######## led_sequencer ########
`src/rtl/led_sequencer.sv`:
```
// rtl/led_sequencer.sv - LED pattern sequencer: up/down count, rotate and bounce scan
// Optional manual advance input step_i is enabled by defining LED_SEQ_STEP_EN.
module led_sequencer #(
   parameter int WIDTH      = 6,
   parameter int TICK_DIV   = 13500000,
   parameter bit ACTIVE_LOW = 1
) (
   input  logic             clk,
   input  logic             rst_n,
   input  logic             en,
   input  logic [1:0]       mode,
`ifdef LED_SEQ_STEP_EN
   input  logic             step_i,
`endif
   output logic [WIDTH-1:0] led_output,
   output logic             tick_o
);
   localparam int CW = (TICK_DIV > 1) ? $clog2(TICK_DIV) : 1;
   localparam logic [CW-1:0]    CNT_MAX = CW'(TICK_DIV - 1);
   localparam logic [WIDTH-1:0] ONE     = WIDTH'(1);

   typedef enum logic {SCAN_L = 1'b0, SCAN_R = 1'b1} dir_t;

   logic [CW-1:0]    cnt, cnt_nxt;
   logic [WIDTH-1:0] pat, pat_nxt;
   logic [1:0]       mode_q;
   dir_t             dir, dir_nxt;
   logic             tick, step, mode_chg, tick_nxt;

   assign tick     = en && (cnt == CNT_MAX);
   assign mode_chg = (mode != mode_q);
`ifdef LED_SEQ_STEP_EN
   assign step = tick || step_i;
`else
   assign step = tick;
`endif

   always_ff @(posedge clk or negedge rst_n) begin
      if (!rst_n) begin
         cnt    <= '0;
         pat    <= '0;
         mode_q <= 2'd0;
         dir    <= SCAN_L;
         tick_o <= 1'b0;
      end else begin
         cnt    <= cnt_nxt;
         pat    <= pat_nxt;
         mode_q <= mode;
         dir    <= dir_nxt;
         tick_o <= tick_nxt;
      end
   end

   // A mode change reloads the pattern and suppresses any coincident step.
   always_comb begin
      cnt_nxt  = cnt;
      pat_nxt  = pat;
      dir_nxt  = dir;
      tick_nxt = 1'b0;
      if (mode_chg) begin
         cnt_nxt = '0;
         dir_nxt = SCAN_L;
         pat_nxt = mode[1] ? ONE : '0;
      end else begin
         if (step) begin
            cnt_nxt = '0;
         end else if (en) begin
            cnt_nxt = cnt + CW'(1);
         end
         if (step) begin
            tick_nxt = 1'b1;
            case (mode_q)
               2'd0: pat_nxt = pat + ONE;
               2'd1: pat_nxt = pat - ONE;
               default: begin
                  // Scan modes never show a blank or multi-hot pattern.
                  if (!$onehot(pat)) begin
                     pat_nxt = ONE;
                     dir_nxt = SCAN_L;
                  end else if (mode_q == 2'd2) begin
                     pat_nxt = {pat[WIDTH-2:0], pat[WIDTH-1]};
                  end else if (dir == SCAN_L) begin
                     pat_nxt = pat << 1;
                     if (pat_nxt[WIDTH-1]) dir_nxt = SCAN_R;
                  end else begin
                     pat_nxt = pat >> 1;
                     if (pat_nxt[0]) dir_nxt = SCAN_L;
                  end
               end
            endcase
         end
      end
   end

   assign led_output = ACTIVE_LOW ? ~pat : pat;
endmodule
```
`config.mk`:
```
export PLATFORM = sky130hd
export DESIGN_NAME = led_sequencer
export DESIGN_NICKNAME = d
export VERILOG_FILES = /design/src/rtl/led_sequencer.sv
export SDC_FILE = /design/constraint.sdc
export NUM_CORES = 1
export LEC_CHECK = 0
export CAP_MARGIN = 10
export CELL_PAD_IN_SITES_DETAIL_PLACEMENT = 0
export CELL_PAD_IN_SITES_GLOBAL_PLACEMENT = 2
export CORE_MARGIN = 2
export CORE_UTILIZATION = 44
export DETAILED_ROUTE_END_ITERATION = 16
export DONT_BUFFER_PORTS = 1
export HOLD_SLACK_MARGIN = 0.06
export PLACE_DENSITY_LB_ADDON = 0.15
export SYNTH_ARGS = -nofsm -noshare
export SYNTH_HDL_FRONTEND = slang
export SYNTH_SLANG_ARGS = --single-unit
export TNS_END_PERCENT = 5
```
`constraint.sdc`:
```
create_clock -name clk -period 9.2 [get_ports clk]
set_clock_uncertainty 0.15 [all_clocks]
set_input_delay 1.84 -clock clk [delete_from_list [all_inputs] [get_ports clk]]
set_output_delay 1.84 -clock clk [all_outputs]
set_load 0.05 [all_outputs]
```
led_sequencer/layers.png
Bar = 20 um.
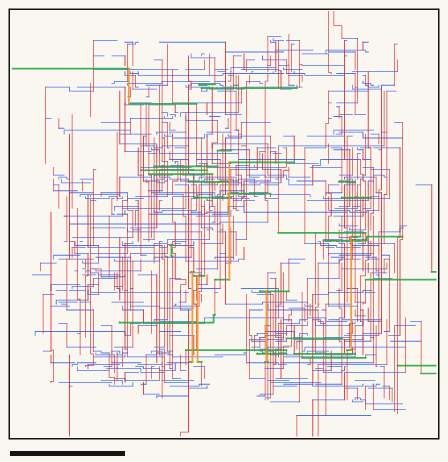
legend:
  red:
    layer: M2
    wire_length: 2640 um
  orange:
    layer: M4
    wire_length: 89.1 um
  green:
    layer: M3
    wire_length: 266 um
  blue:
    layer: M1
    wire_length: 2210 um
Via Count: 1737
Routed WL: 5210 um

==> flow_summary.toml <==
# flow metrics
[worst_setup_path]
crit_path_end = "pat[4]$_DFFE_PN0P_"
path_class = "register to register"
crit_path_max_incr_delay_ps = 510
r2r-start = "pat[0]$_DFFE_PN0P_"
reg2reg_to = "pat[4]$_DFFE_PN0P_"
crit_chain = "inv_1 -> fa_1 -> fa_1 -> inv_1 -> ha_1 -> fa_1 -> nor3b_1 -> nand2_1 -> o221a_2 -> a211oi_1"
ff2ff_setup_slack_ps = 5240
cp-start-kind = "register"
reg2regPathDepth = 10
cp.required_ps = 9240

[final_layout]
nNetsFinal = 244
n_all_buffers = 0
lay_top_count = "dfrtp_1"
bufAreaShareNonClock_pct = 0
final_cells = 297
clkbuf_count = 5
antenna_cells = 0
drive_gt1_share_pct = 7.83

[synthesis]
ys_ff = 34
synthFlopType = "dfrtp_1"
ys_sh_mux_pct = 2.75
ys_cells = 230
netlist_top_cells_area = "dfrtp_1 (39%), xor2_1 (6.0%), nand2_1 (4.5%), nor2_1 (4.3%), fa_1 (3.7%)"
async_reset_ff_share_pct = 100
logic_family = "simple AND/OR/NAND/NOR gates"

[timing]
finalCritPeriodShare_pct = 43.0
maxSlewHeadroom_pct = 57.6
finalSetupTns_ps = 0

[clock_tree]
post_cts_resized = 0
ctsHoldBuffers = 0
tritoncts = "done"
htreeDepth = 2

[floorplanning]
die_w_um = 74.5
num_tap_cells = 67

[power_and_ir_drop]
combPwrFrac_pct = 7.7
power_density_nw_per_um2 = 135
ir_worst_vdd_uv = 93.1
power.switching_mw = 0.0774
intPower_mw = 0.238

[place]
gp_congestion = 0.820

[routing]
dr_wl_met2_um = 2640
post_drt_wl_per_cell_um = 17.5

[hold_path]
hold_depth = 2

[run_status]
status = "completed"

[global_route]
use_met1_pct = 25.4
grt_usage_pct = 20.5
use_met2_pct = 34.6
grt_pass1_wl_um = 8670
grt_max_degree = 35
[per-stage QoR]
stage          hold WS, ps  utilization (%)  instance area, um^2
2_1_floorplan          333                -                 2180
3_3_place_gp           386             46.8                 2220
3_5_place_dp           403             46.8                 2220
4_1_cts                422             49.1                 2330
5_1_grt                439             49.1                 2330
6_report               415             49.1                 2330
[registers in the layout, indices dropped and copies added (netlist names)]
signal	cells
mode_q	2
dir	1
tick_o	1
cnt	24
pat	6

######## shot_sequencer ########
shot_sequencer/placed.png
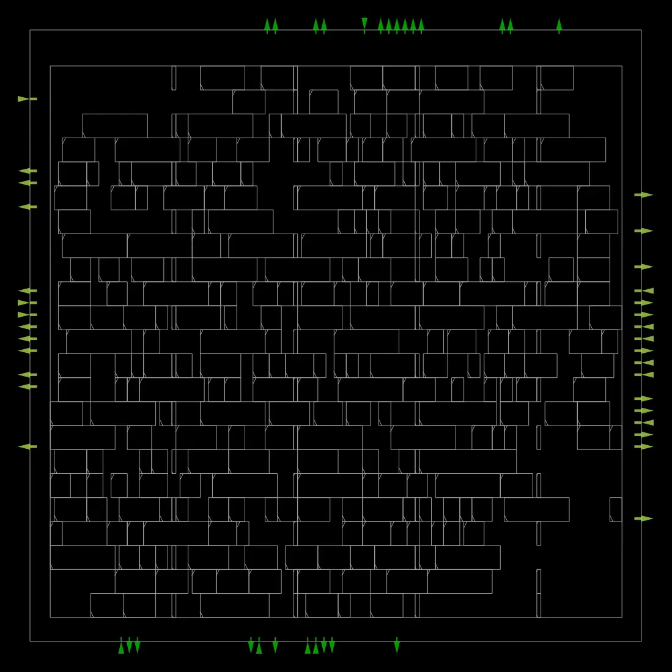
### config.mk
export PLATFORM = sky130hd
export DESIGN_NAME = shot_sequencer
export DESIGN_NICKNAME = d
export VERILOG_FILES = /design/src/rtl/shot_sequencer.sv
export SDC_FILE = /design/constraint.sdc
export NUM_CORES = 1
export LEC_CHECK = 0
export CAP_MARGIN = 30
export CORE_MARGIN = 2
export CORE_UTILIZATION = 48
export CTS_CLUSTER_DIAMETER = 80
export DETAILED_ROUTE_END_ITERATION = 10
export PLACE_DENSITY_LB_ADDON = 0.3
export SLEW_MARGIN = 0
export SYNTH_ARGS = -nofsm -noshare
export SYNTH_HDL_FRONTEND = slang
export SYNTH_SLANG_ARGS = --single-unit
### constraint.sdc
create_clock -name clk -period 2.75 [get_ports clk]
set_input_delay 0.55 -clock clk [delete_from_list [all_inputs] [get_ports clk]]
set_output_delay 0.55 -clock clk [all_outputs]
set_load 0.01 [all_outputs]
### src/rtl/shot_sequencer.sv
// shot_sequencer: game-flow controller for the battleship board.
// Owns the cursor, sequences each shot through a req/ack board read, a
// single-cycle write-back of the result, and win/lose evaluation.
//
// Ports:
//   clk, reset             system clock; synchronous active-low reset
//   start_btn, reset_btn   game start / game abort pulses
//   btn_up/down/left/right cursor move pulses (priority up>down>left>right)
//   btn_select             fire at the cursor cell
//   cur_row, cur_col       cursor position, 0..GRID-1
//   cell_rd_req/ack/data   board read handshake (data valid with ack)
//   cell_addr              latched read/write address (row*GRID+col)
//   cell_wr_en/wr_data     one-cycle result write (2 miss, 3 hit)
//   shot_count, hit_count  accepted shots / hits scored
//   hit/miss/repeat_pulse  one-cycle shot outcome
//   win, lose              game result, held in GAME_OVER
//   state                  FSM state code
module shot_sequencer #(
  parameter int unsigned GRID       = 10,
  parameter int unsigned SHIP_CELLS = 17,
  parameter int unsigned MAX_SHOTS  = 60
) (
  input  logic       clk,
  input  logic       reset,
  input  logic       start_btn,
  input  logic       reset_btn,
  input  logic       btn_up,
  input  logic       btn_down,
  input  logic       btn_left,
  input  logic       btn_right,
  input  logic       btn_select,
  output logic [3:0] cur_row,
  output logic [3:0] cur_col,
  output logic       cell_rd_req,
  output logic [6:0] cell_addr,
  input  logic       cell_rd_ack,
  input  logic [3:0] cell_rd_data,
  output logic       cell_wr_en,
  output logic [3:0] cell_wr_data,
  output logic [6:0] shot_count,
  output logic [4:0] hit_count,
  output logic       hit_pulse,
  output logic       miss_pulse,
  output logic       repeat_pulse,
  output logic       win,
  output logic       lose,
  output logic [2:0] state
);

  typedef enum logic [2:0] {
    IDLE      = 3'd0,
    AIM       = 3'd1,
    READ      = 3'd2,
    RESOLVE   = 3'd3,
    CHECK     = 3'd4,
    GAME_OVER = 3'd5
  } state_t;

  localparam logic [3:0] LAST_POS   = 4'(GRID - 1);
  localparam logic [4:0] SHIP_LIMIT = 5'(SHIP_CELLS);
  localparam logic [6:0] SHOT_LIMIT = 7'(MAX_SHOTS);

  state_t     state_q;
  state_t     state_d;
  logic       shot_is_hit;
  logic       rd_fresh;
  logic [6:0] sel_addr;

  // Codes 0 (water) and 1 (ship) are untouched cells; anything else is a repeat.
  assign rd_fresh = (cell_rd_data[3:1] == 3'd0);
  assign sel_addr = 7'(cur_row) * 7'(GRID) + 7'(cur_col);

  // State register
  always_ff @(posedge clk) begin
    if (!reset) state_q <= IDLE;
    else        state_q <= state_d;
  end

  // Next-state logic; reset_btn overrides every other input
  always_comb begin
    state_d = state_q;
    if (reset_btn) begin
      state_d = IDLE;
    end else begin
      case (state_q)
        IDLE:      if (start_btn) state_d = AIM;
        AIM:       if (btn_select) state_d = READ;
        READ:      if (cell_rd_ack) state_d = rd_fresh ? RESOLVE : AIM;
        RESOLVE:   state_d = CHECK;
        CHECK: begin
          // counts were updated on the RESOLVE->CHECK edge; win beats lose
          if (hit_count == SHIP_LIMIT)      state_d = GAME_OVER;
          else if (shot_count == SHOT_LIMIT) state_d = GAME_OVER;
          else                               state_d = AIM;
        end
        GAME_OVER: state_d = GAME_OVER;
        default:   state_d = IDLE;
      endcase
    end
  end

  // Output logic (decoded from registered state only)
  always_comb begin
    cell_rd_req  = (state_q == READ);
    cell_wr_en   = (state_q == RESOLVE);
    cell_wr_data = '0;
    if (state_q == RESOLVE) cell_wr_data = shot_is_hit ? 4'd3 : 4'd2;
    state = state_q;
  end

  // Datapath: cursor, address latch, counters, outcome pulses, result flags
  always_ff @(posedge clk) begin
    if (!reset || reset_btn) begin
      cur_row      <= '0;
      cur_col      <= '0;
      cell_addr    <= '0;
      shot_is_hit  <= 1'b0;
      shot_count   <= '0;
      hit_count    <= '0;
      hit_pulse    <= 1'b0;
      miss_pulse   <= 1'b0;
      repeat_pulse <= 1'b0;
      win          <= 1'b0;
      lose         <= 1'b0;
    end else begin
      hit_pulse    <= 1'b0;
      miss_pulse   <= 1'b0;
      repeat_pulse <= 1'b0;
      case (state_q)
        AIM: begin
          if (btn_select) begin
            cell_addr <= sel_addr;
          end else if (btn_up) begin
            if (cur_row != 4'd0) cur_row <= cur_row - 4'd1;
          end else if (btn_down) begin
            if (cur_row != LAST_POS) cur_row <= cur_row + 4'd1;
          end else if (btn_left) begin
            if (cur_col != 4'd0) cur_col <= cur_col - 4'd1;
          end else if (btn_right) begin
            if (cur_col != LAST_POS) cur_col <= cur_col + 4'd1;
          end
        end
        READ: begin
          if (cell_rd_ack) begin
            if (rd_fresh) shot_is_hit  <= (cell_rd_data == 4'd1);
            else          repeat_pulse <= 1'b1;
          end
        end
        RESOLVE: begin
          shot_count <= shot_count + 7'd1;
          if (shot_is_hit) hit_count <= hit_count + 5'd1;
          hit_pulse  <= shot_is_hit;
          miss_pulse <= !shot_is_hit;
        end
        CHECK: begin
          if (hit_count == SHIP_LIMIT)       win  <= 1'b1;
          else if (shot_count == SHOT_LIMIT) lose <= 1'b1;
        end
        default: ;
      endcase
    end
  end

endmodule

==> flow_summary.toml <==
# flow metrics
[run_status]
status = "completed"

[worst_setup_path]
r2r-start = "cur_row[1]$_SDFFE_PP0P_"
cp-start-kind = "register"
setup.worst_path.start = "state[1]$_SDFFE_PP0P_"
crit_family = "flip-flops"
crit_chain = "and4b_2 -> clkdlybuf4s50_1"
path_class = "register to primary output"
crit_path_max_incr_delay_ps = 650
cp.depth = 2
ff2ff_setup_slack_ps = 560
reg2regPathDepth = 7
critPathBufInv = 1

[synthesis]
syn_avg_cell_area_um2 = 8.88
synth_cells = 231
top_area_cell = "dfxtp_1"
common_cells = "dfxtp_1 (36), nor2_1 (23), nand2_1 (22)"
ys_chip_area_um2 = 2050
netlist_top_cells_area = "dfxtp_1 (35%), ha_1 (9.2%), a21oi_1 (5.1%), xor2_1 (4.3%), nor2_1 (4.2%)"

[timing]
hold_ws_ps = 456
setup_viol = 0
max_freq_mhz = 402
hold_violations = 0
period_needed_ps = 2480
maxSlewHeadroom_pct = 58.5
finalSetupTns_ps = 0

[clock_tree]
htreeDepth = 2
cts_buffer_depth = 2
post_cts_resized = 0
cts_buffers = 5
clk_pin_slew_ps = 70

[place]
dpl_cell_area_um2 = 2570
gp_congestion = 0.740
dp_hpwl_um = 3230
dpl.cell_count = 323

[power_and_ir_drop]
power.switching_mw = 0.232
comb_power_mw = 0.0767
combPwrFrac_pct = 7.2
ir_worst_vdd_uv = 307
powerSeq_mw = 0.527
maxPowerGroup = "registers"

[global_route]
grt_usage_pct = 19.1
overflow = 0
use_met2_pct = 31.0
top_usage_layer = "met2"
use_met1_pct = 24.2
grt_pass1_vias = 1627

[final_layout]
lay_top_count = "clkdlybuf4s50_1"
antenna_cells = 0
comb_share_pct = 44.8
clkbuf_count = 6
stdcell_area_um2 = 2680
dominant_cells = "multi-input combinational cells"
seq_share_pct = 26.9
area_growth_pct = 30.5
layout_top_cells = "clkdlybuf4s50_1 (52), dfxtp_1 (36), nor2_1 (23)"

[routing]
ant_nets = 0
first_iter_violations = 103
routed_via_density = 5.33
routed_wl_um = 4380

[hold_path]
min_to = "miss_pulse$_SDFF_PP0_"
min_from = "shot_is_hit$_SDFFE_PP0P_"

[job]
tool_warnings = 29
maxCapViolCount = 0

[floorplanning]
dieArea_um2 = 4810
coreArea_um2 = 4060
fp_util_pct = 50.5
dieHeight_um = 69.4
## Picture notes: shot_sequencer/placed.png
fin util: 66.0%
Taps Inserted: 50
fin cells: 331
flip-flops: 36

-- registers in the layout (all words and copies together), names as in the netlist --
name and flops:
repeat_pulse 1, shot_is_hit 1, state 3, lose 1
shot_count 7, hit_count 5, cur_row 4, cell_addr 7
miss_pulse 1, cur_col 4, win 1, hit_pulse 1
-- cell families after synthesis --
group	after synthesis	share of synthesized area, %
other	1	0.183
multiplexers	3	1.46
flip-flops	36	35.1
AND-OR/OR-AND	41	13.1
XOR/XNOR	14	5.98
AND/OR/NAND/NOR	93	24.5
adder cells (fa/ha/maj)	19	13.1
buffers and inverters	24	6.53

######## mmio_req_arbiter ########
mmio_req_arbiter/layers.png
Bar = 100 um.
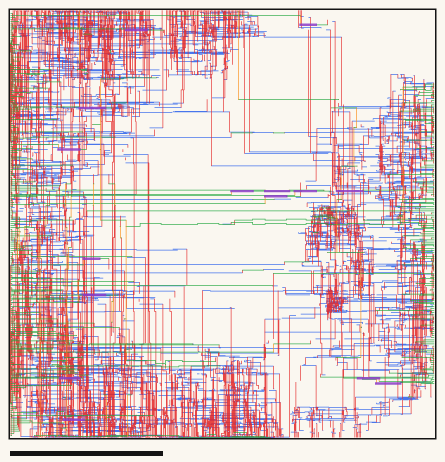
mmio_req_arbiter/m4.png
Supply wires on this layer in gray.
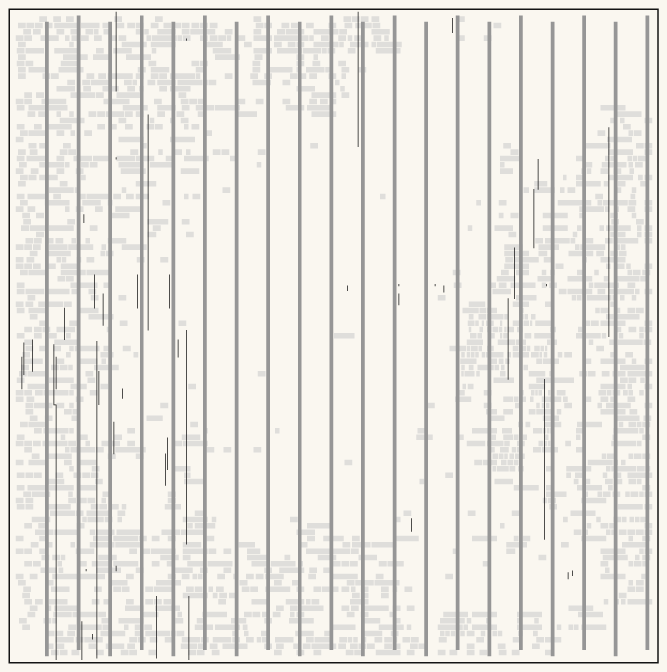
[src/rtl/mmio_req_arbiter_pkg.sv]
// Shared constants for the MMIO request arbiter: FSM state encodings,
// PF/VF field widths and the data pattern returned on a read timeout.
package mmio_arb_pkg;

  localparam int PF_W = 3;
  localparam int VF_W = 11;

  // Wide enough for any supported DATA_W; users slice the low bits.
  localparam int ERR_DATA_W = 256;
  localparam logic [ERR_DATA_W-1:0] ERR_DATA = '1;

  typedef logic [1:0] arb_state_t;
  localparam arb_state_t S_IDLE     = 2'd0;
  localparam arb_state_t S_ISSUE    = 2'd1;
  localparam arb_state_t S_WAIT_RSP = 2'd2;
  localparam arb_state_t S_RESP     = 2'd3;

endpackage

[src/rtl/rr_arbiter.sv]
// Round-robin arbiter: one-hot grant searched upward from the slot after the
// last accepted grant; the pointer only moves when the grant is taken.
module rr_arbiter #(
  parameter int N = 4
) (
  input  logic                 clk,
  input  logic                 rst,
  input  logic [N-1:0]         req,
  input  logic                 update,
  output logic [N-1:0]         grant,
  output logic [$clog2(N)-1:0] grant_idx
);

  localparam int IW = $clog2(N);

  logic [IW-1:0] ptr;
  logic [IW-1:0] idx;
  logic          found;

  // Walk from the farthest candidate down so the nearest one wins last.
  always_comb begin
    found     = 1'b0;
    grant_idx = '0;
    idx       = '0;
    for (int i = N - 1; i >= 0; i--) begin
      idx = IW'((int'(ptr) + i) % N);
      if (req[idx]) begin
        found     = 1'b1;
        grant_idx = idx;
      end
    end
    grant = found ? ({{(N-1){1'b0}}, 1'b1} << grant_idx) : '0;
  end

  always_ff @(posedge clk) begin
    if (rst) begin
      ptr <= '0;
    end else if (update && found) begin
      ptr <= (grant_idx == IW'(N - 1)) ? '0 : grant_idx + IW'(1);
    end
  end

endmodule

[src/rtl/mmio_req_arbiter.sv]
// Arbitrates NUM_REQ MMIO requesters onto one downstream port with a single
// outstanding transaction; reads get a response or a timeout error.
module mmio_req_arbiter
  import mmio_arb_pkg::*;
#(
  parameter int NUM_REQ     = 4,
  parameter int ADDR_W      = 32,
  parameter int DATA_W      = 64,
  parameter int TIMEOUT_CYC = 1024
) (
  input  logic                      clk,
  input  logic                      rst,
  input  logic [NUM_REQ-1:0]        req_valid,
  output logic [NUM_REQ-1:0]        req_ready,
  input  logic [NUM_REQ-1:0]        req_write,
  input  logic [NUM_REQ*ADDR_W-1:0] req_addr,
  input  logic [NUM_REQ*DATA_W-1:0] req_wdata,
  input  logic [NUM_REQ*PF_W-1:0]   req_pf,
  input  logic [NUM_REQ*VF_W-1:0]   req_vf,
  input  logic [NUM_REQ-1:0]        req_va,
  output logic                      m_valid,
  input  logic                      m_ready,
  output logic                      m_write,
  output logic [ADDR_W-1:0]         m_addr,
  output logic [DATA_W-1:0]         m_wdata,
  output logic [PF_W-1:0]           m_pf,
  output logic [VF_W-1:0]           m_vf,
  output logic                      m_va,
  input  logic                      m_rsp_valid,
  input  logic [DATA_W-1:0]         m_rsp_data,
  output logic [NUM_REQ-1:0]        rsp_valid,
  output logic [DATA_W-1:0]         rsp_data,
  output logic                      rsp_err
);

  localparam int IDX_W = $clog2(NUM_REQ);
  localparam int CNT_W = $clog2(TIMEOUT_CYC);
  localparam logic [CNT_W-1:0] CNT_TERM = CNT_W'(TIMEOUT_CYC - 1);

  arb_state_t          state;
  logic [NUM_REQ-1:0]  gnt_q;
  logic [NUM_REQ-1:0]  arb_grant;
  logic [IDX_W-1:0]    arb_idx;
  logic                arb_take;
  logic [CNT_W-1:0]    cnt;
  logic                err_q;
  logic [DATA_W-1:0]   rsp_data_q;
  logic                hold_write;
  logic [ADDR_W-1:0]   hold_addr;
  logic [DATA_W-1:0]   hold_wdata;
  logic [PF_W-1:0]     hold_pf;
  logic [VF_W-1:0]     hold_vf;
  logic                hold_va;
  logic                is_issue;
  logic                is_resp;

  // A grant is taken only once per IDLE visit; the req_ready cycle blocks a regrant.
  assign arb_take = (state == S_IDLE) && (req_ready == '0) && (|req_valid);

  rr_arbiter #(.N(NUM_REQ)) u_rr (
    .clk       (clk),
    .rst       (rst),
    .req       (req_valid),
    .update    (arb_take),
    .grant     (arb_grant),
    .grant_idx (arb_idx)
  );

  always_ff @(posedge clk) begin
    if (rst) begin
      state     <= S_IDLE;
      req_ready <= '0;
      gnt_q     <= '0;
      cnt       <= '0;
      err_q     <= 1'b0;
    end else begin
      case (state)
        S_IDLE: begin
          if (req_ready != '0) begin
            req_ready <= '0;
            state     <= S_ISSUE;
          end else if (arb_take) begin
            req_ready <= arb_grant;
            gnt_q     <= arb_grant;
          end
        end
        S_ISSUE: begin
          if (m_ready) begin
            state <= hold_write ? S_IDLE : S_WAIT_RSP;
            cnt   <= '0;
          end
        end
        S_WAIT_RSP: begin
          if (m_rsp_valid) begin
            err_q <= 1'b0;
            state <= S_RESP;
          end else if (cnt == CNT_TERM) begin
            err_q <= 1'b1;
            state <= S_RESP;
          end else begin
            cnt <= cnt + CNT_W'(1);
          end
        end
        default: state <= S_IDLE;
      endcase
    end
  end

  always_ff @(posedge clk) begin
    if (arb_take) begin
      hold_write <= req_write[arb_idx];
      hold_addr  <= req_addr[arb_idx*ADDR_W +: ADDR_W];
      hold_wdata <= req_wdata[arb_idx*DATA_W +: DATA_W];
      hold_pf    <= req_pf[arb_idx*PF_W +: PF_W];
      hold_vf    <= req_vf[arb_idx*VF_W +: VF_W];
      hold_va    <= req_va[arb_idx];
    end
    if (state == S_WAIT_RSP) begin
      if (m_rsp_valid) begin
        rsp_data_q <= m_rsp_data;
      end else if (cnt == CNT_TERM) begin
        rsp_data_q <= ERR_DATA[DATA_W-1:0];
      end
    end
  end

  // Outputs are gated so that nothing stale leaks out of the holding registers.
  assign is_issue  = (state == S_ISSUE);
  assign is_resp   = (state == S_RESP);
  assign m_valid   = is_issue;
  assign m_write   = is_issue & hold_write;
  assign m_addr    = is_issue ? hold_addr  : '0;
  assign m_wdata   = is_issue ? hold_wdata : '0;
  assign m_pf      = is_issue ? hold_pf    : '0;
  assign m_vf      = is_issue ? hold_vf    : '0;
  assign m_va      = is_issue & hold_va;
  assign rsp_valid = is_resp ? gnt_q      : '0;
  assign rsp_data  = is_resp ? rsp_data_q : '0;
  assign rsp_err   = is_resp & err_q;

endmodule

[config.mk]
export PLATFORM = sky130hd
export DESIGN_NAME = mmio_req_arbiter
export DESIGN_NICKNAME = d
export VERILOG_FILES = /design/src/rtl/mmio_req_arbiter_pkg.sv /design/src/rtl/rr_arbiter.sv /design/src/rtl/mmio_req_arbiter.sv
export SDC_FILE = /design/constraint.sdc
export NUM_CORES = 1
export LEC_CHECK = 0
export CAP_MARGIN = 15
export CORE_AREA = 2 2 276 278
export CTS_CLUSTER_SIZE = 16
export DETAILED_ROUTE_END_ITERATION = 12
export DIE_AREA = 0 0 278 280
export GPL_ROUTABILITY_DRIVEN = 1
export HOLD_SLACK_MARGIN = 0.1
export PLACE_DENSITY = 0.48
export SKIP_CTS_REPAIR_TIMING = 1
export SLEW_MARGIN = 25
export SYNTH_ARGS = -nofsm -noshare
export SYNTH_HDL_FRONTEND = slang
export SYNTH_HIERARCHICAL = 1
export SYNTH_SLANG_ARGS = --single-unit
[constraint.sdc]
create_clock -name clk -period 4.8 [get_ports clk]
set_clock_uncertainty 0.05 [all_clocks]
set_input_delay 0.48 -clock clk [delete_from_list [all_inputs] [get_ports clk]]
set_output_delay 0.48 -clock clk [all_outputs]
set_load 0.02 [all_outputs]
==> flow_summary.toml <==
# flow metrics
[hold_path]
min_from = "m_rsp_valid"
hold_path.class = "input port to register"
hold_depth = 2
min_to = "err_q$_SDFFE_PP0P_"

[floorplanning]
coreArea_um2 = 75200

[final_layout]
layout_top_cells = "clkdlybuf4s50_1 (704), edfxtp_1 (176), and2_1 (113)"
drive_gt1_share_pct = 12.7
clkCellAreaFrac_pct = 3.06
final.fill_count = 7791
seq_cell_count = 199
inverters = 2
clkbuf_count = 18
comb_cells = 479

[clock_tree]
clk_pin_slew_ps = 90
cts_buffer_depth = 2

[timing]
rsz0062_at_grt = "false"
max_slew.worst_pin.slew_ps = 915
finalSetupTns_ps = 0
period_needed_ps = 3420
max_freq_mhz = 293

[routing]
post-route-drc-count = 0
topRoutingLayerUsed = "met5"
routedLengthMet1_um = 22000

[worst_setup_path]
critPathBufInv = 2
cp.depth = 4
cp.required_ps = 4270
ff2ff_setup_slack_ps = 1940

[global_route]
grt_max_degree = 76
use_met1_pct = 16.1
use_met2_pct = 25.6
grt.met3_usage_pct = 7.95

[synthesis]
ys_ff = 199
yosys.area_share.aoi_pct = 3.11
logic_family = "multiplexers"
async_reset_ff_share_pct = 0
top_cell = "edfxtp_1"
yosysUniqueCellTypes = 54

[place]
dp_hpwl_um = 49500

[power_and_ir_drop]
p_total_mw = 8.39
ir_worst_vdd_uv = 451
p_leak_nw = 6.75
power_density_nw_per_um2 = 425

[run_status]
status = "completed"
## Picture notes: mmio_req_arbiter/layers.png
legend:
  green:
    layer: M3
    wire_length: 6830 um
  orange:
    layer: M4
    wire_length: 1100 um
  blue:
    layer: M1
    wire_length: 22.0 mm
  red:
    layer: M2
    wire_length: 30.2 mm
  purple:
    layer: M5
    wire_length: 207 um
Routed WL per cell: 24.9 um
Via Count: 9625
Routed WL: 60300 um
total track usage: 15.2%

## Picture notes: mmio_req_arbiter/m4.png
nets with wire on the layer: 38
longest straight run: 136 um
share of all routed wire: 1.8%
main direction: vertical
wire length on this layer: 1100 um

-- report_power, final --
| part | total (mW) | switching (mW) | internal [mW] |
|---|---|---|---|
| clock | 1.57 | 0.845 | 0.722 |
| combinational | 3.83 | 2.03 | 1.80 |
| sequential | 2.99 | 0.220 | 2.77 |
| total | 8.39 | 3.10 | 5.30 |
-- registers in the layout, summed over array words and instances, names as in the netlist --
signal      flops
cnt            10
hold_vf        11
hold_pf         3
hold_va         1
gnt_q           4
state           2
hold_write      1
err_q           1
req_ready       4
hold_wdata     64
hold_addr      32
u_rr/ptr        2
rsp_data_q     64

######## cdb_arbiter ########
cdb_arbiter/sizing.png
Bar = 50 um.
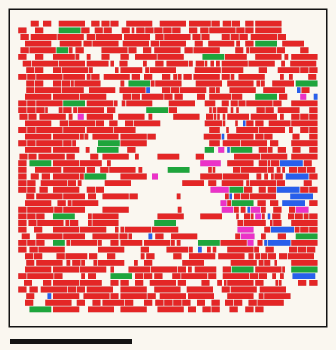
$ cat config.mk
export PLATFORM = sky130hd
export DESIGN_NAME = cdb_arbiter
export DESIGN_NICKNAME = d
export VERILOG_FILES = /design/src/rtl/cdb_arbiter.sv
export SDC_FILE = /design/constraint.sdc
export NUM_CORES = 1
export LEC_CHECK = 0
export CORE_MARGIN = 3
export CORE_UTILIZATION = 50
export CTS_CLUSTER_SIZE = 20
export DETAILED_ROUTE_END_ITERATION = 16
export GPL_TIMING_DRIVEN = 1
export PLACE_DENSITY_LB_ADDON = 0.3
export REMOVE_ABC_BUFFERS = 1
export SLEW_MARGIN = 20
export SYNTH_ARGS = -nofsm -noshare
export SYNTH_HDL_FRONTEND = slang
export SYNTH_SLANG_ARGS = --single-unit
export TNS_END_PERCENT = 50
$ cat constraint.sdc
create_clock -name clk -period 10.15 [get_ports clk]
set_input_delay 1.015 -clock clk [delete_from_list [all_inputs] [get_ports clk]]
set_output_delay 1.015 -clock clk [all_outputs]
set_load 0.03 [all_outputs]
$ cat src/rtl/cdb_arbiter.sv
// Common data bus arbiter: one-entry holding slot per functional unit, one registered broadcast per cycle.
// Define CDB_RR_EN for round-robin arbitration; default build is fixed priority (lowest index wins).
module cdb_arbiter #(
   parameter int                   N_REQ     = 4,
   parameter int                   UNIT_SIZE = 8,
   parameter int                   WORD_SIZE = 32,
   parameter logic [UNIT_SIZE-1:0] IDLE_TAG  = 8'b01111111
) (
   input  logic                       clk,
   input  logic                       rst_n,
   input  logic [N_REQ-1:0]           req_valid,
   input  logic [N_REQ*UNIT_SIZE-1:0] req_tag,
   input  logic [N_REQ*WORD_SIZE-1:0] req_data,
   output logic [N_REQ-1:0]           req_ready,
   output logic                       cdb_valid,
   output logic [UNIT_SIZE-1:0]       cdb_tag,
   output logic [WORD_SIZE-1:0]       cdb_data,
   output logic [3:0]                 pending,
   output logic                       err_idle_tag
);

   localparam int IW = $clog2(N_REQ);

   logic [N_REQ-1:0]     slot_full;
   logic [UNIT_SIZE-1:0] slot_tag  [N_REQ];
   logic [WORD_SIZE-1:0] slot_data [N_REQ];

   logic [N_REQ-1:0]     accept;
   logic [3:0]           accept_cnt;
   logic                 idle_hit;
   logic                 gnt_any;
   logic [IW-1:0]        gnt_idx;
   logic [N_REQ-1:0]     gnt_vec;

   assign req_ready = ~slot_full;

   // NOTE: every always_comb output gets a default first, so no path can infer a latch.
   always_comb begin
      accept     = '0;
      accept_cnt = '0;
      idle_hit   = 1'b0;
      for (int i = 0; i < N_REQ; i++) begin
         if (req_valid[i] && !slot_full[i]) begin
            if (req_tag[i*UNIT_SIZE +: UNIT_SIZE] == IDLE_TAG) idle_hit  = 1'b1;
            else                                               accept[i] = 1'b1;
         end
         accept_cnt = accept_cnt + 4'(accept[i]);
      end
   end

`ifdef CDB_RR_EN
   logic [IW-1:0] rr_ptr;
   logic [IW:0]   rr_idx;

   // Search starts at the pointer and wraps; the first full slot met wins.
   always_comb begin
      gnt_any = 1'b0;
      gnt_idx = '0;
      rr_idx  = '0;
      for (int k = 0; k < N_REQ; k++) begin
         rr_idx = {1'b0, rr_ptr} + (IW+1)'(k);
         if (rr_idx >= (IW+1)'(N_REQ)) rr_idx = rr_idx - (IW+1)'(N_REQ);
         if (!gnt_any && slot_full[rr_idx[IW-1:0]]) begin
            gnt_any = 1'b1;
            gnt_idx = rr_idx[IW-1:0];
         end
      end
   end

   always_ff @(posedge clk or negedge rst_n) begin
      if (!rst_n)       rr_ptr <= '0;
      else if (gnt_any) rr_ptr <= (gnt_idx == IW'(N_REQ-1)) ? '0 : gnt_idx + 1'b1;
   end
`else
   always_comb begin
      gnt_any = 1'b0;
      gnt_idx = '0;
      for (int k = 0; k < N_REQ; k++) begin
         if (!gnt_any && slot_full[k]) begin
            gnt_any = 1'b1;
            gnt_idx = IW'(k);
         end
      end
   end
`endif

   always_comb begin
      gnt_vec = '0;
      if (gnt_any) gnt_vec[gnt_idx] = 1'b1;
   end

   // NOTE: sequential state uses non-blocking assignments so every register samples pre-edge values.
   always_ff @(posedge clk or negedge rst_n) begin
      if (!rst_n) begin
         slot_full    <= '0;
         pending      <= '0;
         err_idle_tag <= 1'b0;
         cdb_valid    <= 1'b0;
         cdb_tag      <= IDLE_TAG;
         cdb_data     <= '0;
      end else begin
         // A granted slot is full, so it cannot also accept at this edge.
         slot_full <= (slot_full & ~gnt_vec) | accept;
         pending   <= pending + accept_cnt - 4'(gnt_any);
         if (idle_hit) err_idle_tag <= 1'b1;
         if (gnt_any) begin
            cdb_valid <= 1'b1;
            cdb_tag   <= slot_tag[gnt_idx];
            cdb_data  <= slot_data[gnt_idx];
         end else begin
            cdb_valid <= 1'b0;
            cdb_tag   <= IDLE_TAG;
            cdb_data  <= '0;
         end
      end
   end

   // NOTE: slot payload is not reset; slot_full alone decides whether it means anything.
   always_ff @(posedge clk) begin
      for (int i = 0; i < N_REQ; i++) begin
         if (accept[i]) begin
            slot_tag[i]  <= req_tag[i*UNIT_SIZE +: UNIT_SIZE];
            slot_data[i] <= req_data[i*WORD_SIZE +: WORD_SIZE];
         end
      end
   end

endmodule

==> flow_summary.toml <==
# flow metrics
[timing]
hold_ws_ps = 508
period_needed_ps = 3810
maxSlewViolCount = 0
maxSlewHeadroom_pct = 30.1
finalSetupTns_ps = 0
max_slew.worst_pin.slew_ps = 1050

[routing]
post-route-drc-count = 0
ant_nets = 0
routed_via_density = 5.78
routed_wl_um = 19200
vias = 4914
wl_met3_um = 1880

[synthesis]
synthFlopType = "edfxtp_1"
synthSimpleGateAreaFrac_pct = 3.39
ys_cells = 430
top_area_cell = "edfxtp_1"
syn_avg_cell_area_um2 = 17.7
yosysUniqueCellTypes = 42
top_cell = "edfxtp_1"
ys_sh_mux_pct = 0.526
ys_ff = 210
edf_count = 160
common_cells = "edfxtp_1 (160), dfrtp_1 (43), a21oi_1 (34), o21ai_0 (34), a222oi_1 (33)"

[final_layout]
final_cells = 850
dominant_cells = "flip-flops and latches"
layout_top_cells = "clkdlybuf4s50_1 (214), edfxtp_1 (160), dfrtp_1 (42)"
inverters = 19
seq_cell_count = 210
bufAreaShareNonClock_pct = 20.9
drive_gt1_share_pct = 9.31
fin_util_pct = 72.0
clkCellAreaFrac_pct = 6.38
nNetsFinal = 826

[global_route]
top_usage_layer = "met2"
use_met2_pct = 38.3
grt_max_degree = 51
use_met1_pct = 30.0

[clock_tree]
ctsHoldBuffers = 0
insertion_delay_ps = 510
post_cts_buffers = 0

[hold_path]
min_to = "cdb_tag[4]$_DFF_PN1_"
hold_path.class = "register to register"

[power_and_ir_drop]
ir_worst_vdd_uv = 182
p_total_mw = 2.58

[floorplanning]
fp_util_pct = 51.8
dieArea_um2 = 16700
rows = 44
coreArea_um2 = 14700
die_w_um = 129
num_tap_cells = 184

[worst_setup_path]
cp.required_ps = 10580
critical_path.max_fanout = 41
setup.worst_path.start = "req_valid[0]"
r2r-start = "slot_full[0]$_DFF_PN0_"
ff2ff_setup_slack_ps = 6460

[job]
tool_warnings = 25

[run_status]
status = "completed"

[place]
gp_congestion = 0.777
Notes on cdb_arbiter/sizing.png above:
legend:
  green:
    size: x6 and larger
    cells: 27
  magenta:
    size: x3 and x4
    cells: 14
  blue:
    size: x2
    cells: 21
  red:
    size: x1 and smaller
    cells: 604
area grow syn2layout: 39.1%
Setup WS post-layout: 6340 ps
Non-CTS buffers: 223
design area: 10600 um^2

-- power by group --
part | internal (mW) | total, mW | switching, mW
clock network | 0.440 | 0.754 | 0.314
logic | 0.286 | 0.669 | 0.383
registers | 1.09 | 1.16 | 0.0670
-- sequential cells by signal, summed over array words and instances, names as in the netlist --
signal	count
slot_data	128
cdb_data	32
slot_tag	32
cdb_tag	8
pending	4
slot_full	4
cdb_valid	1
err_idle_tag	1
-- worst max-delay path: stages --
cell and delay (ps):
clkdlybuf4s50_1 450, nor2b_1 230, o21a_4 600, inv_1 100, ha_1 340, fa_1 490, inv_1 50, fa_1 400
inv_1 80, fa_1 410, inv_1 60

######## key_debounce_array ########
key_debounce_array/pinout.png
Bar = 20 um. Pins as bars across the die edge, other pins in gray.
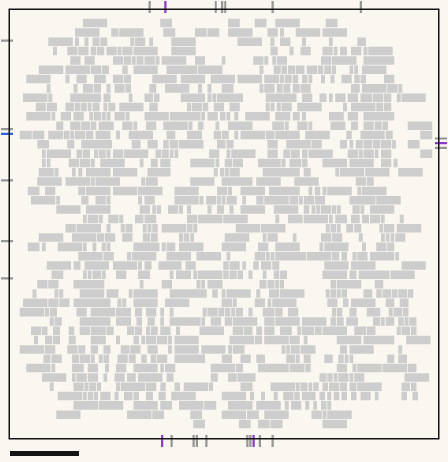
key_debounce_array/sizing.png
Bar = 20 um.
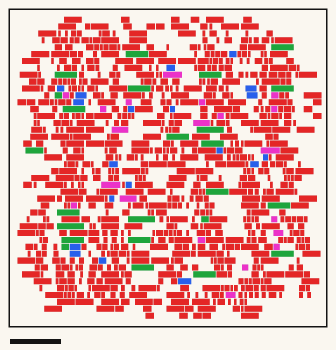
### src/rtl/key_debounce_pkg.sv
// Shared constants for key inputs: pin polarity codes and the default
// debounce / long-press timing for the board clock.
package key_debounce_pkg;

   localparam int unsigned KEY_ACTIVE_LOW  = 1;
   localparam int unsigned KEY_ACTIVE_HIGH = 0;

   localparam int unsigned KEY_SAMPLE_TIME_DEFAULT = 5000;
   localparam int unsigned KEY_LONG_TIME_DEFAULT   = 2000000;

endpackage

### src/rtl/key_debounce_channel.sv
// One key: polarity normalisation, 2-flop synchroniser, stability counter,
// accepted level with press/release pulses, and a saturating long-press counter.
module key_debounce_channel
   import key_debounce_pkg::*;
#(
   parameter int unsigned SAMPLE_TIME = KEY_SAMPLE_TIME_DEFAULT,
   parameter int unsigned LONG_TIME   = KEY_LONG_TIME_DEFAULT,
   parameter int unsigned ACTIVE_LOW  = KEY_ACTIVE_LOW
) (
   input  logic clk_i,
   input  logic rst_i,
   input  logic key_i,
   output logic level_o,
   output logic press_o,
   output logic release_o,
   output logic long_o,
   output logic held_long_o
);

   localparam int unsigned DEB_W  = $clog2(SAMPLE_TIME + 1);
   localparam int unsigned HOLD_W = $clog2(LONG_TIME + 1);

   localparam logic [DEB_W-1:0]  DEB_LAST  = DEB_W'(SAMPLE_TIME - 1);
   localparam logic [DEB_W-1:0]  DEB_ONE   = DEB_W'(1);
   localparam logic [HOLD_W-1:0] HOLD_LAST = HOLD_W'(LONG_TIME - 1);
   localparam logic [HOLD_W-1:0] HOLD_MAX  = HOLD_W'(LONG_TIME);
   localparam logic [HOLD_W-1:0] HOLD_ONE  = HOLD_W'(1);
   localparam logic              POL       = (ACTIVE_LOW != 0);

   logic              sync1_q, sync1_d;
   logic              sync2_q, sync2_d;
   logic [DEB_W-1:0]  deb_cnt_q, deb_cnt_d;
   logic              stable_q, stable_d;
   logic              press_q, press_d;
   logic              rel_q, rel_d;
   logic [HOLD_W-1:0] hold_cnt_q, hold_cnt_d;
   logic              long_q, long_d;
   logic              held_long_q, held_long_d;

   always_comb begin
      sync1_d     = key_i ^ POL;
      sync2_d     = sync1_q;
      deb_cnt_d   = deb_cnt_q;
      stable_d    = stable_q;
      press_d     = 1'b0;
      rel_d       = 1'b0;
      hold_cnt_d  = hold_cnt_q;
      long_d      = 1'b0;
      held_long_d = held_long_q;

      // Any sample matching the accepted level throws away the running count.
      if (sync2_q == stable_q) begin
         deb_cnt_d = '0;
      end else if (deb_cnt_q == DEB_LAST) begin
         deb_cnt_d = '0;
         stable_d  = sync2_q;
         press_d   = sync2_q;
         rel_d     = ~sync2_q;
      end else begin
         deb_cnt_d = deb_cnt_q + DEB_ONE;
      end

      // A release on the threshold cycle takes priority over the long pulse.
      if (press_d) begin
         hold_cnt_d = '0;
      end else if (rel_d) begin
         hold_cnt_d  = '0;
         held_long_d = 1'b0;
      end else if (stable_q && (hold_cnt_q != HOLD_MAX)) begin
         hold_cnt_d = hold_cnt_q + HOLD_ONE;
         if (hold_cnt_q == HOLD_LAST) begin
            long_d      = 1'b1;
            held_long_d = 1'b1;
         end
      end
   end

   always_ff @(posedge clk_i) begin
      if (rst_i) begin
         sync1_q     <= 1'b0;
         sync2_q     <= 1'b0;
         deb_cnt_q   <= '0;
         stable_q    <= 1'b0;
         press_q     <= 1'b0;
         rel_q       <= 1'b0;
         hold_cnt_q  <= '0;
         long_q      <= 1'b0;
         held_long_q <= 1'b0;
      end else begin
         sync1_q     <= sync1_d;
         sync2_q     <= sync2_d;
         deb_cnt_q   <= deb_cnt_d;
         stable_q    <= stable_d;
         press_q     <= press_d;
         rel_q       <= rel_d;
         hold_cnt_q  <= hold_cnt_d;
         long_q      <= long_d;
         held_long_q <= held_long_d;
      end
   end

   assign level_o     = stable_q;
   assign press_o     = press_q;
   assign release_o   = rel_q;
   assign long_o      = long_q;
   assign held_long_o = held_long_q;

endmodule

### src/rtl/key_debounce_array.sv
// Multi-channel push-button debouncer: one independent key_debounce_channel
// per pin, all outputs reported as pressed = 1 regardless of pin polarity.
module key_debounce_array
   import key_debounce_pkg::*;
#(
   parameter int unsigned CHANNELS    = 4,
   parameter int unsigned SAMPLE_TIME = KEY_SAMPLE_TIME_DEFAULT,
   parameter int unsigned LONG_TIME   = KEY_LONG_TIME_DEFAULT,
   parameter int unsigned ACTIVE_LOW  = KEY_ACTIVE_LOW
) (
   input  logic                clk,
   input  logic                rst,
   input  logic [CHANNELS-1:0] key_in,
   output logic [CHANNELS-1:0] key_level,
   output logic [CHANNELS-1:0] key_press,
   output logic [CHANNELS-1:0] key_release,
   output logic [CHANNELS-1:0] key_long,
   output logic [CHANNELS-1:0] key_held_long
);

   for (genvar g = 0; g < CHANNELS; g++) begin : g_ch
      key_debounce_channel #(
         .SAMPLE_TIME (SAMPLE_TIME),
         .LONG_TIME   (LONG_TIME),
         .ACTIVE_LOW  (ACTIVE_LOW)
      ) u_ch (
         .clk_i       (clk),
         .rst_i       (rst),
         .key_i       (key_in[g]),
         .level_o     (key_level[g]),
         .press_o     (key_press[g]),
         .release_o   (key_release[g]),
         .long_o      (key_long[g]),
         .held_long_o (key_held_long[g])
      );
   end

endmodule

### config.mk
export PLATFORM = sky130hd
export DESIGN_NAME = key_debounce_array
export DESIGN_NICKNAME = d
export VERILOG_FILES = /design/src/rtl/key_debounce_pkg.sv /design/src/rtl/key_debounce_channel.sv /design/src/rtl/key_debounce_array.sv
export SDC_FILE = /design/constraint.sdc
export NUM_CORES = 1
export LEC_CHECK = 0
export CORE_MARGIN = 1.5
export CORE_UTILIZATION = 50
export CTS_CLUSTER_DIAMETER = 150
export DETAILED_ROUTE_END_ITERATION = 8
export GPL_ROUTABILITY_DRIVEN = 0
export PLACE_DENSITY_LB_ADDON = 0.12
export SLEW_MARGIN = 20
export SYNTH_ARGS = -nofsm -noshare
export SYNTH_HDL_FRONTEND = slang
export SYNTH_HIERARCHICAL = 1
export SYNTH_SLANG_ARGS = --single-unit
### constraint.sdc
create_clock -name clk -period 2.94 [get_ports clk]
set_clock_uncertainty 0.15 [all_clocks]
set_input_delay 0.882 -clock clk [delete_from_list [all_inputs] [get_ports clk]]
set_output_delay 0.882 -clock clk [all_outputs]
set_load 0.005 [all_outputs]
==> flow_summary.toml <==
# flow metrics
[power_and_ir_drop]
power_density_nw_per_um2 = 539
intPower_mw = 3.59
ir_worst_vdd_uv = 471
clock_power_mw = 2.25

[timing]
max_slew.worst_pin.slew_ps = 569
hold_ws_ps = 288
maxSlewHeadroom_pct = 61.9
maxSlewViolCount = 0

[worst_setup_path]
cp_slowest_cell = "clkdlybuf4s50_1"
cp.required_ps = 1910
crit_path_end = "key_level[3]"
end_kind = "primary output"
crit_chain = "clkdlybuf4s50_1"

[run_status]
status = "completed"

[synthesis]
logic_family = "simple AND/OR/NAND/NOR gates"
synthFlopType = "dfxtp_1"
netlist_top_cells_area = "dfxtp_1 (44%), nor2_1 (8.2%), xor2_1 (7.2%), xnor2_1 (6.0%), nand4_1 (3.5%)"
synthSimpleGateAreaFrac_pct = 31.4
ys_chip_area_um2 = 7430
ys_sh_mux_pct = 1.21
yosys.area_share.adder_pct = 2.02

[floorplanning]
rows = 44
num_tap_cells = 184

[place]
place_ws_ps = 405
dp_hpwl_um = 9790

[global_route]
top_usage_layer = "met2"
grt_usage_pct = 18.7
antenna_found_initial = 0

[clock_tree]
clockRootBuffer = "clkbuf_16"
clock_sinks = 164

[final_layout]
comb_share_pct = 46.9
inverters = 15
combGateArea_um2 = 3960
dominant_cells = "multi-input combinational cells"
seq_share_pct = 38.9

[routing]
drt-pass1-iter-count = 4
topRoutingLayerUsed = "met4"
post_drt_wl_per_cell_um = 13.6
first_iter_violations = 417
## Picture notes: key_debounce_array/pinout.png
legend:
  purple:
    port: key_held_long
    pins: 4
    direction: output
    edge: 2 bottom, 1 right, 1 top
  blue:
    port: rst
    pins: 1
    direction: input
    edge: left
all pins by edge: 10 bottom, 7 top, 6 left, 3 right
number of port buffers: 25
Die W: 125 um
Die Y: 125 um

## Picture notes: key_debounce_array/sizing.png
legend:
  magenta:
    size: x3 and x4
    cells: 20
  red:
    size: x1 and smaller
    cells: 805
  blue:
    size: x2
    cells: 19
  green:
    size: x6 and larger
    cells: 24
area grow syn2layout: 13.6%
Non-CTS buffers: 30

[placed cells by master, fill, tap and decap left out, types with 14 or more instances in the layout]
master / Yosys / layout
dfxtp_1: 164 / 164
nor2_1: 163 / 163
xor2_1: 61 / 61
nand2_1: 57 / 57
xnor2_1: 51 / 51
nand3_1: 42 / 42
nand4_1: 42 / 42
clkdlybuf4s50_1: 0 / 25
clkbuf_16: 0 / 17
and3_1: 16 / 16
inv_1: 15 / 15
nor4_1: 15 / 15
nor2b_1: 14 / 14
a21oi_1: 14 / 14

######## mem_ctrl ########
mem_ctrl/placed.png
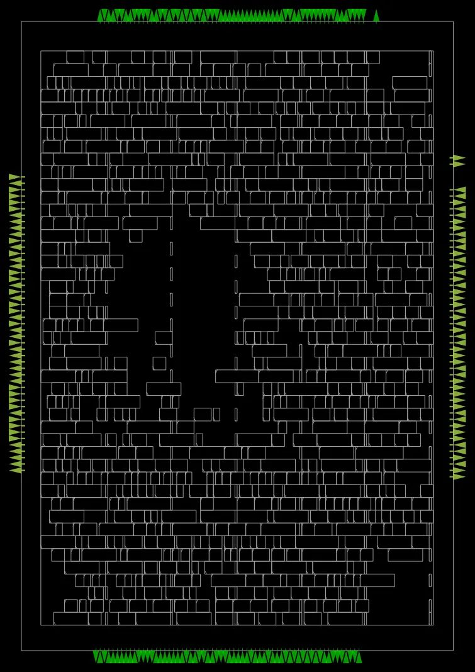
mem_ctrl/sizing.png
Bar = 20 um.
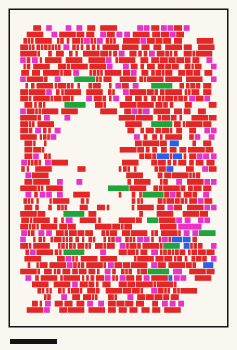
mem_ctrl/m4.png
Supply wires on this layer in gray.
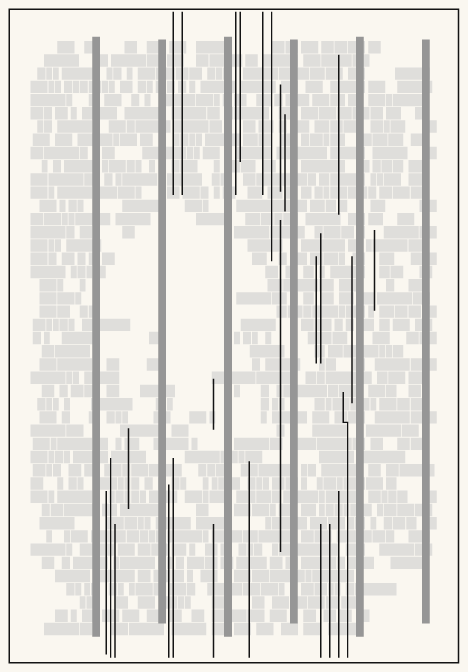
**src/rtl/mem_ctrl.sv**
```systemverilog
// Data-side memory controller: latches one issued memory op, runs it on the
// SRAM-like data bus and returns aligned/extended load data to commit.
module mem_ctrl #(
  parameter int unsigned PREG_WIDTH = 6
) (
  input  logic                  clk,
  input  logic                  reset,
  input  logic                  mem_issued,
  input  logic                  req_wr,
  input  logic [1:0]            req_size,
  input  logic                  req_signed,
  input  logic [31:0]           req_addr,
  input  logic [31:0]           req_wdata,
  input  logic [PREG_WIDTH-1:0] req_preg,
  input  logic                  flush,
  output logic                  wait_mem,
  output logic                  data_req,
  output logic                  data_wr,
  output logic [1:0]            data_size,
  output logic [31:0]           data_addr,
  output logic [31:0]           data_wdata,
  input  logic                  data_addr_ok,
  input  logic                  data_data_ok,
  input  logic [31:0]           data_rdata,
  output logic                  resp_valid,
  output logic [31:0]           resp_data,
  output logic [PREG_WIDTH-1:0] resp_preg
);

  typedef enum logic [2:0] {
    IDLE  = 3'd0,
    REQ   = 3'd1,
    WAIT  = 3'd2,
    RESP  = 3'd3,
    DRAIN = 3'd4
  } state_t;

  state_t state;
  logic   sgn_q;

  // Select the addressed byte/half of the bus word and extend it to 32 bits.
  function automatic logic [31:0] align_load(input logic        wr,
                                             input logic [1:0]  size,
                                             input logic        sgn,
                                             input logic [1:0]  off,
                                             input logic [31:0] rdata);
    logic [7:0]  b;
    logic [15:0] h;
    b = 8'(rdata >> {off, 3'b000});
    h = 16'(rdata >> {off[1], 4'b0000});
    if (wr) return 32'd0;
    case (size)
      2'd0:    return sgn ? {{24{b[7]}}, b} : {24'd0, b};
      2'd1:    return sgn ? {{16{h[15]}}, h} : {16'd0, h};
      default: return rdata;
    endcase
  endfunction

  // Stores are replicated across the bus so any byte lane carries the data.
  function automatic logic [31:0] replicate(input logic [1:0]  size,
                                            input logic [31:0] wdata);
    case (size)
      2'd0:    return {4{wdata[7:0]}};
      2'd1:    return {2{wdata[15:0]}};
      default: return wdata;
    endcase
  endfunction

  assign wait_mem   = (state != IDLE);
  assign data_req   = (state == REQ);
  assign resp_valid = (state == RESP) && !flush;

  always_ff @(posedge clk) begin
    if (reset) begin
      state      <= IDLE;
      sgn_q      <= 1'b0;
      data_wr    <= 1'b0;
      data_size  <= 2'd0;
      data_addr  <= 32'd0;
      data_wdata <= 32'd0;
      resp_data  <= 32'd0;
      resp_preg  <= '0;
    end else begin
      case (state)
        IDLE: begin
          if (mem_issued && !flush) begin
            state      <= REQ;
            data_wr    <= req_wr;
            data_size  <= (req_size == 2'd3) ? 2'd2 : req_size;
            data_addr  <= req_addr;
            data_wdata <= replicate(req_size, req_wdata);
            sgn_q      <= req_signed;
            resp_preg  <= req_preg;
          end
        end
        REQ: begin
          // An unaccepted request may be withdrawn; an accepted one must drain.
          if (flush) begin
            state <= (data_addr_ok && !data_data_ok) ? DRAIN : IDLE;
          end else if (data_addr_ok) begin
            if (data_data_ok) begin
              state     <= RESP;
              resp_data <= align_load(data_wr, data_size, sgn_q, data_addr[1:0], data_rdata);
            end else begin
              state <= WAIT;
            end
          end
        end
        WAIT: begin
          if (flush) begin
            state <= data_data_ok ? IDLE : DRAIN;
          end else if (data_data_ok) begin
            state     <= RESP;
            resp_data <= align_load(data_wr, data_size, sgn_q, data_addr[1:0], data_rdata);
          end
        end
        RESP: state <= IDLE;
        DRAIN: begin
          if (data_data_ok) state <= IDLE;
        end
        default: state <= IDLE;
      endcase
    end
  end

endmodule

```
**config.mk**
```make
export PLATFORM = sky130hd
export DESIGN_NAME = mem_ctrl
export DESIGN_NICKNAME = d
export VERILOG_FILES = /design/src/rtl/mem_ctrl.sv
export SDC_FILE = /design/constraint.sdc
export NUM_CORES = 1
export LEC_CHECK = 0
export CORE_ASPECT_RATIO = 1.5
export CORE_MARGIN = 4
export CORE_UTILIZATION = 44
export CTS_CLUSTER_SIZE = 8
export DETAILED_ROUTE_END_ITERATION = 7
export PLACE_DENSITY = 0.9
export SYNTH_ARGS = -nofsm -noshare
export SYNTH_HDL_FRONTEND = slang
export SYNTH_SLANG_ARGS = --single-unit
```
**constraint.sdc**
```tcl
create_clock -name clk -period 3.7 [get_ports clk]
set_input_delay 1.11 -clock clk [delete_from_list [all_inputs] [get_ports clk]]
set_output_delay 1.11 -clock clk [all_outputs]
set_load 0.1 [all_outputs]
```
==> flow_summary.toml <==
# flow metrics
[run_status]
status = "completed"

[floorplanning]
rows = 45
dieHeight_um = 134

[worst_setup_path]
critical_path.max_fanout = 4
cp-start-kind = "input port"
end_kind = "primary output"
cp.depth = 4
crit_path_max_incr_delay_ps = 430
reg2regPathDepth = 4
ff2ff_setup_slack_ps = 1360
crit_family = "buffers and inverters"

[clock_tree]
clockRootBuffer = "clkbuf_16"
insertion_delay_ps = 340
post_cts_buffers = 0
ctsHoldBuffers = 0
htreeDepth = 3
clock_sinks = 109

[place]
port_buffers = 219

[power_and_ir_drop]
comb_power_mw = 0.771
power.switching_mw = 0.985
p_leak_nw = 2.82
clkPwrFrac_pct = 30.8
power_density_nw_per_um2 = 421

[synthesis]
ys_chip_area_um2 = 4670
netlist_top_cells_area = "dfxtp_1 (47%), nand2_1 (12%), a21oi_1 (8.4%), mux2i_1 (4.9%), o2bb2ai_1 (3.4%)"
top_cell = "nand2_1"
logic_family = "AND-OR/OR-AND gates"
ys_ff = 109
edf_count = 0
synthesis.nets = 676
yosysUniqueCellTypes = 40
synth_cells = 564

[routing]
drt-pass1-iter-count = 6
routedLengthMet1_um = 5290
first_iter_violations = 250
wl_met3_um = 1120

[timing]
finalCritPeriodShare_pct = 90.2
finalSetupTns_ps = 0
hold_ws_ps = 458
rsz0062_at_grt = "false"
hold_violations = 0
max_slew.worst_pin.slew_ps = 1050

[final_layout]
area_growth_pct = 49.1
lay_top_count = "nand2_1"
antenna_cells = 0

[global_route]
grt_pass1_wl_um = 23500
top_usage_layer = "met2"
overflow = 0
use_met1_pct = 24.3
grt_pass1_vias = 4844

[hold_path]
hold_path.class = "register to register"
hold_depth = 2
Notes on mem_ctrl/placed.png above:
core area: 10200 um^2
filler cell count: 831
Seq/total area: 31.4%

Notes on mem_ctrl/sizing.png above:
legend:
  green:
    size: x6 and larger
    cells: 12
  magenta:
    size: x3 and x4
    cells: 120
  red:
    size: x1 and smaller
    cells: 619
  blue:
    size: x2
    cells: 9
Non-CTS buffers: 227
design area: 6960 um^2
Setup WS post-layout: 361 ps

Notes on mem_ctrl/m4.png above:
longest straight run: 68.0 um
nets with wire on the layer: 25
share of all routed wire: 5.8%
Via Count: 4979
Routed WL: 15300 um

==> worst paths after layout <==
| path | to |
|---|---|
| setup / recovery | resp_valid |
| hold / removal | data_addr[11]$_SDFFE_PP0P_ |
| setup reg to reg | resp_data[22]$_SDFFE_PP0P_ |
| hold reg to reg | data_addr[11]$_SDFFE_PP0P_ |
==> final cells by class <==
type,count,area (um^2)
clock buffers,12,246
clock inverters,4,33.8
fillers,831,3290
inverters,3,11.3
multi-input cells,405,2310
flip-flops and latches,109,2180
well taps,141,176
repair buffers,227,2000

######## frame_proc_fsm_param ########
frame_proc_fsm_param/sizing.png
Bar = 20 um.
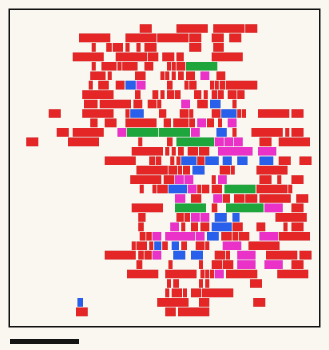
frame_proc_fsm_param/m3.png
Bar = 20 um.
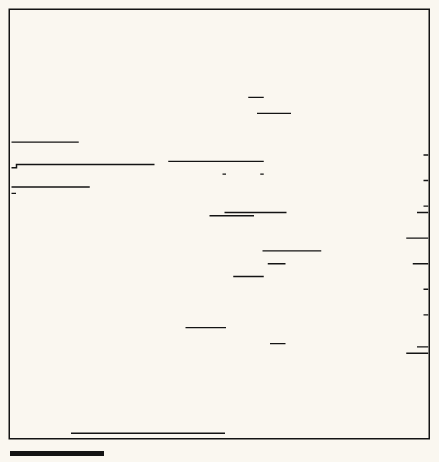
frame_proc_fsm_param/pinout.png
Bar = 20 um. Pins as bars across the die edge, other pins in gray.
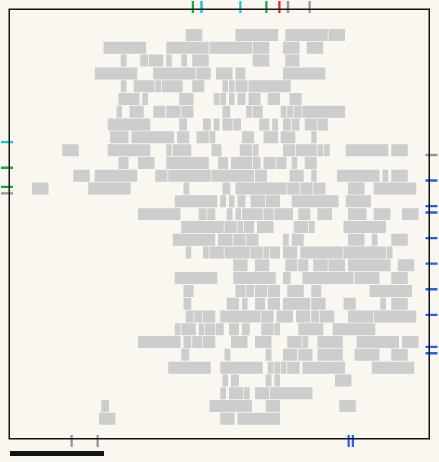
--- src/rtl/frame_proc_fsm_param.sv ---
// frame_proc_fsm_param: frame sequencer (preamble, SOF, data, CRC, EOP, gap) driving a CRC generator and framing-word ROM.
// Define FRAME_PROC_TMR_EN to triplicate all registers with majority voting.
module frame_proc_fsm_param #(
    parameter int N_PRE   = 3,
    parameter int N_EOP   = 3,
    parameter int AW      = 3,
    parameter int MAX_LEN = 1024,
    parameter int IFG     = 2
) (
    input  logic                           CLK,
    input  logic                           RST_N,
    input  logic                           VALID,
    output logic                           CLR_CRC,
    output logic                           CRC_DV,
    output logic [AW-1:0]                  ROM_ADDR,
    output logic                           TX_ACK,
    output logic                           FRM_ERR,
    output logic [$clog2(MAX_LEN+1)-1:0]   FRM_LEN,
    output logic [3:0]                     FRM_STATE
);
    localparam int LW = $clog2(MAX_LEN + 1);
    localparam int SW = (AW > 4) ? AW : 4;
`ifdef FRAME_PROC_TMR_EN
    localparam int NC = 3;
`else
    localparam int NC = 1;
`endif

    typedef enum logic [3:0] {IDLE, SOP, PRE, SOF, STRT, DATA, CRC, EOP, GAP} state_e;

    typedef struct packed {
        state_e          st;
        logic [SW-1:0]   sub;
        logic [LW-1:0]   cnt;
        logic            drain;
        logic [LW-1:0]   len;
        logic            clr;
        logic            dv;
        logic [AW-1:0]   addr;
        logic            ack;
        logic            err;
    } regs_t;

    regs_t         r_q [NC];
    regs_t         r_d;
    regs_t         v;
    state_e        nxt;
    logic [LW-1:0] inc;
    logic          trunc;

`ifdef FRAME_PROC_TMR_EN
    assign v = (r_q[0] & r_q[1]) | (r_q[0] & r_q[2]) | (r_q[1] & r_q[2]);
`else
    assign v = r_q[0];
`endif

    always_comb begin
        inc   = (v.cnt == LW'(MAX_LEN)) ? v.cnt : v.cnt + 1'b1;
        trunc = (v.st == DATA) && VALID && (inc == LW'(MAX_LEN));
        nxt   = IDLE;
        case (v.st)
            IDLE:    nxt = (VALID && !v.drain) ? SOP : IDLE;
            SOP:     nxt = PRE;
            PRE:     nxt = (v.sub == SW'(N_PRE - 1)) ? SOF : PRE;
            SOF:     nxt = STRT;
            STRT:    nxt = DATA;
            DATA:    nxt = (!VALID || inc == LW'(MAX_LEN)) ? CRC : DATA;
            CRC:     nxt = EOP;
            EOP:     nxt = (v.sub == SW'(N_EOP - 1)) ? ((IFG == 0) ? IDLE : GAP) : EOP;
            GAP:     nxt = (v.sub == SW'(IFG - 1)) ? IDLE : GAP;
            default: nxt = IDLE;
        endcase
        r_d       = v;
        r_d.st    = nxt;
        r_d.sub   = (nxt == v.st) ? v.sub + 1'b1 : '0;
        r_d.cnt   = (nxt == SOP) ? '0 : (v.st == STRT || v.st == DATA) ? inc : v.cnt;
        r_d.len   = (nxt == CRC) ? inc : v.len;
        r_d.err   = trunc;
        r_d.drain = !VALID ? 1'b0 : (trunc | v.drain);
        r_d.clr   = nxt inside {SOP, PRE, SOF};
        r_d.dv    = nxt inside {STRT, DATA};
        r_d.ack   = (nxt == SOF);
        // EOP words are addressed from 4 upward, one per EOP cycle
        r_d.addr  = (nxt == PRE) ? AW'(1) :
                    (nxt == SOF) ? AW'(2) :
                    (nxt inside {STRT, DATA, CRC}) ? AW'(3) :
                    (nxt == EOP) ? AW'(4) + r_d.sub[AW-1:0] : '0;
    end

    always_ff @(posedge CLK or negedge RST_N) begin
        if (!RST_N) for (int i = 0; i < NC; i++) r_q[i] <= '0;
        else        for (int i = 0; i < NC; i++) r_q[i] <= r_d;
    end

    assign FRM_STATE = v.st;
    assign CLR_CRC   = v.clr;
    assign CRC_DV    = v.dv;
    assign ROM_ADDR  = v.addr;
    assign TX_ACK    = v.ack;
    assign FRM_ERR   = v.err;
    assign FRM_LEN   = v.len;
endmodule

--- config.mk ---
export PLATFORM = sky130hd
export DESIGN_NAME = frame_proc_fsm_param
export DESIGN_NICKNAME = d
export VERILOG_FILES = /design/src/rtl/frame_proc_fsm_param.sv
export SDC_FILE = /design/constraint.sdc
export NUM_CORES = 1
export LEC_CHECK = 0
export ABC_AREA = 0
export CAP_MARGIN = 20
export CORE_AREA = 2 2 87 89
export CTS_BUF_LIST = sky130_fd_sc_hd__clkbuf_16
export CTS_CLUSTER_DIAMETER = 80
export DETAILED_ROUTE_END_ITERATION = 12
export DIE_AREA = 0 0 89 91
export GPL_ROUTABILITY_DRIVEN = 0
export SLEW_MARGIN = 25
export SYNTH_ARGS = -nofsm -noshare
export SYNTH_HDL_FRONTEND = slang
export SYNTH_SLANG_ARGS = --single-unit
--- constraint.sdc ---
create_clock -name CLK -period 2.7 [get_ports CLK]
set_clock_uncertainty 0.15 [all_clocks]
set_input_delay 0.27 -clock CLK [delete_from_list [all_inputs] [get_ports CLK]]
set_output_delay 0.27 -clock CLK [all_outputs]
set_load 0.03 [all_outputs]
==> flow_summary.toml <==
# flow metrics
[final_layout]
largest_register_ffs = 16
final_cells = 366
top_register = "r_q"
antenna_cells = 0
layout_top_cells = "dfrtp_1 (38), nor2_1 (29), clkdlybuf4s50_1 (23)"

[timing]
max_slew.worst_pin.slew_ps = 840
max_freq_mhz = 383
maxSlewHeadroom_pct = 44.0
finalSetupTns_ps = 0
finalCritPeriodShare_pct = 96.7
rsz0062_at_grt = "true"
hold_violations = 0

[synthesis]
postSynthSeqShare_pct = 39.7
yosysUniqueCellTypes = 55
synthesis.nets = 253
synthFlopType = "dfrtp_1"
syn-cell-area_um2 = 2400
edf_count = 0
ys_chip_area_um2 = 2400
yosys.area_share.adder_pct = 2.61
ys_cells = 245
common_cells = "dfrtp_1 (38), nor2_1 (29), buf_4 (23)"
async_reset_ff_share_pct = 100
ys_sh_mux_pct = 6.42
ys_warn_count = 0

[power_and_ir_drop]
maxPowerGroup = "combinational cells"
clkPwrFrac_pct = 20.1
power_frac_seq_pct = 28.5

[clock_tree]
insertion_delay_ps = 280
clk_pin_slew_ps = 60
tritoncts = "done"

[run_status]
status = "completed"

[place]
place_ws_ps = -36.6
dp_hpwl_um = 3560

[hold_path]
min_from = "r_q[18]$_DFF_PN0_"

[worst_setup_path]
crit_path_end = "FRM_LEN[9]$_DFFE_PN0P_"
ff2ff_setup_slack_ps = 90
cp.required_ps = 2710
cp-start-kind = "register"
setup.worst_path.start = "r_q[19]$_DFFE_PN0P_"
cp_data_arrival_time_ps = 2620
reg2regPathDepth = 7
cp_slowest_cell = "or4_1"
crit_path_max_incr_delay_ps = 570

[routing]
ant_nets = 0

[floorplanning]
io_pins = 25

[global_route]
grt_pass1_wl_um = 8340
overflow = 0
## Picture notes: frame_proc_fsm_param/sizing.png
legend:
  red:
    size: x1 and smaller
    cells: 207
  blue:
    size: x2
    cells: 21
  green:
    size: x6 and larger
    cells: 7
  magenta:
    size: x3 and x4
    cells: 32
Non-CTS buffers: 47
area grow syn2layout: 21.0%
Setup WS post-layout: 90.0 ps
design area: 2900 um^2

## Picture notes: frame_proc_fsm_param/m3.png
longest straight run: 32.4 um
main direction: horizontal
Via Count: 1737
met3 Track Usage GR: 3.55%
Routed WL: 4940 um

## Picture notes: frame_proc_fsm_param/pinout.png
legend:
  red:
    port: TX_ACK
    pins: 1
    direction: output
    edge: top
  cyan:
    port: ROM_ADDR
    pins: 3
    direction: output
    edge: 2 top, 1 left
  blue:
    port: FRM_LEN
    pins: 11
    direction: output
    edge: 9 right, 2 bottom
  green:
    port: FRM_STATE
    pins: 4
    direction: output
    edge: 2 top, 2 left
number of port buffers: 24
Die W: 89 um
Die Y: 91 um

==> area by class of cell <==
| type | instances | area [um^2] |
|---|---|---|
| Clock inverter | 3 | 68.8 |
| Inverter | 11 | 41.3 |
| Tap cell | 99 | 124 |
| Sequential cell | 38 | 951 |
| Timing Repair Buffer | 47 | 410 |
| Fill cell | 727 | 4240 |
| Multi-Input combinational cell | 163 | 1180 |
| Clock buffer | 5 | 125 |
==> routing by layer <==
layer  global-route usage, %  up-vias  wire (um)
li1                        -      869          -
met1                    18.9      828       2450
met4                    6.09        0        110
met5                       0        -          0
met2                    18.0       31       2190
met3                    3.55        9        199

######## md5_job_dispatcher ########
md5_job_dispatcher/m3.png
Bar = 100 um.
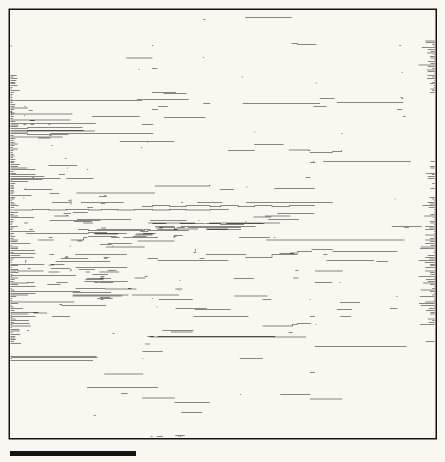
===== src/rtl/md5_job_dispatcher.sv =====
// md5_job_dispatcher
//   Avalon-MM slave that queues {start,count} MD5 search jobs from the HPS,
//   hands them round-robin to idle cores, counts completions and latches the
//   first reported match.
// Ports:
//   clk, reset                  clock, async active-high reset
//   avs_address/read/write/     word-addressed register port; readdata is
//   writedata/readdata          registered one cycle after avs_read
//   job_valid/ready/start/count per-core job offer (valid held until ready)
//   done_valid/found/word       per-core completion pulse and match result
//   irq                         irq_en & found
//   seg_value                   JOBS_DONE[23:0]

// One per core: job registers, offer valid and busy flag.
module md5_dispatch_slot (
  input  logic        clk,
  input  logic        reset,
  input  logic        load,
  input  logic [31:0] load_start,
  input  logic [31:0] load_count,
  input  logic        drop,
  input  logic        ready,
  input  logic        done,
  output logic        valid,
  output logic        busy,
  output logic [31:0] start,
  output logic [31:0] count
);
  always_ff @(posedge clk or posedge reset) begin
    if (reset) begin
      valid <= 1'b0;
      busy  <= 1'b0;
      start <= '0;
      count <= '0;
    end else begin
      if (load) begin
        start <= load_start;
        count <= load_count;
      end
      if (drop)               valid <= 1'b0;
      else if (load)          valid <= 1'b1;
      else if (valid && ready) valid <= 1'b0;
      // A handshake on the wire means the core took the job, even if the
      // offer is being dropped by a soft clear in the same cycle.
      busy <= (busy & ~done) | (valid & ready);
    end
  end
endmodule

module md5_job_dispatcher #(
  parameter int NUM_CORES  = 4,
  parameter int FIFO_DEPTH = 8
) (
  input  logic                   clk,
  input  logic                   reset,
  input  logic [2:0]             avs_address,
  input  logic                   avs_read,
  input  logic                   avs_write,
  input  logic [31:0]            avs_writedata,
  output logic [31:0]            avs_readdata,
  output logic [NUM_CORES-1:0]    job_valid,
  input  logic [NUM_CORES-1:0]    job_ready,
  output logic [32*NUM_CORES-1:0] job_start,
  output logic [32*NUM_CORES-1:0] job_count,
  input  logic [NUM_CORES-1:0]    done_valid,
  input  logic [NUM_CORES-1:0]    done_found,
  input  logic [32*NUM_CORES-1:0] done_word,
  output logic                   irq,
  output logic [23:0]            seg_value
);
  localparam int AW = $clog2(FIFO_DEPTH);
  localparam int LW = AW + 1;
  localparam int CW = (NUM_CORES > 1) ? $clog2(NUM_CORES) : 1;

  logic           enable, irq_en, found, overflow;
  logic [31:0]    job_cnt, result, jobs_done;
  logic [CW-1:0]  result_core, rr_ptr;
  logic [63:0]    fifo_mem [FIFO_DEPTH];
  logic [AW-1:0]  wr_ptr, rd_ptr;
  logic [LW-1:0]  level;
  logic [NUM_CORES-1:0] busy, load_vec, hits;

  // register decode
  logic wr_ctrl, soft_clear, push, wr_cnt, clr_found, clr_ovf;
  assign wr_ctrl    = avs_write && (avs_address == 3'd0);
  assign soft_clear = wr_ctrl && avs_writedata[1];
  assign push       = avs_write && (avs_address == 3'd2);
  assign wr_cnt     = avs_write && (avs_address == 3'd3);
  assign clr_found  = avs_write && (avs_address == 3'd7) && avs_writedata[10];
  assign clr_ovf    = avs_write && (avs_address == 3'd7) && avs_writedata[11];

  logic empty, full;
  assign empty = (level == '0);
  assign full  = (level == LW'(FIFO_DEPTH));

  // round-robin search for an idle core starting at rr_ptr
  logic          grant_ok;
  logic [CW-1:0] grant_idx, idx;
  always_comb begin
    grant_ok  = 1'b0;
    grant_idx = '0;
    idx       = '0;
    for (int k = 0; k < NUM_CORES; k++) begin
      idx = CW'((int'(rr_ptr) + k) % NUM_CORES);
      if (!grant_ok && !busy[idx]) begin
        grant_ok  = 1'b1;
        grant_idx = idx;
      end
    end
  end

  logic dispatch, push_ok, ovf_set;
  logic [63:0] head;
  assign dispatch = enable && !empty && !(|job_valid) && grant_ok && !soft_clear;
  assign push_ok  = push && (!full || dispatch);
  assign ovf_set  = push && full && !dispatch;
  assign head     = fifo_mem[rd_ptr];
  assign load_vec = dispatch ? (NUM_CORES'(1) << grant_idx) : '0;

  // FIFO storage carries no reset; validity is tracked by level/pointers
  always_ff @(posedge clk) begin
    if (push_ok)
      fifo_mem[wr_ptr] <= {avs_writedata, (job_cnt == '0) ? 32'd1 : job_cnt};
  end

  always_ff @(posedge clk or posedge reset) begin
    if (reset) begin
      wr_ptr <= '0;
      rd_ptr <= '0;
      level  <= '0;
      rr_ptr <= '0;
    end else begin
      if (soft_clear) begin
        wr_ptr <= '0;
        rd_ptr <= '0;
        level  <= '0;
      end else begin
        if (push_ok)  wr_ptr <= wr_ptr + 1'b1;
        if (dispatch) rd_ptr <= rd_ptr + 1'b1;
        if (push_ok && !dispatch)      level <= level + 1'b1;
        else if (!push_ok && dispatch) level <= level - 1'b1;
      end
      if (dispatch)
        rr_ptr <= (grant_idx == CW'(NUM_CORES - 1)) ? '0 : grant_idx + 1'b1;
    end
  end

  genvar gi;
  generate
    for (gi = 0; gi < NUM_CORES; gi++) begin : g_slot
      md5_dispatch_slot u_slot (
        .clk        (clk),
        .reset      (reset),
        .load       (load_vec[gi]),
        .load_start (head[63:32]),
        .load_count (head[31:0]),
        .drop       (soft_clear),
        .ready      (job_ready[gi]),
        .done       (done_valid[gi]),
        .valid      (job_valid[gi]),
        .busy       (busy[gi]),
        .start      (job_start[32*gi +: 32]),
        .count      (job_count[32*gi +: 32])
      );
    end
  endgenerate

  // completion: lowest-index busy core reporting a match wins
  logic          hit_any, capture;
  logic [CW-1:0] hit_idx;
  logic [3:0]    done_cnt;
  logic [32:0]   done_sum;
  assign hits = done_valid & done_found & busy;
  always_comb begin
    hit_idx  = '0;
    done_cnt = '0;
    for (int k = NUM_CORES - 1; k >= 0; k--)
      if (hits[k]) hit_idx = CW'(k);
    for (int k = 0; k < NUM_CORES; k++)
      done_cnt = done_cnt + 4'(done_valid[k]);
  end
  assign hit_any  = |hits;
  // a match arriving with a found-clear in the same cycle re-arms found
  assign capture  = hit_any && (!found || clr_found);
  assign done_sum = {1'b0, jobs_done} + 33'(done_cnt);

  always_ff @(posedge clk or posedge reset) begin
    if (reset) begin
      enable      <= 1'b0;
      irq_en      <= 1'b0;
      job_cnt     <= '0;
      found       <= 1'b0;
      overflow    <= 1'b0;
      result      <= '0;
      result_core <= '0;
      jobs_done   <= '0;
    end else begin
      if (wr_ctrl) begin
        enable <= avs_writedata[0];
        irq_en <= avs_writedata[2];
      end
      if (wr_cnt) job_cnt <= avs_writedata;
      if (soft_clear) begin
        found       <= 1'b0;
        overflow    <= 1'b0;
        result      <= '0;
        result_core <= '0;
        jobs_done   <= '0;
      end else begin
        if (capture) begin
          found       <= 1'b1;
          result      <= done_word[32*hit_idx +: 32];
          result_core <= hit_idx;
        end else if (clr_found) begin
          found <= 1'b0;
        end
        if (ovf_set)      overflow <= 1'b1;
        else if (clr_ovf) overflow <= 1'b0;
        jobs_done <= done_sum[32] ? 32'hFFFF_FFFF : done_sum[31:0];
      end
    end
  end

  // register read mux
  logic [31:0] status, rdata;
  assign status = {8'h00, 8'(busy), 4'h0, overflow, found, empty, full, 1'b0, 7'(level)};
  always_comb begin
    rdata = '0;
    case (avs_address)
      3'd0: rdata = {29'd0, irq_en, 1'b0, enable};
      3'd1: rdata = status;
      3'd3: rdata = job_cnt;
      3'd4: rdata = result;
      3'd5: rdata = 32'(result_core);
      3'd6: rdata = jobs_done;
      default: rdata = '0;
    endcase
  end

  always_ff @(posedge clk or posedge reset) begin
    if (reset) avs_readdata <= '0;
    else       avs_readdata <= avs_read ? rdata : '0;
  end

  assign irq       = irq_en & found;
  assign seg_value = jobs_done[23:0];
endmodule


===== config.mk =====
export PLATFORM = sky130hd
export DESIGN_NAME = md5_job_dispatcher
export DESIGN_NICKNAME = d
export VERILOG_FILES = /design/src/rtl/md5_job_dispatcher.sv
export SDC_FILE = /design/constraint.sdc
export NUM_CORES = 1
export LEC_CHECK = 0
export CAP_MARGIN = 30
export CORE_AREA = 2 2 335 337
export DETAILED_ROUTE_END_ITERATION = 10
export DIE_AREA = 0 0 337 339
export HOLD_SLACK_MARGIN = 0.15
export SYNTH_ARGS = -nofsm -noshare
export SYNTH_HDL_FRONTEND = slang
export SYNTH_SLANG_ARGS = --single-unit
export TNS_END_PERCENT = 10

===== constraint.sdc =====
create_clock -name clk -period 45.2 [get_ports clk]
set_input_delay 9.04 -clock clk [delete_from_list [all_inputs] [get_ports clk]]
set_output_delay 9.04 -clock clk [all_outputs]
set_load 0.02 [all_outputs]

==> flow_summary.toml <==
# flow metrics
[power_and_ir_drop]
p_total_mw = 3.23
clock_power_mw = 0.839
power.switching_mw = 1.04
intPower_mw = 2.18
powerSeq_mw = 1.21

[timing]
setup_viol = 0
maxSlewViolCount = 0
clock_skew_ps = 25.1

[run_status]
status = "completed"

[synthesis]
edf_count = 512
postSynthSeqShare_pct = 66.8
netlist_top_cells_area = "edfxtp_1 (40%), dfrtp_1 (27%), mux2_4 (7.7%), mux4_2 (7.5%), mux2_2 (5.2%)"
synth_top_area_share_pct = 40.1

[worst_setup_path]
r2r-start = "g_slot[2].u_slot.busy$_DFF_PP0_"
cp.required_ps = 45780
critical_path.max_fanout = 45
end_kind = "register"

[final_layout]
lay_top_count = "edfxtp_1"
antenna_cells = 4
final.fill_count = 9583
seqCellArea_um2 = 25600
layout_top_cells = "edfxtp_1 (512), clkdlybuf4s50_1 (495), dfrtp_1 (407)"
bufAreaShareNonClock_pct = 11.4

[clock_tree]
htreeDepth = 3
clock_sinks = 922

[global_route]
top_usage_layer = "met2"

[floorplanning]
dieArea_um2 = 114000
num_tap_cells = 1488

[routing]
dr_wl_met2_um = 52700
## Picture notes: md5_job_dispatcher/m3.png
share of all routed wire: 6.5%
wire length on this layer: 6850 um
main direction: horizontal
longest straight run: 123 um
nets with wire on the layer: 404
Routed WL: 105000 um
met3 Track Usage GR: 4.15%
Via Count: 21400

state kept, by name, indices dropped and copies added (netlist names):
name,flops
level,4
g_slot.u_slot.valid,4
enable,1
g_slot.u_slot.busy,4
rr_ptr,2
result_core,2
overflow,1
found,1
wr_ptr,3
avs_readdata,32
g_slot.u_slot.start,128
jobs_done,32
irq_en,1
result,32
g_slot.u_slot.count,128
job_cnt,32
fifo_mem,512
rd_ptr,3
metrics by stage:
stage	setup WS [ps]	cell area, um^2
6_report	32790	48000
5_1_grt	32610	48000
4_1_cts	32880	48000
3_5_place_dp	32160	44600
3_3_place_gp	31930	44400
2_1_floorplan	24750	38400

######## tangram_piece_ctrl ########
tangram_piece_ctrl/m4.png
Supply wires on this layer in gray.
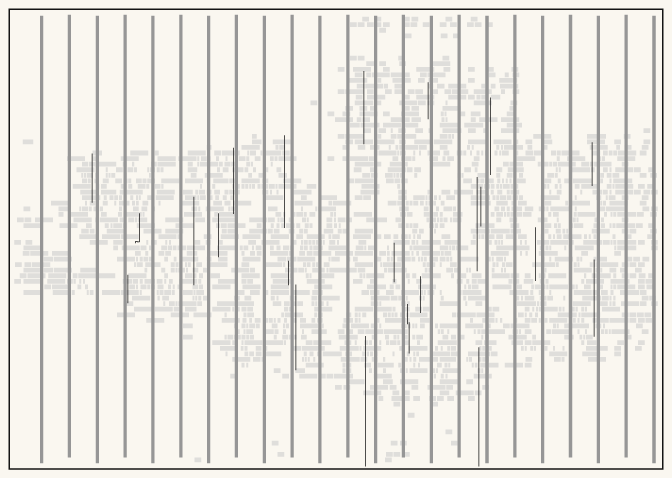
===== config.mk =====
export PLATFORM = sky130hd
export DESIGN_NAME = tangram_piece_ctrl
export DESIGN_NICKNAME = d
export VERILOG_FILES = /design/src/rtl/tangram_pkg.sv /design/src/rtl/btn_debounce.sv /design/src/rtl/tangram_piece_ctrl.sv
export SDC_FILE = /design/constraint.sdc
export NUM_CORES = 1
export LEC_CHECK = 0
export CORE_ASPECT_RATIO = 0.7
export CORE_MARGIN = 1.5
export CORE_UTILIZATION = 23
export CTS_BUF_LIST = sky130_fd_sc_hd__clkbuf_2 sky130_fd_sc_hd__clkbuf_4 sky130_fd_sc_hd__clkbuf_8
export DETAILED_ROUTE_END_ITERATION = 10
export SLEW_MARGIN = 20
export SYNTH_ARGS = -nofsm -noshare
export SYNTH_HDL_FRONTEND = slang
export SYNTH_HIERARCHICAL = 1
export SYNTH_SLANG_ARGS = --single-unit

===== constraint.sdc =====
create_clock -name i_clk_40m -period 10.6 [get_ports i_clk_40m]
set_input_delay 2.12 -clock i_clk_40m [delete_from_list [all_inputs] [get_ports i_clk_40m]]
set_output_delay 2.12 -clock i_clk_40m [all_outputs]
set_load 0.02 [all_outputs]

===== src/rtl/tangram_pkg.sv =====
// Shared types, initial piece placement and small arithmetic helpers for tangram_piece_ctrl.
package tangram_pkg;

  typedef struct packed {
    logic [10:0] x;
    logic [10:0] y;
    logic [2:0]  rot;
  } piece_t;

  typedef enum logic [1:0] {StIdle, StPend, StApply} state_t;

  typedef struct packed {
    logic [2:0]         idx;
    logic signed [11:0] dx;
    logic signed [11:0] dy;
    logic               rot;
  } cmd_t;

  localparam int unsigned MOVE_UP = 0;
  localparam int unsigned MOVE_DN = 1;
  localparam int unsigned MOVE_LT = 2;
  localparam int unsigned MOVE_RT = 3;

  localparam logic [10:0] INIT_X [0:6] = '{11'd100, 11'd200, 11'd300, 11'd400,
                                           11'd500, 11'd600, 11'd700};
  localparam logic [10:0] INIT_Y [0:6] = '{11'd100, 11'd150, 11'd200, 11'd250,
                                           11'd300, 11'd350, 11'd400};
  localparam logic [2:0]  INIT_ROT [0:6] = '{3'd0, 3'd1, 3'd2, 3'd3, 3'd4, 3'd0, 3'd6};

  function automatic piece_t init_piece(input int unsigned i);
    piece_t     p;
    logic [2:0] k;
    p = '0;
    k = 3'(i);
    if (i < 7) begin
      p.x   = INIT_X[k];
      p.y   = INIT_Y[k];
      p.rot = INIT_ROT[k];
    end
    return p;
  endfunction

  // Opposing buttons pressed together cancel on that axis.
  function automatic logic signed [11:0] axis_step(input logic neg, input logic pos,
                                                   input int unsigned step);
    logic signed [11:0] s;
    s = 12'(step);
    if (neg && !pos)      return -s;
    else if (pos && !neg) return s;
    else                  return 12'sd0;
  endfunction

  function automatic logic [10:0] clamp_add(input logic [10:0] cur, input logic signed [11:0] d,
                                            input int unsigned max);
    logic signed [11:0] sum;
    int                 s;
    sum = $signed({1'b0, cur}) + d;
    s   = int'(sum);
    if (s < 0)                 return 11'd0;
    else if (s > int'(max) - 1) return 11'(max - 1);
    else                       return 11'(s);
  endfunction

endpackage


===== src/rtl/btn_debounce.sv =====
// Button conditioner: 2-flop synchronizer, stability counter, registered press-edge pulse.
module btn_debounce
  import tangram_pkg::*;
#(
  parameter int unsigned DB_CYCLES = 800000
) (
  input  logic i_clk,
  input  logic i_rst_n,
  input  logic i_btn,
  output logic o_level,
  output logic o_press
);

  localparam int unsigned CW = $clog2(DB_CYCLES + 1);

  logic [1:0]    r_sync;
  logic          r_state;
  logic          r_press;
  logic [CW-1:0] r_cnt;

  // A change is accepted only after DB_CYCLES consecutive cycles differing from the held state.
  always_ff @(posedge i_clk or negedge i_rst_n) begin
    if (!i_rst_n) begin
      r_sync  <= '0;
      r_state <= 1'b0;
      r_press <= 1'b0;
      r_cnt   <= '0;
    end else begin
      r_sync  <= {r_sync[0], i_btn};
      r_press <= 1'b0;
      if (r_sync[1] == r_state) begin
        r_cnt <= '0;
      end else if (r_cnt == CW'(DB_CYCLES - 1)) begin
        r_state <= r_sync[1];
        r_press <= r_sync[1];
        r_cnt   <= '0;
      end else begin
        r_cnt <= r_cnt + 1'b1;
      end
    end
  end

  assign o_level = r_state;
  assign o_press = r_press;

endmodule


===== src/rtl/tangram_piece_ctrl.sv =====
// Tangram piece position/rotation owner; edits commit only on frame_start.
// Optional auto-repeat of held move buttons when AUTO_REPEAT_EN is defined.
module tangram_piece_ctrl
  import tangram_pkg::*;
#(
  parameter int unsigned NPIECE    = 7,
  parameter int unsigned DB_CYCLES = 800000,
  parameter int unsigned STEP      = 8,
  parameter int unsigned XMAX      = 800,
  parameter int unsigned YMAX      = 600,
  parameter int unsigned REP_DLY   = 20,
  parameter int unsigned REP_PER   = 4
) (
  input  logic                   i_clk_40m,
  input  logic                   i_clr_n,
  input  logic                   i_frame_start,
  input  logic [NPIECE-1:0]      i_select,
  input  logic                   i_rotate_btn,
  input  logic [3:0]             i_move_btn,
  output logic [NPIECE*11-1:0]   o_piece_x,
  output logic [NPIECE*11-1:0]   o_piece_y,
  output logic [NPIECE*3-1:0]    o_piece_rot,
  output logic [2:0]             o_active_idx,
  output logic                   o_active_vld,
  output logic                   o_busy
);

  logic [4:0] w_btn_raw;
  logic [4:0] w_lvl;
  logic [4:0] w_press;

  assign w_btn_raw = {i_move_btn, i_rotate_btn};

  for (genvar g = 0; g < 5; g++) begin : g_db
    btn_debounce #(
      .DB_CYCLES(DB_CYCLES)
    ) u_db (
      .i_clk  (i_clk_40m),
      .i_rst_n(i_clr_n),
      .i_btn  (w_btn_raw[g]),
      .o_level(w_lvl[g]),
      .o_press(w_press[g])
    );
  end

  logic w_unused_rot_lvl;
  assign w_unused_rot_lvl = w_lvl[0];

  logic [NPIECE-1:0] r_sel_s0;
  logic [NPIECE-1:0] r_sel_s1;
  logic [2:0]        r_active_idx;
  logic              r_active_vld;
  logic [2:0]        w_idx;
  logic              w_vld;

  always_comb begin
    w_idx = '0;
    w_vld = 1'b0;
    for (int i = 0; i < NPIECE; i++) begin
      if (r_sel_s1[i] && !w_vld) begin
        w_idx = 3'(i);
        w_vld = 1'b1;
      end
    end
  end

  always_ff @(posedge i_clk_40m or negedge i_clr_n) begin
    if (!i_clr_n) begin
      r_sel_s0     <= '0;
      r_sel_s1     <= '0;
      r_active_idx <= '0;
      r_active_vld <= 1'b0;
    end else begin
      r_sel_s0     <= i_select;
      r_sel_s1     <= r_sel_s0;
      r_active_idx <= w_idx;
      r_active_vld <= w_vld;
    end
  end

  logic [3:0] w_move_press;
  logic [3:0] w_move_lvl;
  logic       w_rot_press;
  logic       w_press_any;
  logic       w_rep;

  assign w_rot_press  = w_press[0];
  assign w_move_press = w_press[4:1];
  assign w_move_lvl   = w_lvl[4:1];
  assign w_press_any  = w_rot_press | (|w_move_press);

`ifdef AUTO_REPEAT_EN
  localparam int unsigned DW = $clog2(REP_DLY + 1);
  localparam int unsigned PW = $clog2(REP_PER + 1);

  logic [DW-1:0] r_rep_dly;
  logic [PW-1:0] r_rep_per;
  logic          r_rep_armed;
  logic          r_rep;

  // Frame_starts are counted while any move button stays held; release restarts the delay.
  always_ff @(posedge i_clk_40m or negedge i_clr_n) begin
    if (!i_clr_n) begin
      r_rep_dly   <= '0;
      r_rep_per   <= '0;
      r_rep_armed <= 1'b0;
      r_rep       <= 1'b0;
    end else begin
      r_rep <= 1'b0;
      if (!(|w_move_lvl)) begin
        r_rep_dly   <= '0;
        r_rep_per   <= '0;
        r_rep_armed <= 1'b0;
      end else if (i_frame_start) begin
        if (!r_rep_armed) begin
          if (r_rep_dly == DW'(REP_DLY - 1)) begin
            r_rep_armed <= 1'b1;
            r_rep       <= 1'b1;
          end else begin
            r_rep_dly <= r_rep_dly + 1'b1;
          end
        end else if (r_rep_per == PW'(REP_PER - 1)) begin
          r_rep_per <= '0;
          r_rep     <= 1'b1;
        end else begin
          r_rep_per <= r_rep_per + 1'b1;
        end
      end
    end
  end

  assign w_rep = r_rep;
`else
  logic [31:0] w_unused_rep_cfg;
  assign w_unused_rep_cfg = REP_DLY ^ REP_PER;
  assign w_rep = 1'b0;
`endif

  logic [3:0] w_src;
  cmd_t       w_cmd;
  logic       w_cmd_vld;

  always_comb begin
    w_src     = w_press_any ? w_move_press : w_move_lvl;
    w_cmd     = '0;
    w_cmd.idx = r_active_idx;
    w_cmd.dx  = axis_step(w_src[MOVE_LT], w_src[MOVE_RT], STEP);
    w_cmd.dy  = axis_step(w_src[MOVE_UP], w_src[MOVE_DN], STEP);
    w_cmd.rot = w_rot_press;
    w_cmd_vld = r_active_vld & (w_press_any | w_rep);
  end

  state_t r_state;
  cmd_t   r_cmd;
  logic   r_busy;
  piece_t r_piece [NPIECE];
  piece_t w_cur;
  piece_t w_new;

  always_comb begin
    w_cur = '0;
    for (int i = 0; i < NPIECE; i++) begin
      if (r_cmd.idx == 3'(i)) w_cur = r_piece[i];
    end
    w_new     = '0;
    w_new.x   = clamp_add(w_cur.x, r_cmd.dx, XMAX);
    w_new.y   = clamp_add(w_cur.y, r_cmd.dy, YMAX);
    w_new.rot = w_cur.rot + {2'b00, r_cmd.rot};
  end

  always_ff @(posedge i_clk_40m or negedge i_clr_n) begin
    if (!i_clr_n) begin
      r_state <= StIdle;
      r_cmd   <= '0;
      r_busy  <= 1'b0;
      for (int i = 0; i < NPIECE; i++) r_piece[i] <= init_piece(i);
    end else begin
      unique case (r_state)
        StIdle: begin
          if (w_cmd_vld) begin
            r_cmd   <= w_cmd;
            r_busy  <= 1'b1;
            r_state <= StPend;
          end
        end
        StPend: begin
          if (i_frame_start) r_state <= StApply;
        end
        StApply: begin
          for (int i = 0; i < NPIECE; i++) begin
            if (r_cmd.idx == 3'(i)) r_piece[i] <= w_new;
          end
          r_busy  <= 1'b0;
          r_state <= StIdle;
        end
        default: r_state <= StIdle;
      endcase
    end
  end

  for (genvar g = 0; g < NPIECE; g++) begin : g_out
    assign o_piece_x[11*g +: 11] = r_piece[g].x;
    assign o_piece_y[11*g +: 11] = r_piece[g].y;
    assign o_piece_rot[3*g +: 3] = r_piece[g].rot;
  end

  assign o_active_idx = r_active_idx;
  assign o_active_vld = r_active_vld;
  assign o_busy       = r_busy;

endmodule

==> flow_summary.toml <==
# flow metrics
[routing]
routedLengthMet1_um = 21900
post-route-drc-count = 0

[worst_setup_path]
cp_slowest_cell = "dfrtp_4"
cp-start-kind = "register"
critical_path.max_fanout = 40
setup.worst_path.start = "r_cmd[25]$_DFFE_PN0P_"
end_kind = "register"

[synthesis]
top_cell = "dfrtp_1"
logic_family = "simple AND/OR/NAND/NOR gates"
ys_sh_mux_pct = 8.07

[timing]
fin_ws_ps = 5000
max_slew.worst_pin.slew_ps = 1180
clock_skew_ps = 62.6

[power_and_ir_drop]
p_leak_nw = 7.93

[final_layout]
combGateArea_um2 = 7400
comb_cells = 1128
seqCellArea_um2 = 8200

[clock_tree]
post_cts_buffers = 0

[job]
maxCapViolCount = 0

[place]
dp_hpwl_um = 34600

[run_status]
status = "completed"

[global_route]
grt_pass1_vias = 12500
Notes on tangram_piece_ctrl/m4.png above:
share of all routed wire: 1.4%
nets with wire on the layer: 10
main direction: vertical
wire length on this layer: 669 um
longest straight run: 63.2 um
Routed WL: 48600 um
Via Count: 12600

## sequential cells by signal, indices dropped and copies added (netlist names)
signal / cells
g_db.u_db/r_cnt: 100
o_piece_x: 77
o_piece_y: 77
o_piece_rot: 21
g_db.u_db/r_sync: 10
r_cmd: 8
r_sel_s0: 7
r_sel_s1: 7
g_db.u_db/o_level: 5
g_db.u_db/o_press: 5
o_active_idx: 3
r_state: 2
o_active_vld: 1
o_busy: 1

######## reorder_buffer ########
reorder_buffer/m4.png
Supply wires on this layer in gray.
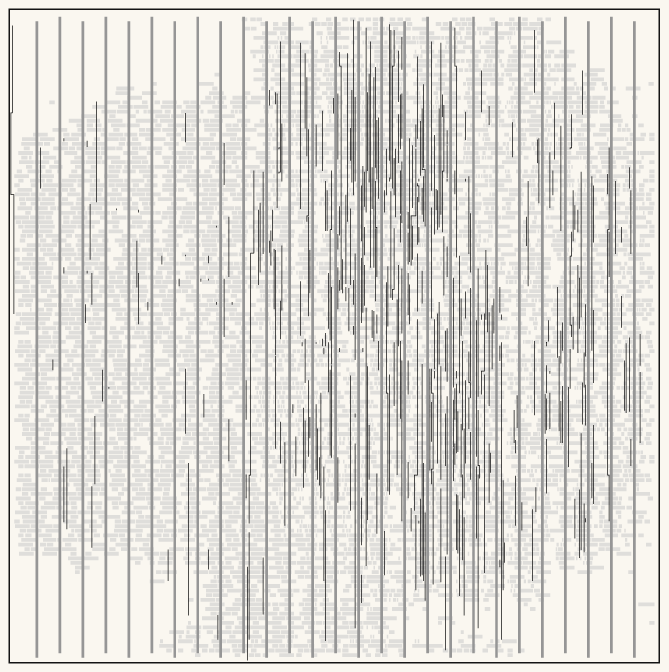
--- src/rtl/reorder_buffer_pkg.sv ---
// rtl/reorder_buffer_pkg.sv - shared sizes, types and id helpers for the reorder buffer
package reorder_buffer_pkg;

   localparam int ROB_SIZE    = 16;
   localparam int FULL_MARGIN = 2;
   localparam int ROB_ID_W    = $clog2(ROB_SIZE + 1);
   localparam int IDX_W       = $clog2(ROB_SIZE);

   typedef logic [ROB_ID_W-1:0] rob_id_t;
   typedef logic [IDX_W-1:0]    rob_idx_t;
   typedef logic [31:0]         data_t;
   typedef logic [31:0]         addr_t;
   typedef logic [4:0]          reg_pos_t;

   localparam rob_id_t ZERO_ROB = '0;
   localparam logic    TRUE     = 1'b1;
   localparam logic    FALSE    = 1'b0;

   // External ids are index+1 so that 0 can mean "no dependency".
   function automatic rob_idx_t id_to_idx(input rob_id_t id);
      rob_id_t t;
      t = id - rob_id_t'(1);
      return t[IDX_W-1:0];
   endfunction

   function automatic rob_id_t idx_to_id(input rob_idx_t idx);
      return rob_id_t'(idx) + rob_id_t'(1);
   endfunction

   function automatic logic id_in_range(input rob_id_t id);
      return (id != ZERO_ROB) && (id <= rob_id_t'(ROB_SIZE));
   endfunction

endpackage

--- src/rtl/reorder_buffer.sv ---
// rtl/reorder_buffer.sv - circular in-order-commit reorder buffer with CDB capture and operand queries
module reorder_buffer
   import reorder_buffer_pkg::*;
(
   input  logic     clk,
   input  logic     rst,
   input  logic     rdy,
   input  logic     ena_from_dsp,
   input  reg_pos_t rd_from_dsp,
   input  addr_t    pc_from_dsp,
   input  logic     is_store_from_dsp,
   input  logic     is_branch_from_dsp,
   output rob_id_t  rob_id_to_dsp,
   input  rob_id_t  Q1_from_dsp,
   input  rob_id_t  Q2_from_dsp,
   output logic     Q1_ready_to_dsp,
   output logic     Q2_ready_to_dsp,
   output data_t    ready_data1_to_dsp,
   output data_t    ready_data2_to_dsp,
   input  logic     valid_from_rs_cdb,
   input  rob_id_t  rob_id_from_rs_cdb,
   input  data_t    result_from_rs_cdb,
   input  logic     jump_flag_from_rs_cdb,
   input  addr_t    target_pc_from_rs_cdb,
   input  logic     valid_from_ls_cdb,
   input  rob_id_t  rob_id_from_ls_cdb,
   input  data_t    result_from_ls_cdb,
   output logic     full_to_if,
   output logic     commit_reg_flag_to_reg,
   output reg_pos_t commit_rd_to_reg,
   output rob_id_t  commit_rob_id_to_reg,
   output data_t    commit_data_to_reg,
   output logic     commit_store_flag_to_lsb,
   output rob_id_t  commit_rob_id_to_lsb,
   output logic     commit_jump_flag,
   output addr_t    target_pc_to_if
);

   localparam rob_idx_t LAST_IDX    = rob_idx_t'(ROB_SIZE - 1);
   localparam rob_id_t  CAPACITY    = rob_id_t'(ROB_SIZE);
   localparam rob_id_t  FULL_THRESH = rob_id_t'(ROB_SIZE - FULL_MARGIN);

   rob_idx_t head_q, head_d, tail_q, tail_d;
   rob_id_t  count_q, count_d;
   logic     flush_pending_q, flush_pending_d;

   logic [ROB_SIZE-1:0] busy_q, busy_d, ready_q, ready_d;
   logic [ROB_SIZE-1:0] is_store_q, is_store_d, is_branch_q, is_branch_d;
   logic [ROB_SIZE-1:0] jump_q, jump_d;
   reg_pos_t rd_q     [ROB_SIZE];
   reg_pos_t rd_d     [ROB_SIZE];
   addr_t    pc_q     [ROB_SIZE];
   addr_t    pc_d     [ROB_SIZE];
   addr_t    target_q [ROB_SIZE];
   addr_t    target_d [ROB_SIZE];
   data_t    data_q   [ROB_SIZE];
   data_t    data_d   [ROB_SIZE];

   logic     c_reg_flag_q, c_reg_flag_d, c_store_flag_q, c_store_flag_d;
   logic     c_jump_q, c_jump_d;
   reg_pos_t c_rd_q, c_rd_d;
   rob_id_t  c_reg_id_q, c_reg_id_d, c_lsb_id_q, c_lsb_id_d;
   data_t    c_data_q, c_data_d;
   addr_t    c_target_q, c_target_d;

   logic     commit_fire, alloc_fire;
   rob_idx_t rs_idx, ls_idx;
   addr_t    head_pc_unused;

   assign rob_id_to_dsp  = idx_to_id(tail_q);
   assign full_to_if     = (count_q >= FULL_THRESH);
   assign rs_idx         = id_to_idx(rob_id_from_rs_cdb);
   assign ls_idx         = id_to_idx(rob_id_from_ls_cdb);
   assign head_pc_unused = pc_q[head_q];

   always_comb begin
      Q1_ready_to_dsp    = FALSE;
      ready_data1_to_dsp = '0;
      Q2_ready_to_dsp    = FALSE;
      ready_data2_to_dsp = '0;
      if (id_in_range(Q1_from_dsp)) begin
         Q1_ready_to_dsp    = busy_q[id_to_idx(Q1_from_dsp)] & ready_q[id_to_idx(Q1_from_dsp)];
         ready_data1_to_dsp = data_q[id_to_idx(Q1_from_dsp)];
      end
      if (id_in_range(Q2_from_dsp)) begin
         Q2_ready_to_dsp    = busy_q[id_to_idx(Q2_from_dsp)] & ready_q[id_to_idx(Q2_from_dsp)];
         ready_data2_to_dsp = data_q[id_to_idx(Q2_from_dsp)];
      end
   end

   always_comb begin
      head_d          = head_q;
      tail_d          = tail_q;
      count_d         = count_q;
      flush_pending_d = flush_pending_q;
      busy_d          = busy_q;
      ready_d         = ready_q;
      is_store_d      = is_store_q;
      is_branch_d     = is_branch_q;
      jump_d          = jump_q;
      rd_d            = rd_q;
      pc_d            = pc_q;
      target_d        = target_q;
      data_d          = data_q;
      c_reg_flag_d    = FALSE;
      c_store_flag_d  = FALSE;
      c_jump_d        = FALSE;
      c_rd_d          = '0;
      c_reg_id_d      = ZERO_ROB;
      c_lsb_id_d      = ZERO_ROB;
      c_data_d        = '0;
      c_target_d      = '0;
      commit_fire     = FALSE;
      alloc_fire      = FALSE;

      // The flush request survives rdy=0 so a stalled cycle cannot lose it.
      if (rdy) begin
         if (flush_pending_q) begin
            head_d          = '0;
            tail_d          = '0;
            count_d         = '0;
            flush_pending_d = FALSE;
            busy_d          = '0;
            ready_d         = '0;
         end else begin
            commit_fire = busy_q[head_q] & ready_q[head_q];
            alloc_fire  = ena_from_dsp && (count_q < CAPACITY);

            if (valid_from_rs_cdb && id_in_range(rob_id_from_rs_cdb) && busy_q[rs_idx]) begin
               data_d[rs_idx]   = result_from_rs_cdb;
               ready_d[rs_idx]  = TRUE;
               jump_d[rs_idx]   = jump_flag_from_rs_cdb;
               target_d[rs_idx] = target_pc_from_rs_cdb;
            end
            if (valid_from_ls_cdb && id_in_range(rob_id_from_ls_cdb) && busy_q[ls_idx]) begin
               data_d[ls_idx]  = result_from_ls_cdb;
               ready_d[ls_idx] = TRUE;
            end

            if (commit_fire) begin
               busy_d[head_q]  = FALSE;
               ready_d[head_q] = FALSE;
               head_d          = (head_q == LAST_IDX) ? '0 : head_q + rob_idx_t'(1);
               if (is_store_q[head_q]) begin
                  c_store_flag_d = TRUE;
                  c_lsb_id_d     = idx_to_id(head_q);
               end else begin
                  c_reg_flag_d = TRUE;
                  c_rd_d       = rd_q[head_q];
                  c_reg_id_d   = idx_to_id(head_q);
                  c_data_d     = data_q[head_q];
               end
               if (is_branch_q[head_q] && jump_q[head_q]) begin
                  c_jump_d        = TRUE;
                  c_target_d      = target_q[head_q];
                  flush_pending_d = TRUE;
               end
            end

            if (alloc_fire) begin
               busy_d[tail_q]      = TRUE;
               ready_d[tail_q]     = FALSE;
               jump_d[tail_q]      = FALSE;
               is_store_d[tail_q]  = is_store_from_dsp;
               is_branch_d[tail_q] = is_branch_from_dsp;
               rd_d[tail_q]        = rd_from_dsp;
               pc_d[tail_q]        = pc_from_dsp;
               tail_d              = (tail_q == LAST_IDX) ? '0 : tail_q + rob_idx_t'(1);
            end

            count_d = count_q + rob_id_t'(alloc_fire) - rob_id_t'(commit_fire);
         end
      end
   end

   always_ff @(posedge clk or negedge rst) begin
      if (!rst) begin
         head_q          <= '0;
         tail_q          <= '0;
         count_q         <= '0;
         flush_pending_q <= FALSE;
         busy_q          <= '0;
         ready_q         <= '0;
         is_store_q      <= '0;
         is_branch_q     <= '0;
         jump_q          <= '0;
         for (int i = 0; i < ROB_SIZE; i++) begin
            rd_q[i]     <= '0;
            pc_q[i]     <= '0;
            target_q[i] <= '0;
            data_q[i]   <= '0;
         end
         c_reg_flag_q   <= FALSE;
         c_store_flag_q <= FALSE;
         c_jump_q       <= FALSE;
         c_rd_q         <= '0;
         c_reg_id_q     <= ZERO_ROB;
         c_lsb_id_q     <= ZERO_ROB;
         c_data_q       <= '0;
         c_target_q     <= '0;
      end else begin
         head_q          <= head_d;
         tail_q          <= tail_d;
         count_q         <= count_d;
         flush_pending_q <= flush_pending_d;
         busy_q          <= busy_d;
         ready_q         <= ready_d;
         is_store_q      <= is_store_d;
         is_branch_q     <= is_branch_d;
         jump_q          <= jump_d;
         rd_q            <= rd_d;
         pc_q            <= pc_d;
         target_q        <= target_d;
         data_q          <= data_d;
         c_reg_flag_q    <= c_reg_flag_d;
         c_store_flag_q  <= c_store_flag_d;
         c_jump_q        <= c_jump_d;
         c_rd_q          <= c_rd_d;
         c_reg_id_q      <= c_reg_id_d;
         c_lsb_id_q      <= c_lsb_id_d;
         c_data_q        <= c_data_d;
         c_target_q      <= c_target_d;
      end
   end

   assign commit_reg_flag_to_reg   = c_reg_flag_q;
   assign commit_rd_to_reg         = c_rd_q;
   assign commit_rob_id_to_reg     = c_reg_id_q;
   assign commit_data_to_reg       = c_data_q;
   assign commit_store_flag_to_lsb = c_store_flag_q;
   assign commit_rob_id_to_lsb     = c_lsb_id_q;
   assign commit_jump_flag         = c_jump_q;
   assign target_pc_to_if          = c_target_q;

endmodule

--- config.mk ---
export PLATFORM = sky130hd
export DESIGN_NAME = reorder_buffer
export DESIGN_NICKNAME = d
export VERILOG_FILES = /design/src/rtl/reorder_buffer_pkg.sv /design/src/rtl/reorder_buffer.sv
export SDC_FILE = /design/constraint.sdc
export NUM_CORES = 2
export LEC_CHECK = 0
export CAP_MARGIN = 20
export CORE_AREA = 2 2 381 383
export DETAILED_ROUTE_END_ITERATION = 16
export DIE_AREA = 0 0 383 385
export PLACE_DENSITY_LB_ADDON = 0.2
export SLEW_MARGIN = 20
export SYNTH_ARGS = -nofsm -noshare
export SYNTH_HDL_FRONTEND = slang
export SYNTH_SLANG_ARGS = --single-unit
--- constraint.sdc ---
create_clock -name clk -period 4.9 [get_ports clk]
set_clock_uncertainty 0.2 [all_clocks]
set_input_delay 0.735 -clock clk [delete_from_list [all_inputs] [get_ports clk]]
set_output_delay 0.735 -clock clk [all_outputs]
set_load 0.01 [all_outputs]
==> flow_summary.toml <==
# flow metrics
[run_status]
status = "completed"

[floorplanning]
die_w_um = 383

[clock_tree]
cts_buffers = 145
insertion_delay_ps = 820
cts_buffer_depth = 3
clk_pin_slew_ps = 60

[worst_setup_path]
cp_data_arrival_time_ps = 3910
end_kind = "primary output"

[global_route]
overflow = 0
top_usage_layer = "met2"

[power_and_ir_drop]
p_sw_share_pct = 29.0

[timing]
fin_ws_ps = 52.9
finalSetupTns_ps = 0
maxSlewHeadroom_pct = 26.8
setup_viol = 0

[final_layout]
comb_cells = 3534
stdcell_area_um2 = 81700
seq_share_pct = 39.2

[job]
maxCapViolCount = 0
About reorder_buffer/m4.png:
share of all routed wire: 5.6%
main direction: vertical
longest straight run: 175 um
wire length on this layer: 13900 um
Via Count: 53400
Routed WL: 248000 um

==> placed cells by master (no fill, tap or decap), types with 64 or more instances in the layout <==
cell type	count
a21oi_1	102
o221a_2	157
or3_1	66
a2bb2oi_1	100
dfrtp_1	1277
clkbuf_16	145
clkdlybuf4s50_1	280
nor2_1	263
nand3_1	224
nand2_1	323
mux2_1	207
mux2_2	422
mux4_2	624
nor2b_1	141
buf_4	145
a211oi_1	134
inv_1	68
buf_12	70
a221o_1	131
o221ai_1	64
mux2i_1	79
nand4_1	102

######## taylor_cos_sched ########
`config.mk`:
```
export PLATFORM = sky130hd
export DESIGN_NAME = taylor_cos_sched
export DESIGN_NICKNAME = d
export VERILOG_FILES = /design/src/rtl/taylor_cos_sched.sv
export SDC_FILE = /design/constraint.sdc
export NUM_CORES = 1
export LEC_CHECK = 0
export ABC_AREA = 1
export CAP_MARGIN = 20
export CORE_MARGIN = 2
export CORE_UTILIZATION = 60
export CTS_CLUSTER_DIAMETER = 200
export DETAILED_ROUTE_END_ITERATION = 8
export PLACE_DENSITY = 0.95
export REMOVE_ABC_BUFFERS = 1
export SLEW_MARGIN = 0
export SYNTH_ARGS = -nofsm -noshare
export SYNTH_HDL_FRONTEND = slang
export SYNTH_SLANG_ARGS = --single-unit
```
`constraint.sdc`:
```
create_clock -name clk_80 -period 8.4 [get_ports clk_80]
set_input_delay 1.68 -clock clk_80 [delete_from_list [all_inputs] [get_ports clk_80]]
set_output_delay 1.68 -clock clk_80 [all_outputs]
set_load 0.05 [all_outputs]
```
`src/rtl/taylor_cos_sched.sv`:
```
// Request sequencer for the taylor_cos datapath: degree reduction, radian coding, latency wait, signed result.
// Optional macro TAYLOR_SCHED_SIN_EN adds req_sin_80 to compute sin(d) as cos(d - 90).
module taylor_cos_sched #(
    parameter int unsigned LAT_80   = 3,
    parameter logic [7:0]  FACT2_80 = 8'd2,
    parameter logic [7:0]  FACT4_80 = 8'd24
) (
    input  logic       clk_80,
    input  logic       reset_80,
    input  logic       req_valid_80,
    output logic       req_ready_80,
    input  logic [8:0] req_deg_80,
`ifdef TAYLOR_SCHED_SIN_EN
    input  logic       req_sin_80,
`endif
    output logic       res_valid_80,
    input  logic       res_ready_80,
    output logic [8:0] res_cos_80,
    output logic       busy_80,
    output logic [7:0] radian_80,
    output logic [7:0] fact2_80,
    output logic [7:0] fact4_80,
    input  logic [7:0] cos_value_80
);

    localparam int unsigned CNT_W = 4;
    localparam int unsigned RAD_W = 17;

    typedef enum logic [1:0] {S_IDLE, S_RED, S_WAIT, S_DONE} state_t;

    state_t             state_q, state_d;
    logic [8:0]         deg_q, deg_d;
    logic               neg_q, neg_d;
    logic [CNT_W-1:0]   cnt_q, cnt_d;
    logic [7:0]         rad_q, rad_d;
    logic [8:0]         res_q, res_d;
    logic               vld_q, vld_d;
    logic [7:0]         f2_q, f4_q;

    logic               accept;
    logic               cnt_last;
    logic [9:0]         deg_norm;
    logic [6:0]         red_a;
    logic               red_neg;
    logic [RAD_W-1:0]   rad_prod;
    logic [8:0]         mag;

    assign accept       = req_valid_80 && (state_q == S_IDLE);
    assign cnt_last     = (cnt_q == CNT_W'(1));
    assign req_ready_80 = (state_q == S_IDLE);
    assign busy_80      = (state_q != S_IDLE);
    assign res_valid_80 = vld_q;
    assign res_cos_80   = res_q;
    assign radian_80    = rad_q;
    assign fact2_80     = f2_q;
    assign fact4_80     = f4_q;

    // State register
    always_ff @(posedge clk_80) begin
        if (reset_80) state_q <= S_IDLE;
        else          state_q <= state_d;
    end

    // Next-state logic
    always_comb begin
        state_d = state_q;
        case (state_q)
            S_IDLE: if (accept) state_d = S_RED;
            S_RED:  state_d = S_WAIT;
            S_WAIT: if (cnt_last) state_d = S_DONE;
            S_DONE: if (res_ready_80) state_d = S_IDLE;
            default: state_d = S_IDLE;
        endcase
    end

    // Datapath next values: angle normalisation, quadrant reduction, sign application
    always_comb begin
        deg_d = deg_q;
        neg_d = neg_q;
        cnt_d = cnt_q;
        rad_d = rad_q;
        res_d = res_q;
        vld_d = vld_q;

        deg_norm = (req_deg_80 >= 9'd360) ? 10'(req_deg_80) - 10'd360 : 10'(req_deg_80);
`ifdef TAYLOR_SCHED_SIN_EN
        if (req_sin_80) begin
            deg_norm = deg_norm + 10'd270;
            if (deg_norm >= 10'd360) deg_norm = deg_norm - 10'd360;
        end
`endif

        if (deg_q <= 9'd90) begin
            red_a = 7'(deg_q);           red_neg = 1'b0;
        end else if (deg_q <= 9'd180) begin
            red_a = 7'(9'd180 - deg_q);  red_neg = 1'b1;
        end else if (deg_q <= 9'd270) begin
            red_a = 7'(deg_q - 9'd180);  red_neg = 1'b1;
        end else begin
            red_a = 7'(9'd360 - deg_q);  red_neg = 1'b0;
        end
        rad_prod = RAD_W'(red_a) * RAD_W'(572) + RAD_W'(128);

        // Negating a zero magnitude yields zero, so no -0 is ever produced
        mag = {1'b0, cos_value_80};

        case (state_q)
            S_IDLE: if (accept) deg_d = 9'(deg_norm);
            S_RED: begin
                neg_d = red_neg;
                rad_d = 8'(rad_prod >> 8);
                cnt_d = CNT_W'(LAT_80);
            end
            S_WAIT: begin
                cnt_d = cnt_q - CNT_W'(1);
                if (cnt_last) begin
                    res_d = neg_q ? 9'(-mag) : mag;
                    vld_d = 1'b1;
                end
            end
            S_DONE: if (res_ready_80) vld_d = 1'b0;
            default: ;
        endcase
    end

    always_ff @(posedge clk_80) begin
        if (reset_80) begin
            deg_q <= '0;
            neg_q <= 1'b0;
            cnt_q <= '0;
            rad_q <= '0;
            res_q <= '0;
            vld_q <= 1'b0;
            f2_q  <= '0;
            f4_q  <= '0;
        end else begin
            deg_q <= deg_d;
            neg_q <= neg_d;
            cnt_q <= cnt_d;
            rad_q <= rad_d;
            res_q <= res_d;
            vld_q <= vld_d;
            f2_q  <= FACT2_80;
            f4_q  <= FACT4_80;
        end
    end

endmodule

```
==> flow_summary.toml <==
# flow metrics
[final_layout]
fin_util_pct = 70.4
drive_gt1_share_pct = 10.4
lay_top_count = "inv_1"
final_cells = 622
layout_top_cells = "inv_1 (82), nand2_1 (67), ha_1 (49)"
antenna_cells = 0

[floorplanning]
dieArea_um2 = 6800
dieHeight_um = 82.4
die_w_um = 82.4

[timing]
hold_violations = 0
finalSetupTns_ps = 0
maxSlewViolCount = 0
max_slew.worst_pin.slew_ps = 1030
maxSlewHeadroom_pct = 31.0
period_needed_ps = 6150
hold_ws_ps = 494

[worst_setup_path]
ff2ff_setup_slack_ps = 2250
crit_path_max_incr_delay_ps = 700
r2r-start = "deg_q[0]$_SDFFE_PP0P_"
reg2regPathDepth = 26
crit_family = "adder cells"
cp_data_arrival_time_ps = 6350
critical_path.max_fanout = 7
setup.worst_path.start = "deg_q[0]$_SDFFE_PP0P_"
cp_slowest_cell = "a21boi_0"
critPathBufInv = 3
path_class = "register to register"
cp.required_ps = 8590

[routing]
drt-pass1-iter-count = 7
post-route-drc-count = 0
ant_nets = 0
routed_via_density = 5.45
topRoutingLayerUsed = "met4"
first_iter_violations = 152

[hold_path]
min_from = "radian_80[1]$_SDFFE_PP0N_"
hold_depth = 2
min_to = "radian_80[1]$_SDFFE_PP0N_"
hold_path.class = "register to register"

[global_route]
antenna_found_initial = 0
grt_pass1_wl_um = 13900
grt_pass1_vias = 3292

[place]
gp_congestion = 0.911
dp_hpwl_um = 6680

[clock_tree]
cts_buffer_depth = 2
ctsHoldBuffers = 0
htreeDepth = 2
clk_pin_slew_ps = 70
tritoncts = "done"
clock_sinks = 35

[synthesis]
syn_avg_cell_area_um2 = 7.25
synthFlopType = "dfxtp_1"
syn-cell-area_um2 = 3690
top_area_cell = "dfxtp_1"
ys_warn_count = 0
edf_count = 0
ys_ff = 35
netlist_top_cells_area = "dfxtp_1 (19%), ha_1 (17%), inv_1 (8.3%), nand2_1 (6.8%), a21oi_1 (4.6%)"
async_reset_ff_share_pct = 0
logic_family = "simple AND/OR/NAND/NOR gates"
top_cell = "inv_1"

[job]
maxCapViolCount = 0

[run_status]
status = "completed"
-- routing by layer --
metal	track usage (%)	vias up
met3	5.00	13
met2	48.8	103
li1	-	1703
met4	7.00	0
met5	0	-
met1	29.4	1574
-- flip-flops by register name, summed over array words and instances (netlist names) --
name	flops
res_valid_80	1
radian_80	8
state_q	2
deg_q	9
neg_q	1
fact4_80	1
res_cos_80	9
cnt_q	4
-- area by class of cell --
class	instances	area, um^2
Fill cell	459	1750
Clock buffer	8	100
Timing Repair Buffer	43	430
Tap cell	75	93.8
Inverter	88	330
Sequential cell	35	701
Multi-Input combinational cell	373	2510
taylor_cos_sched/layers.png
Bar = 20 um.
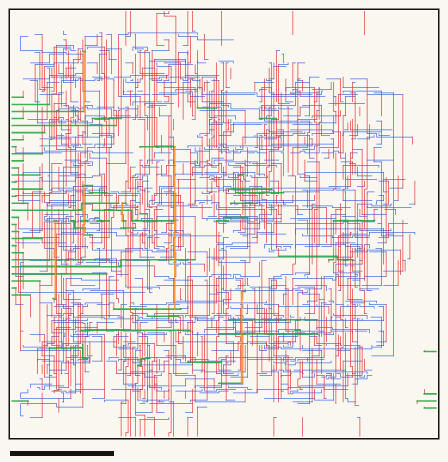
legend:
  orange:
    layer: M4
    wire_length: 88.4 um
  blue:
    layer: M1
    wire_length: 3610 um
  red:
    layer: M2
    wire_length: 4270 um
  green:
    layer: M3
    wire_length: 421 um
Routed WL per cell: 13.5 um
total track usage: 25.9%
Routed WL: 8390 um
Via Count: 3393

taylor_cos_sched/sizing.png
Bar = 20 um.
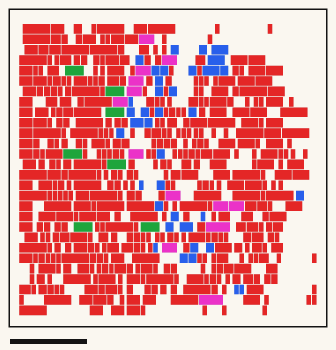
legend:
  red:
    size: x1 and smaller
    cells: 490
  green:
    size: x6 and larger
    cells: 7
  blue:
    size: x2
    cells: 37
  magenta:
    size: x3 and x4
    cells: 13
Non-CTS buffers: 43
Setup WS post-layout: 2250 ps
area grow syn2layout: 12.9%



## Gallery

I/O pins on the die edge.
Bar = 20 um. Pins as bars across the die edge, other pins in gray.
(a)
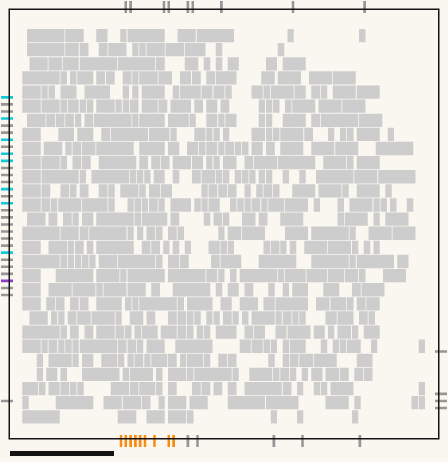
(b)
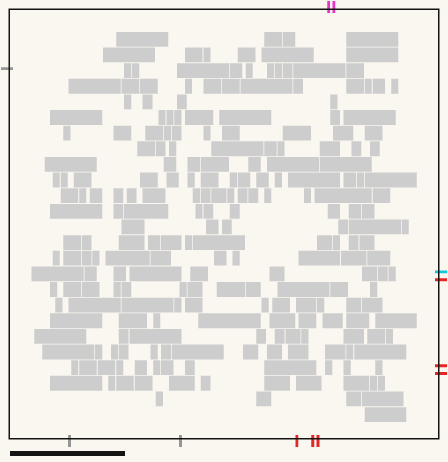
(c)
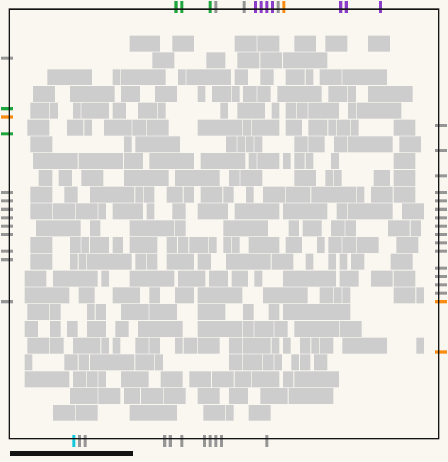
shot_sequencer -> (c)
led_sequencer -> (b)
taylor_cos_sched -> (a)
Of these, smallest die: (c)
Of these, fewest pins: (b)


==> screenshots <==
Metal 3.
picture 1
Bar = 20 um.
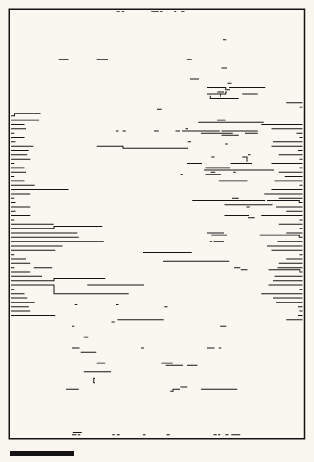
picture 2
Bar = 20 um.
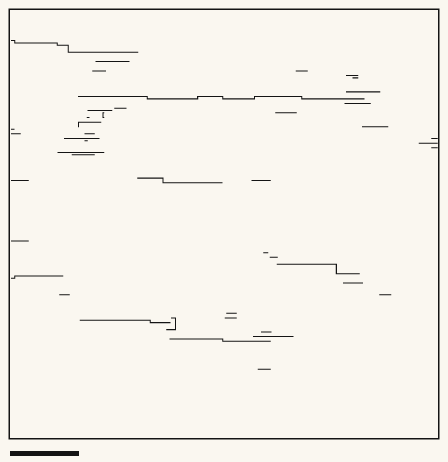
picture 3
Bar = 100 um.
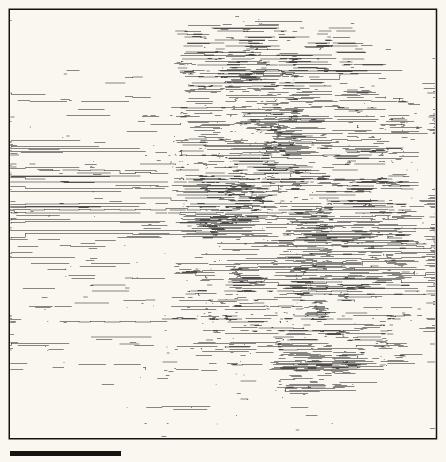
picture 4
Bar = 20 um.
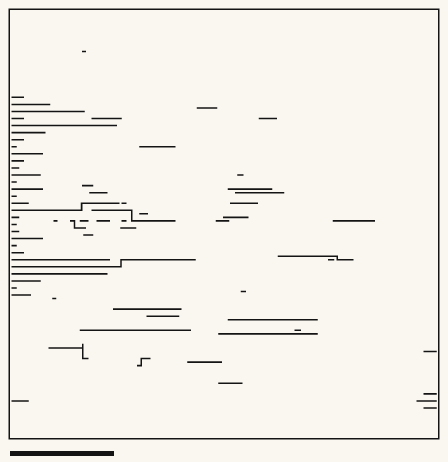
picture 5
Bar = 100 um.
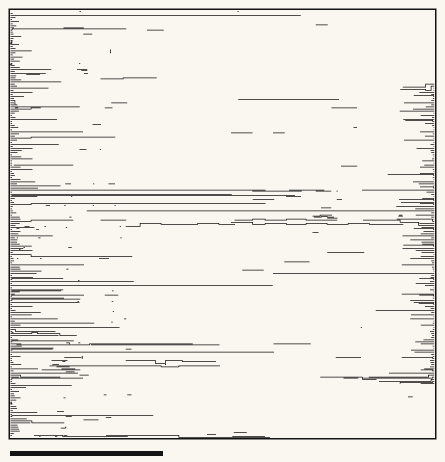
picture 6
Bar = 20 um.
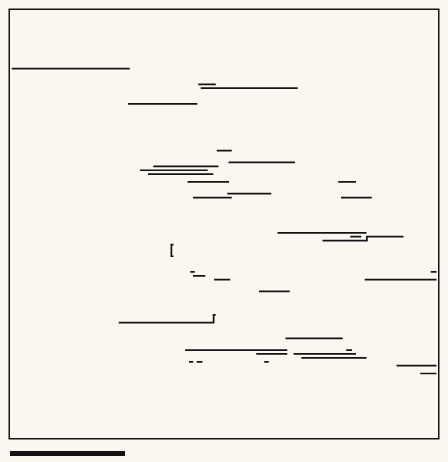
| from | picture |
|---|---|
| mem_ctrl | picture 1 |
| led_sequencer | picture 6 |
| key_debounce_array | picture 2 |
| taylor_cos_sched | picture 4 |
| reorder_buffer | picture 3 |
| mmio_req_arbiter | picture 5 |
- smallest die: picture 6
- largest die: picture 3

Key to picture 5:
main direction: horizontal
longest straight run: 227 um
share of all routed wire: 11%

Power is estimated from default activity; no workload was simulated.
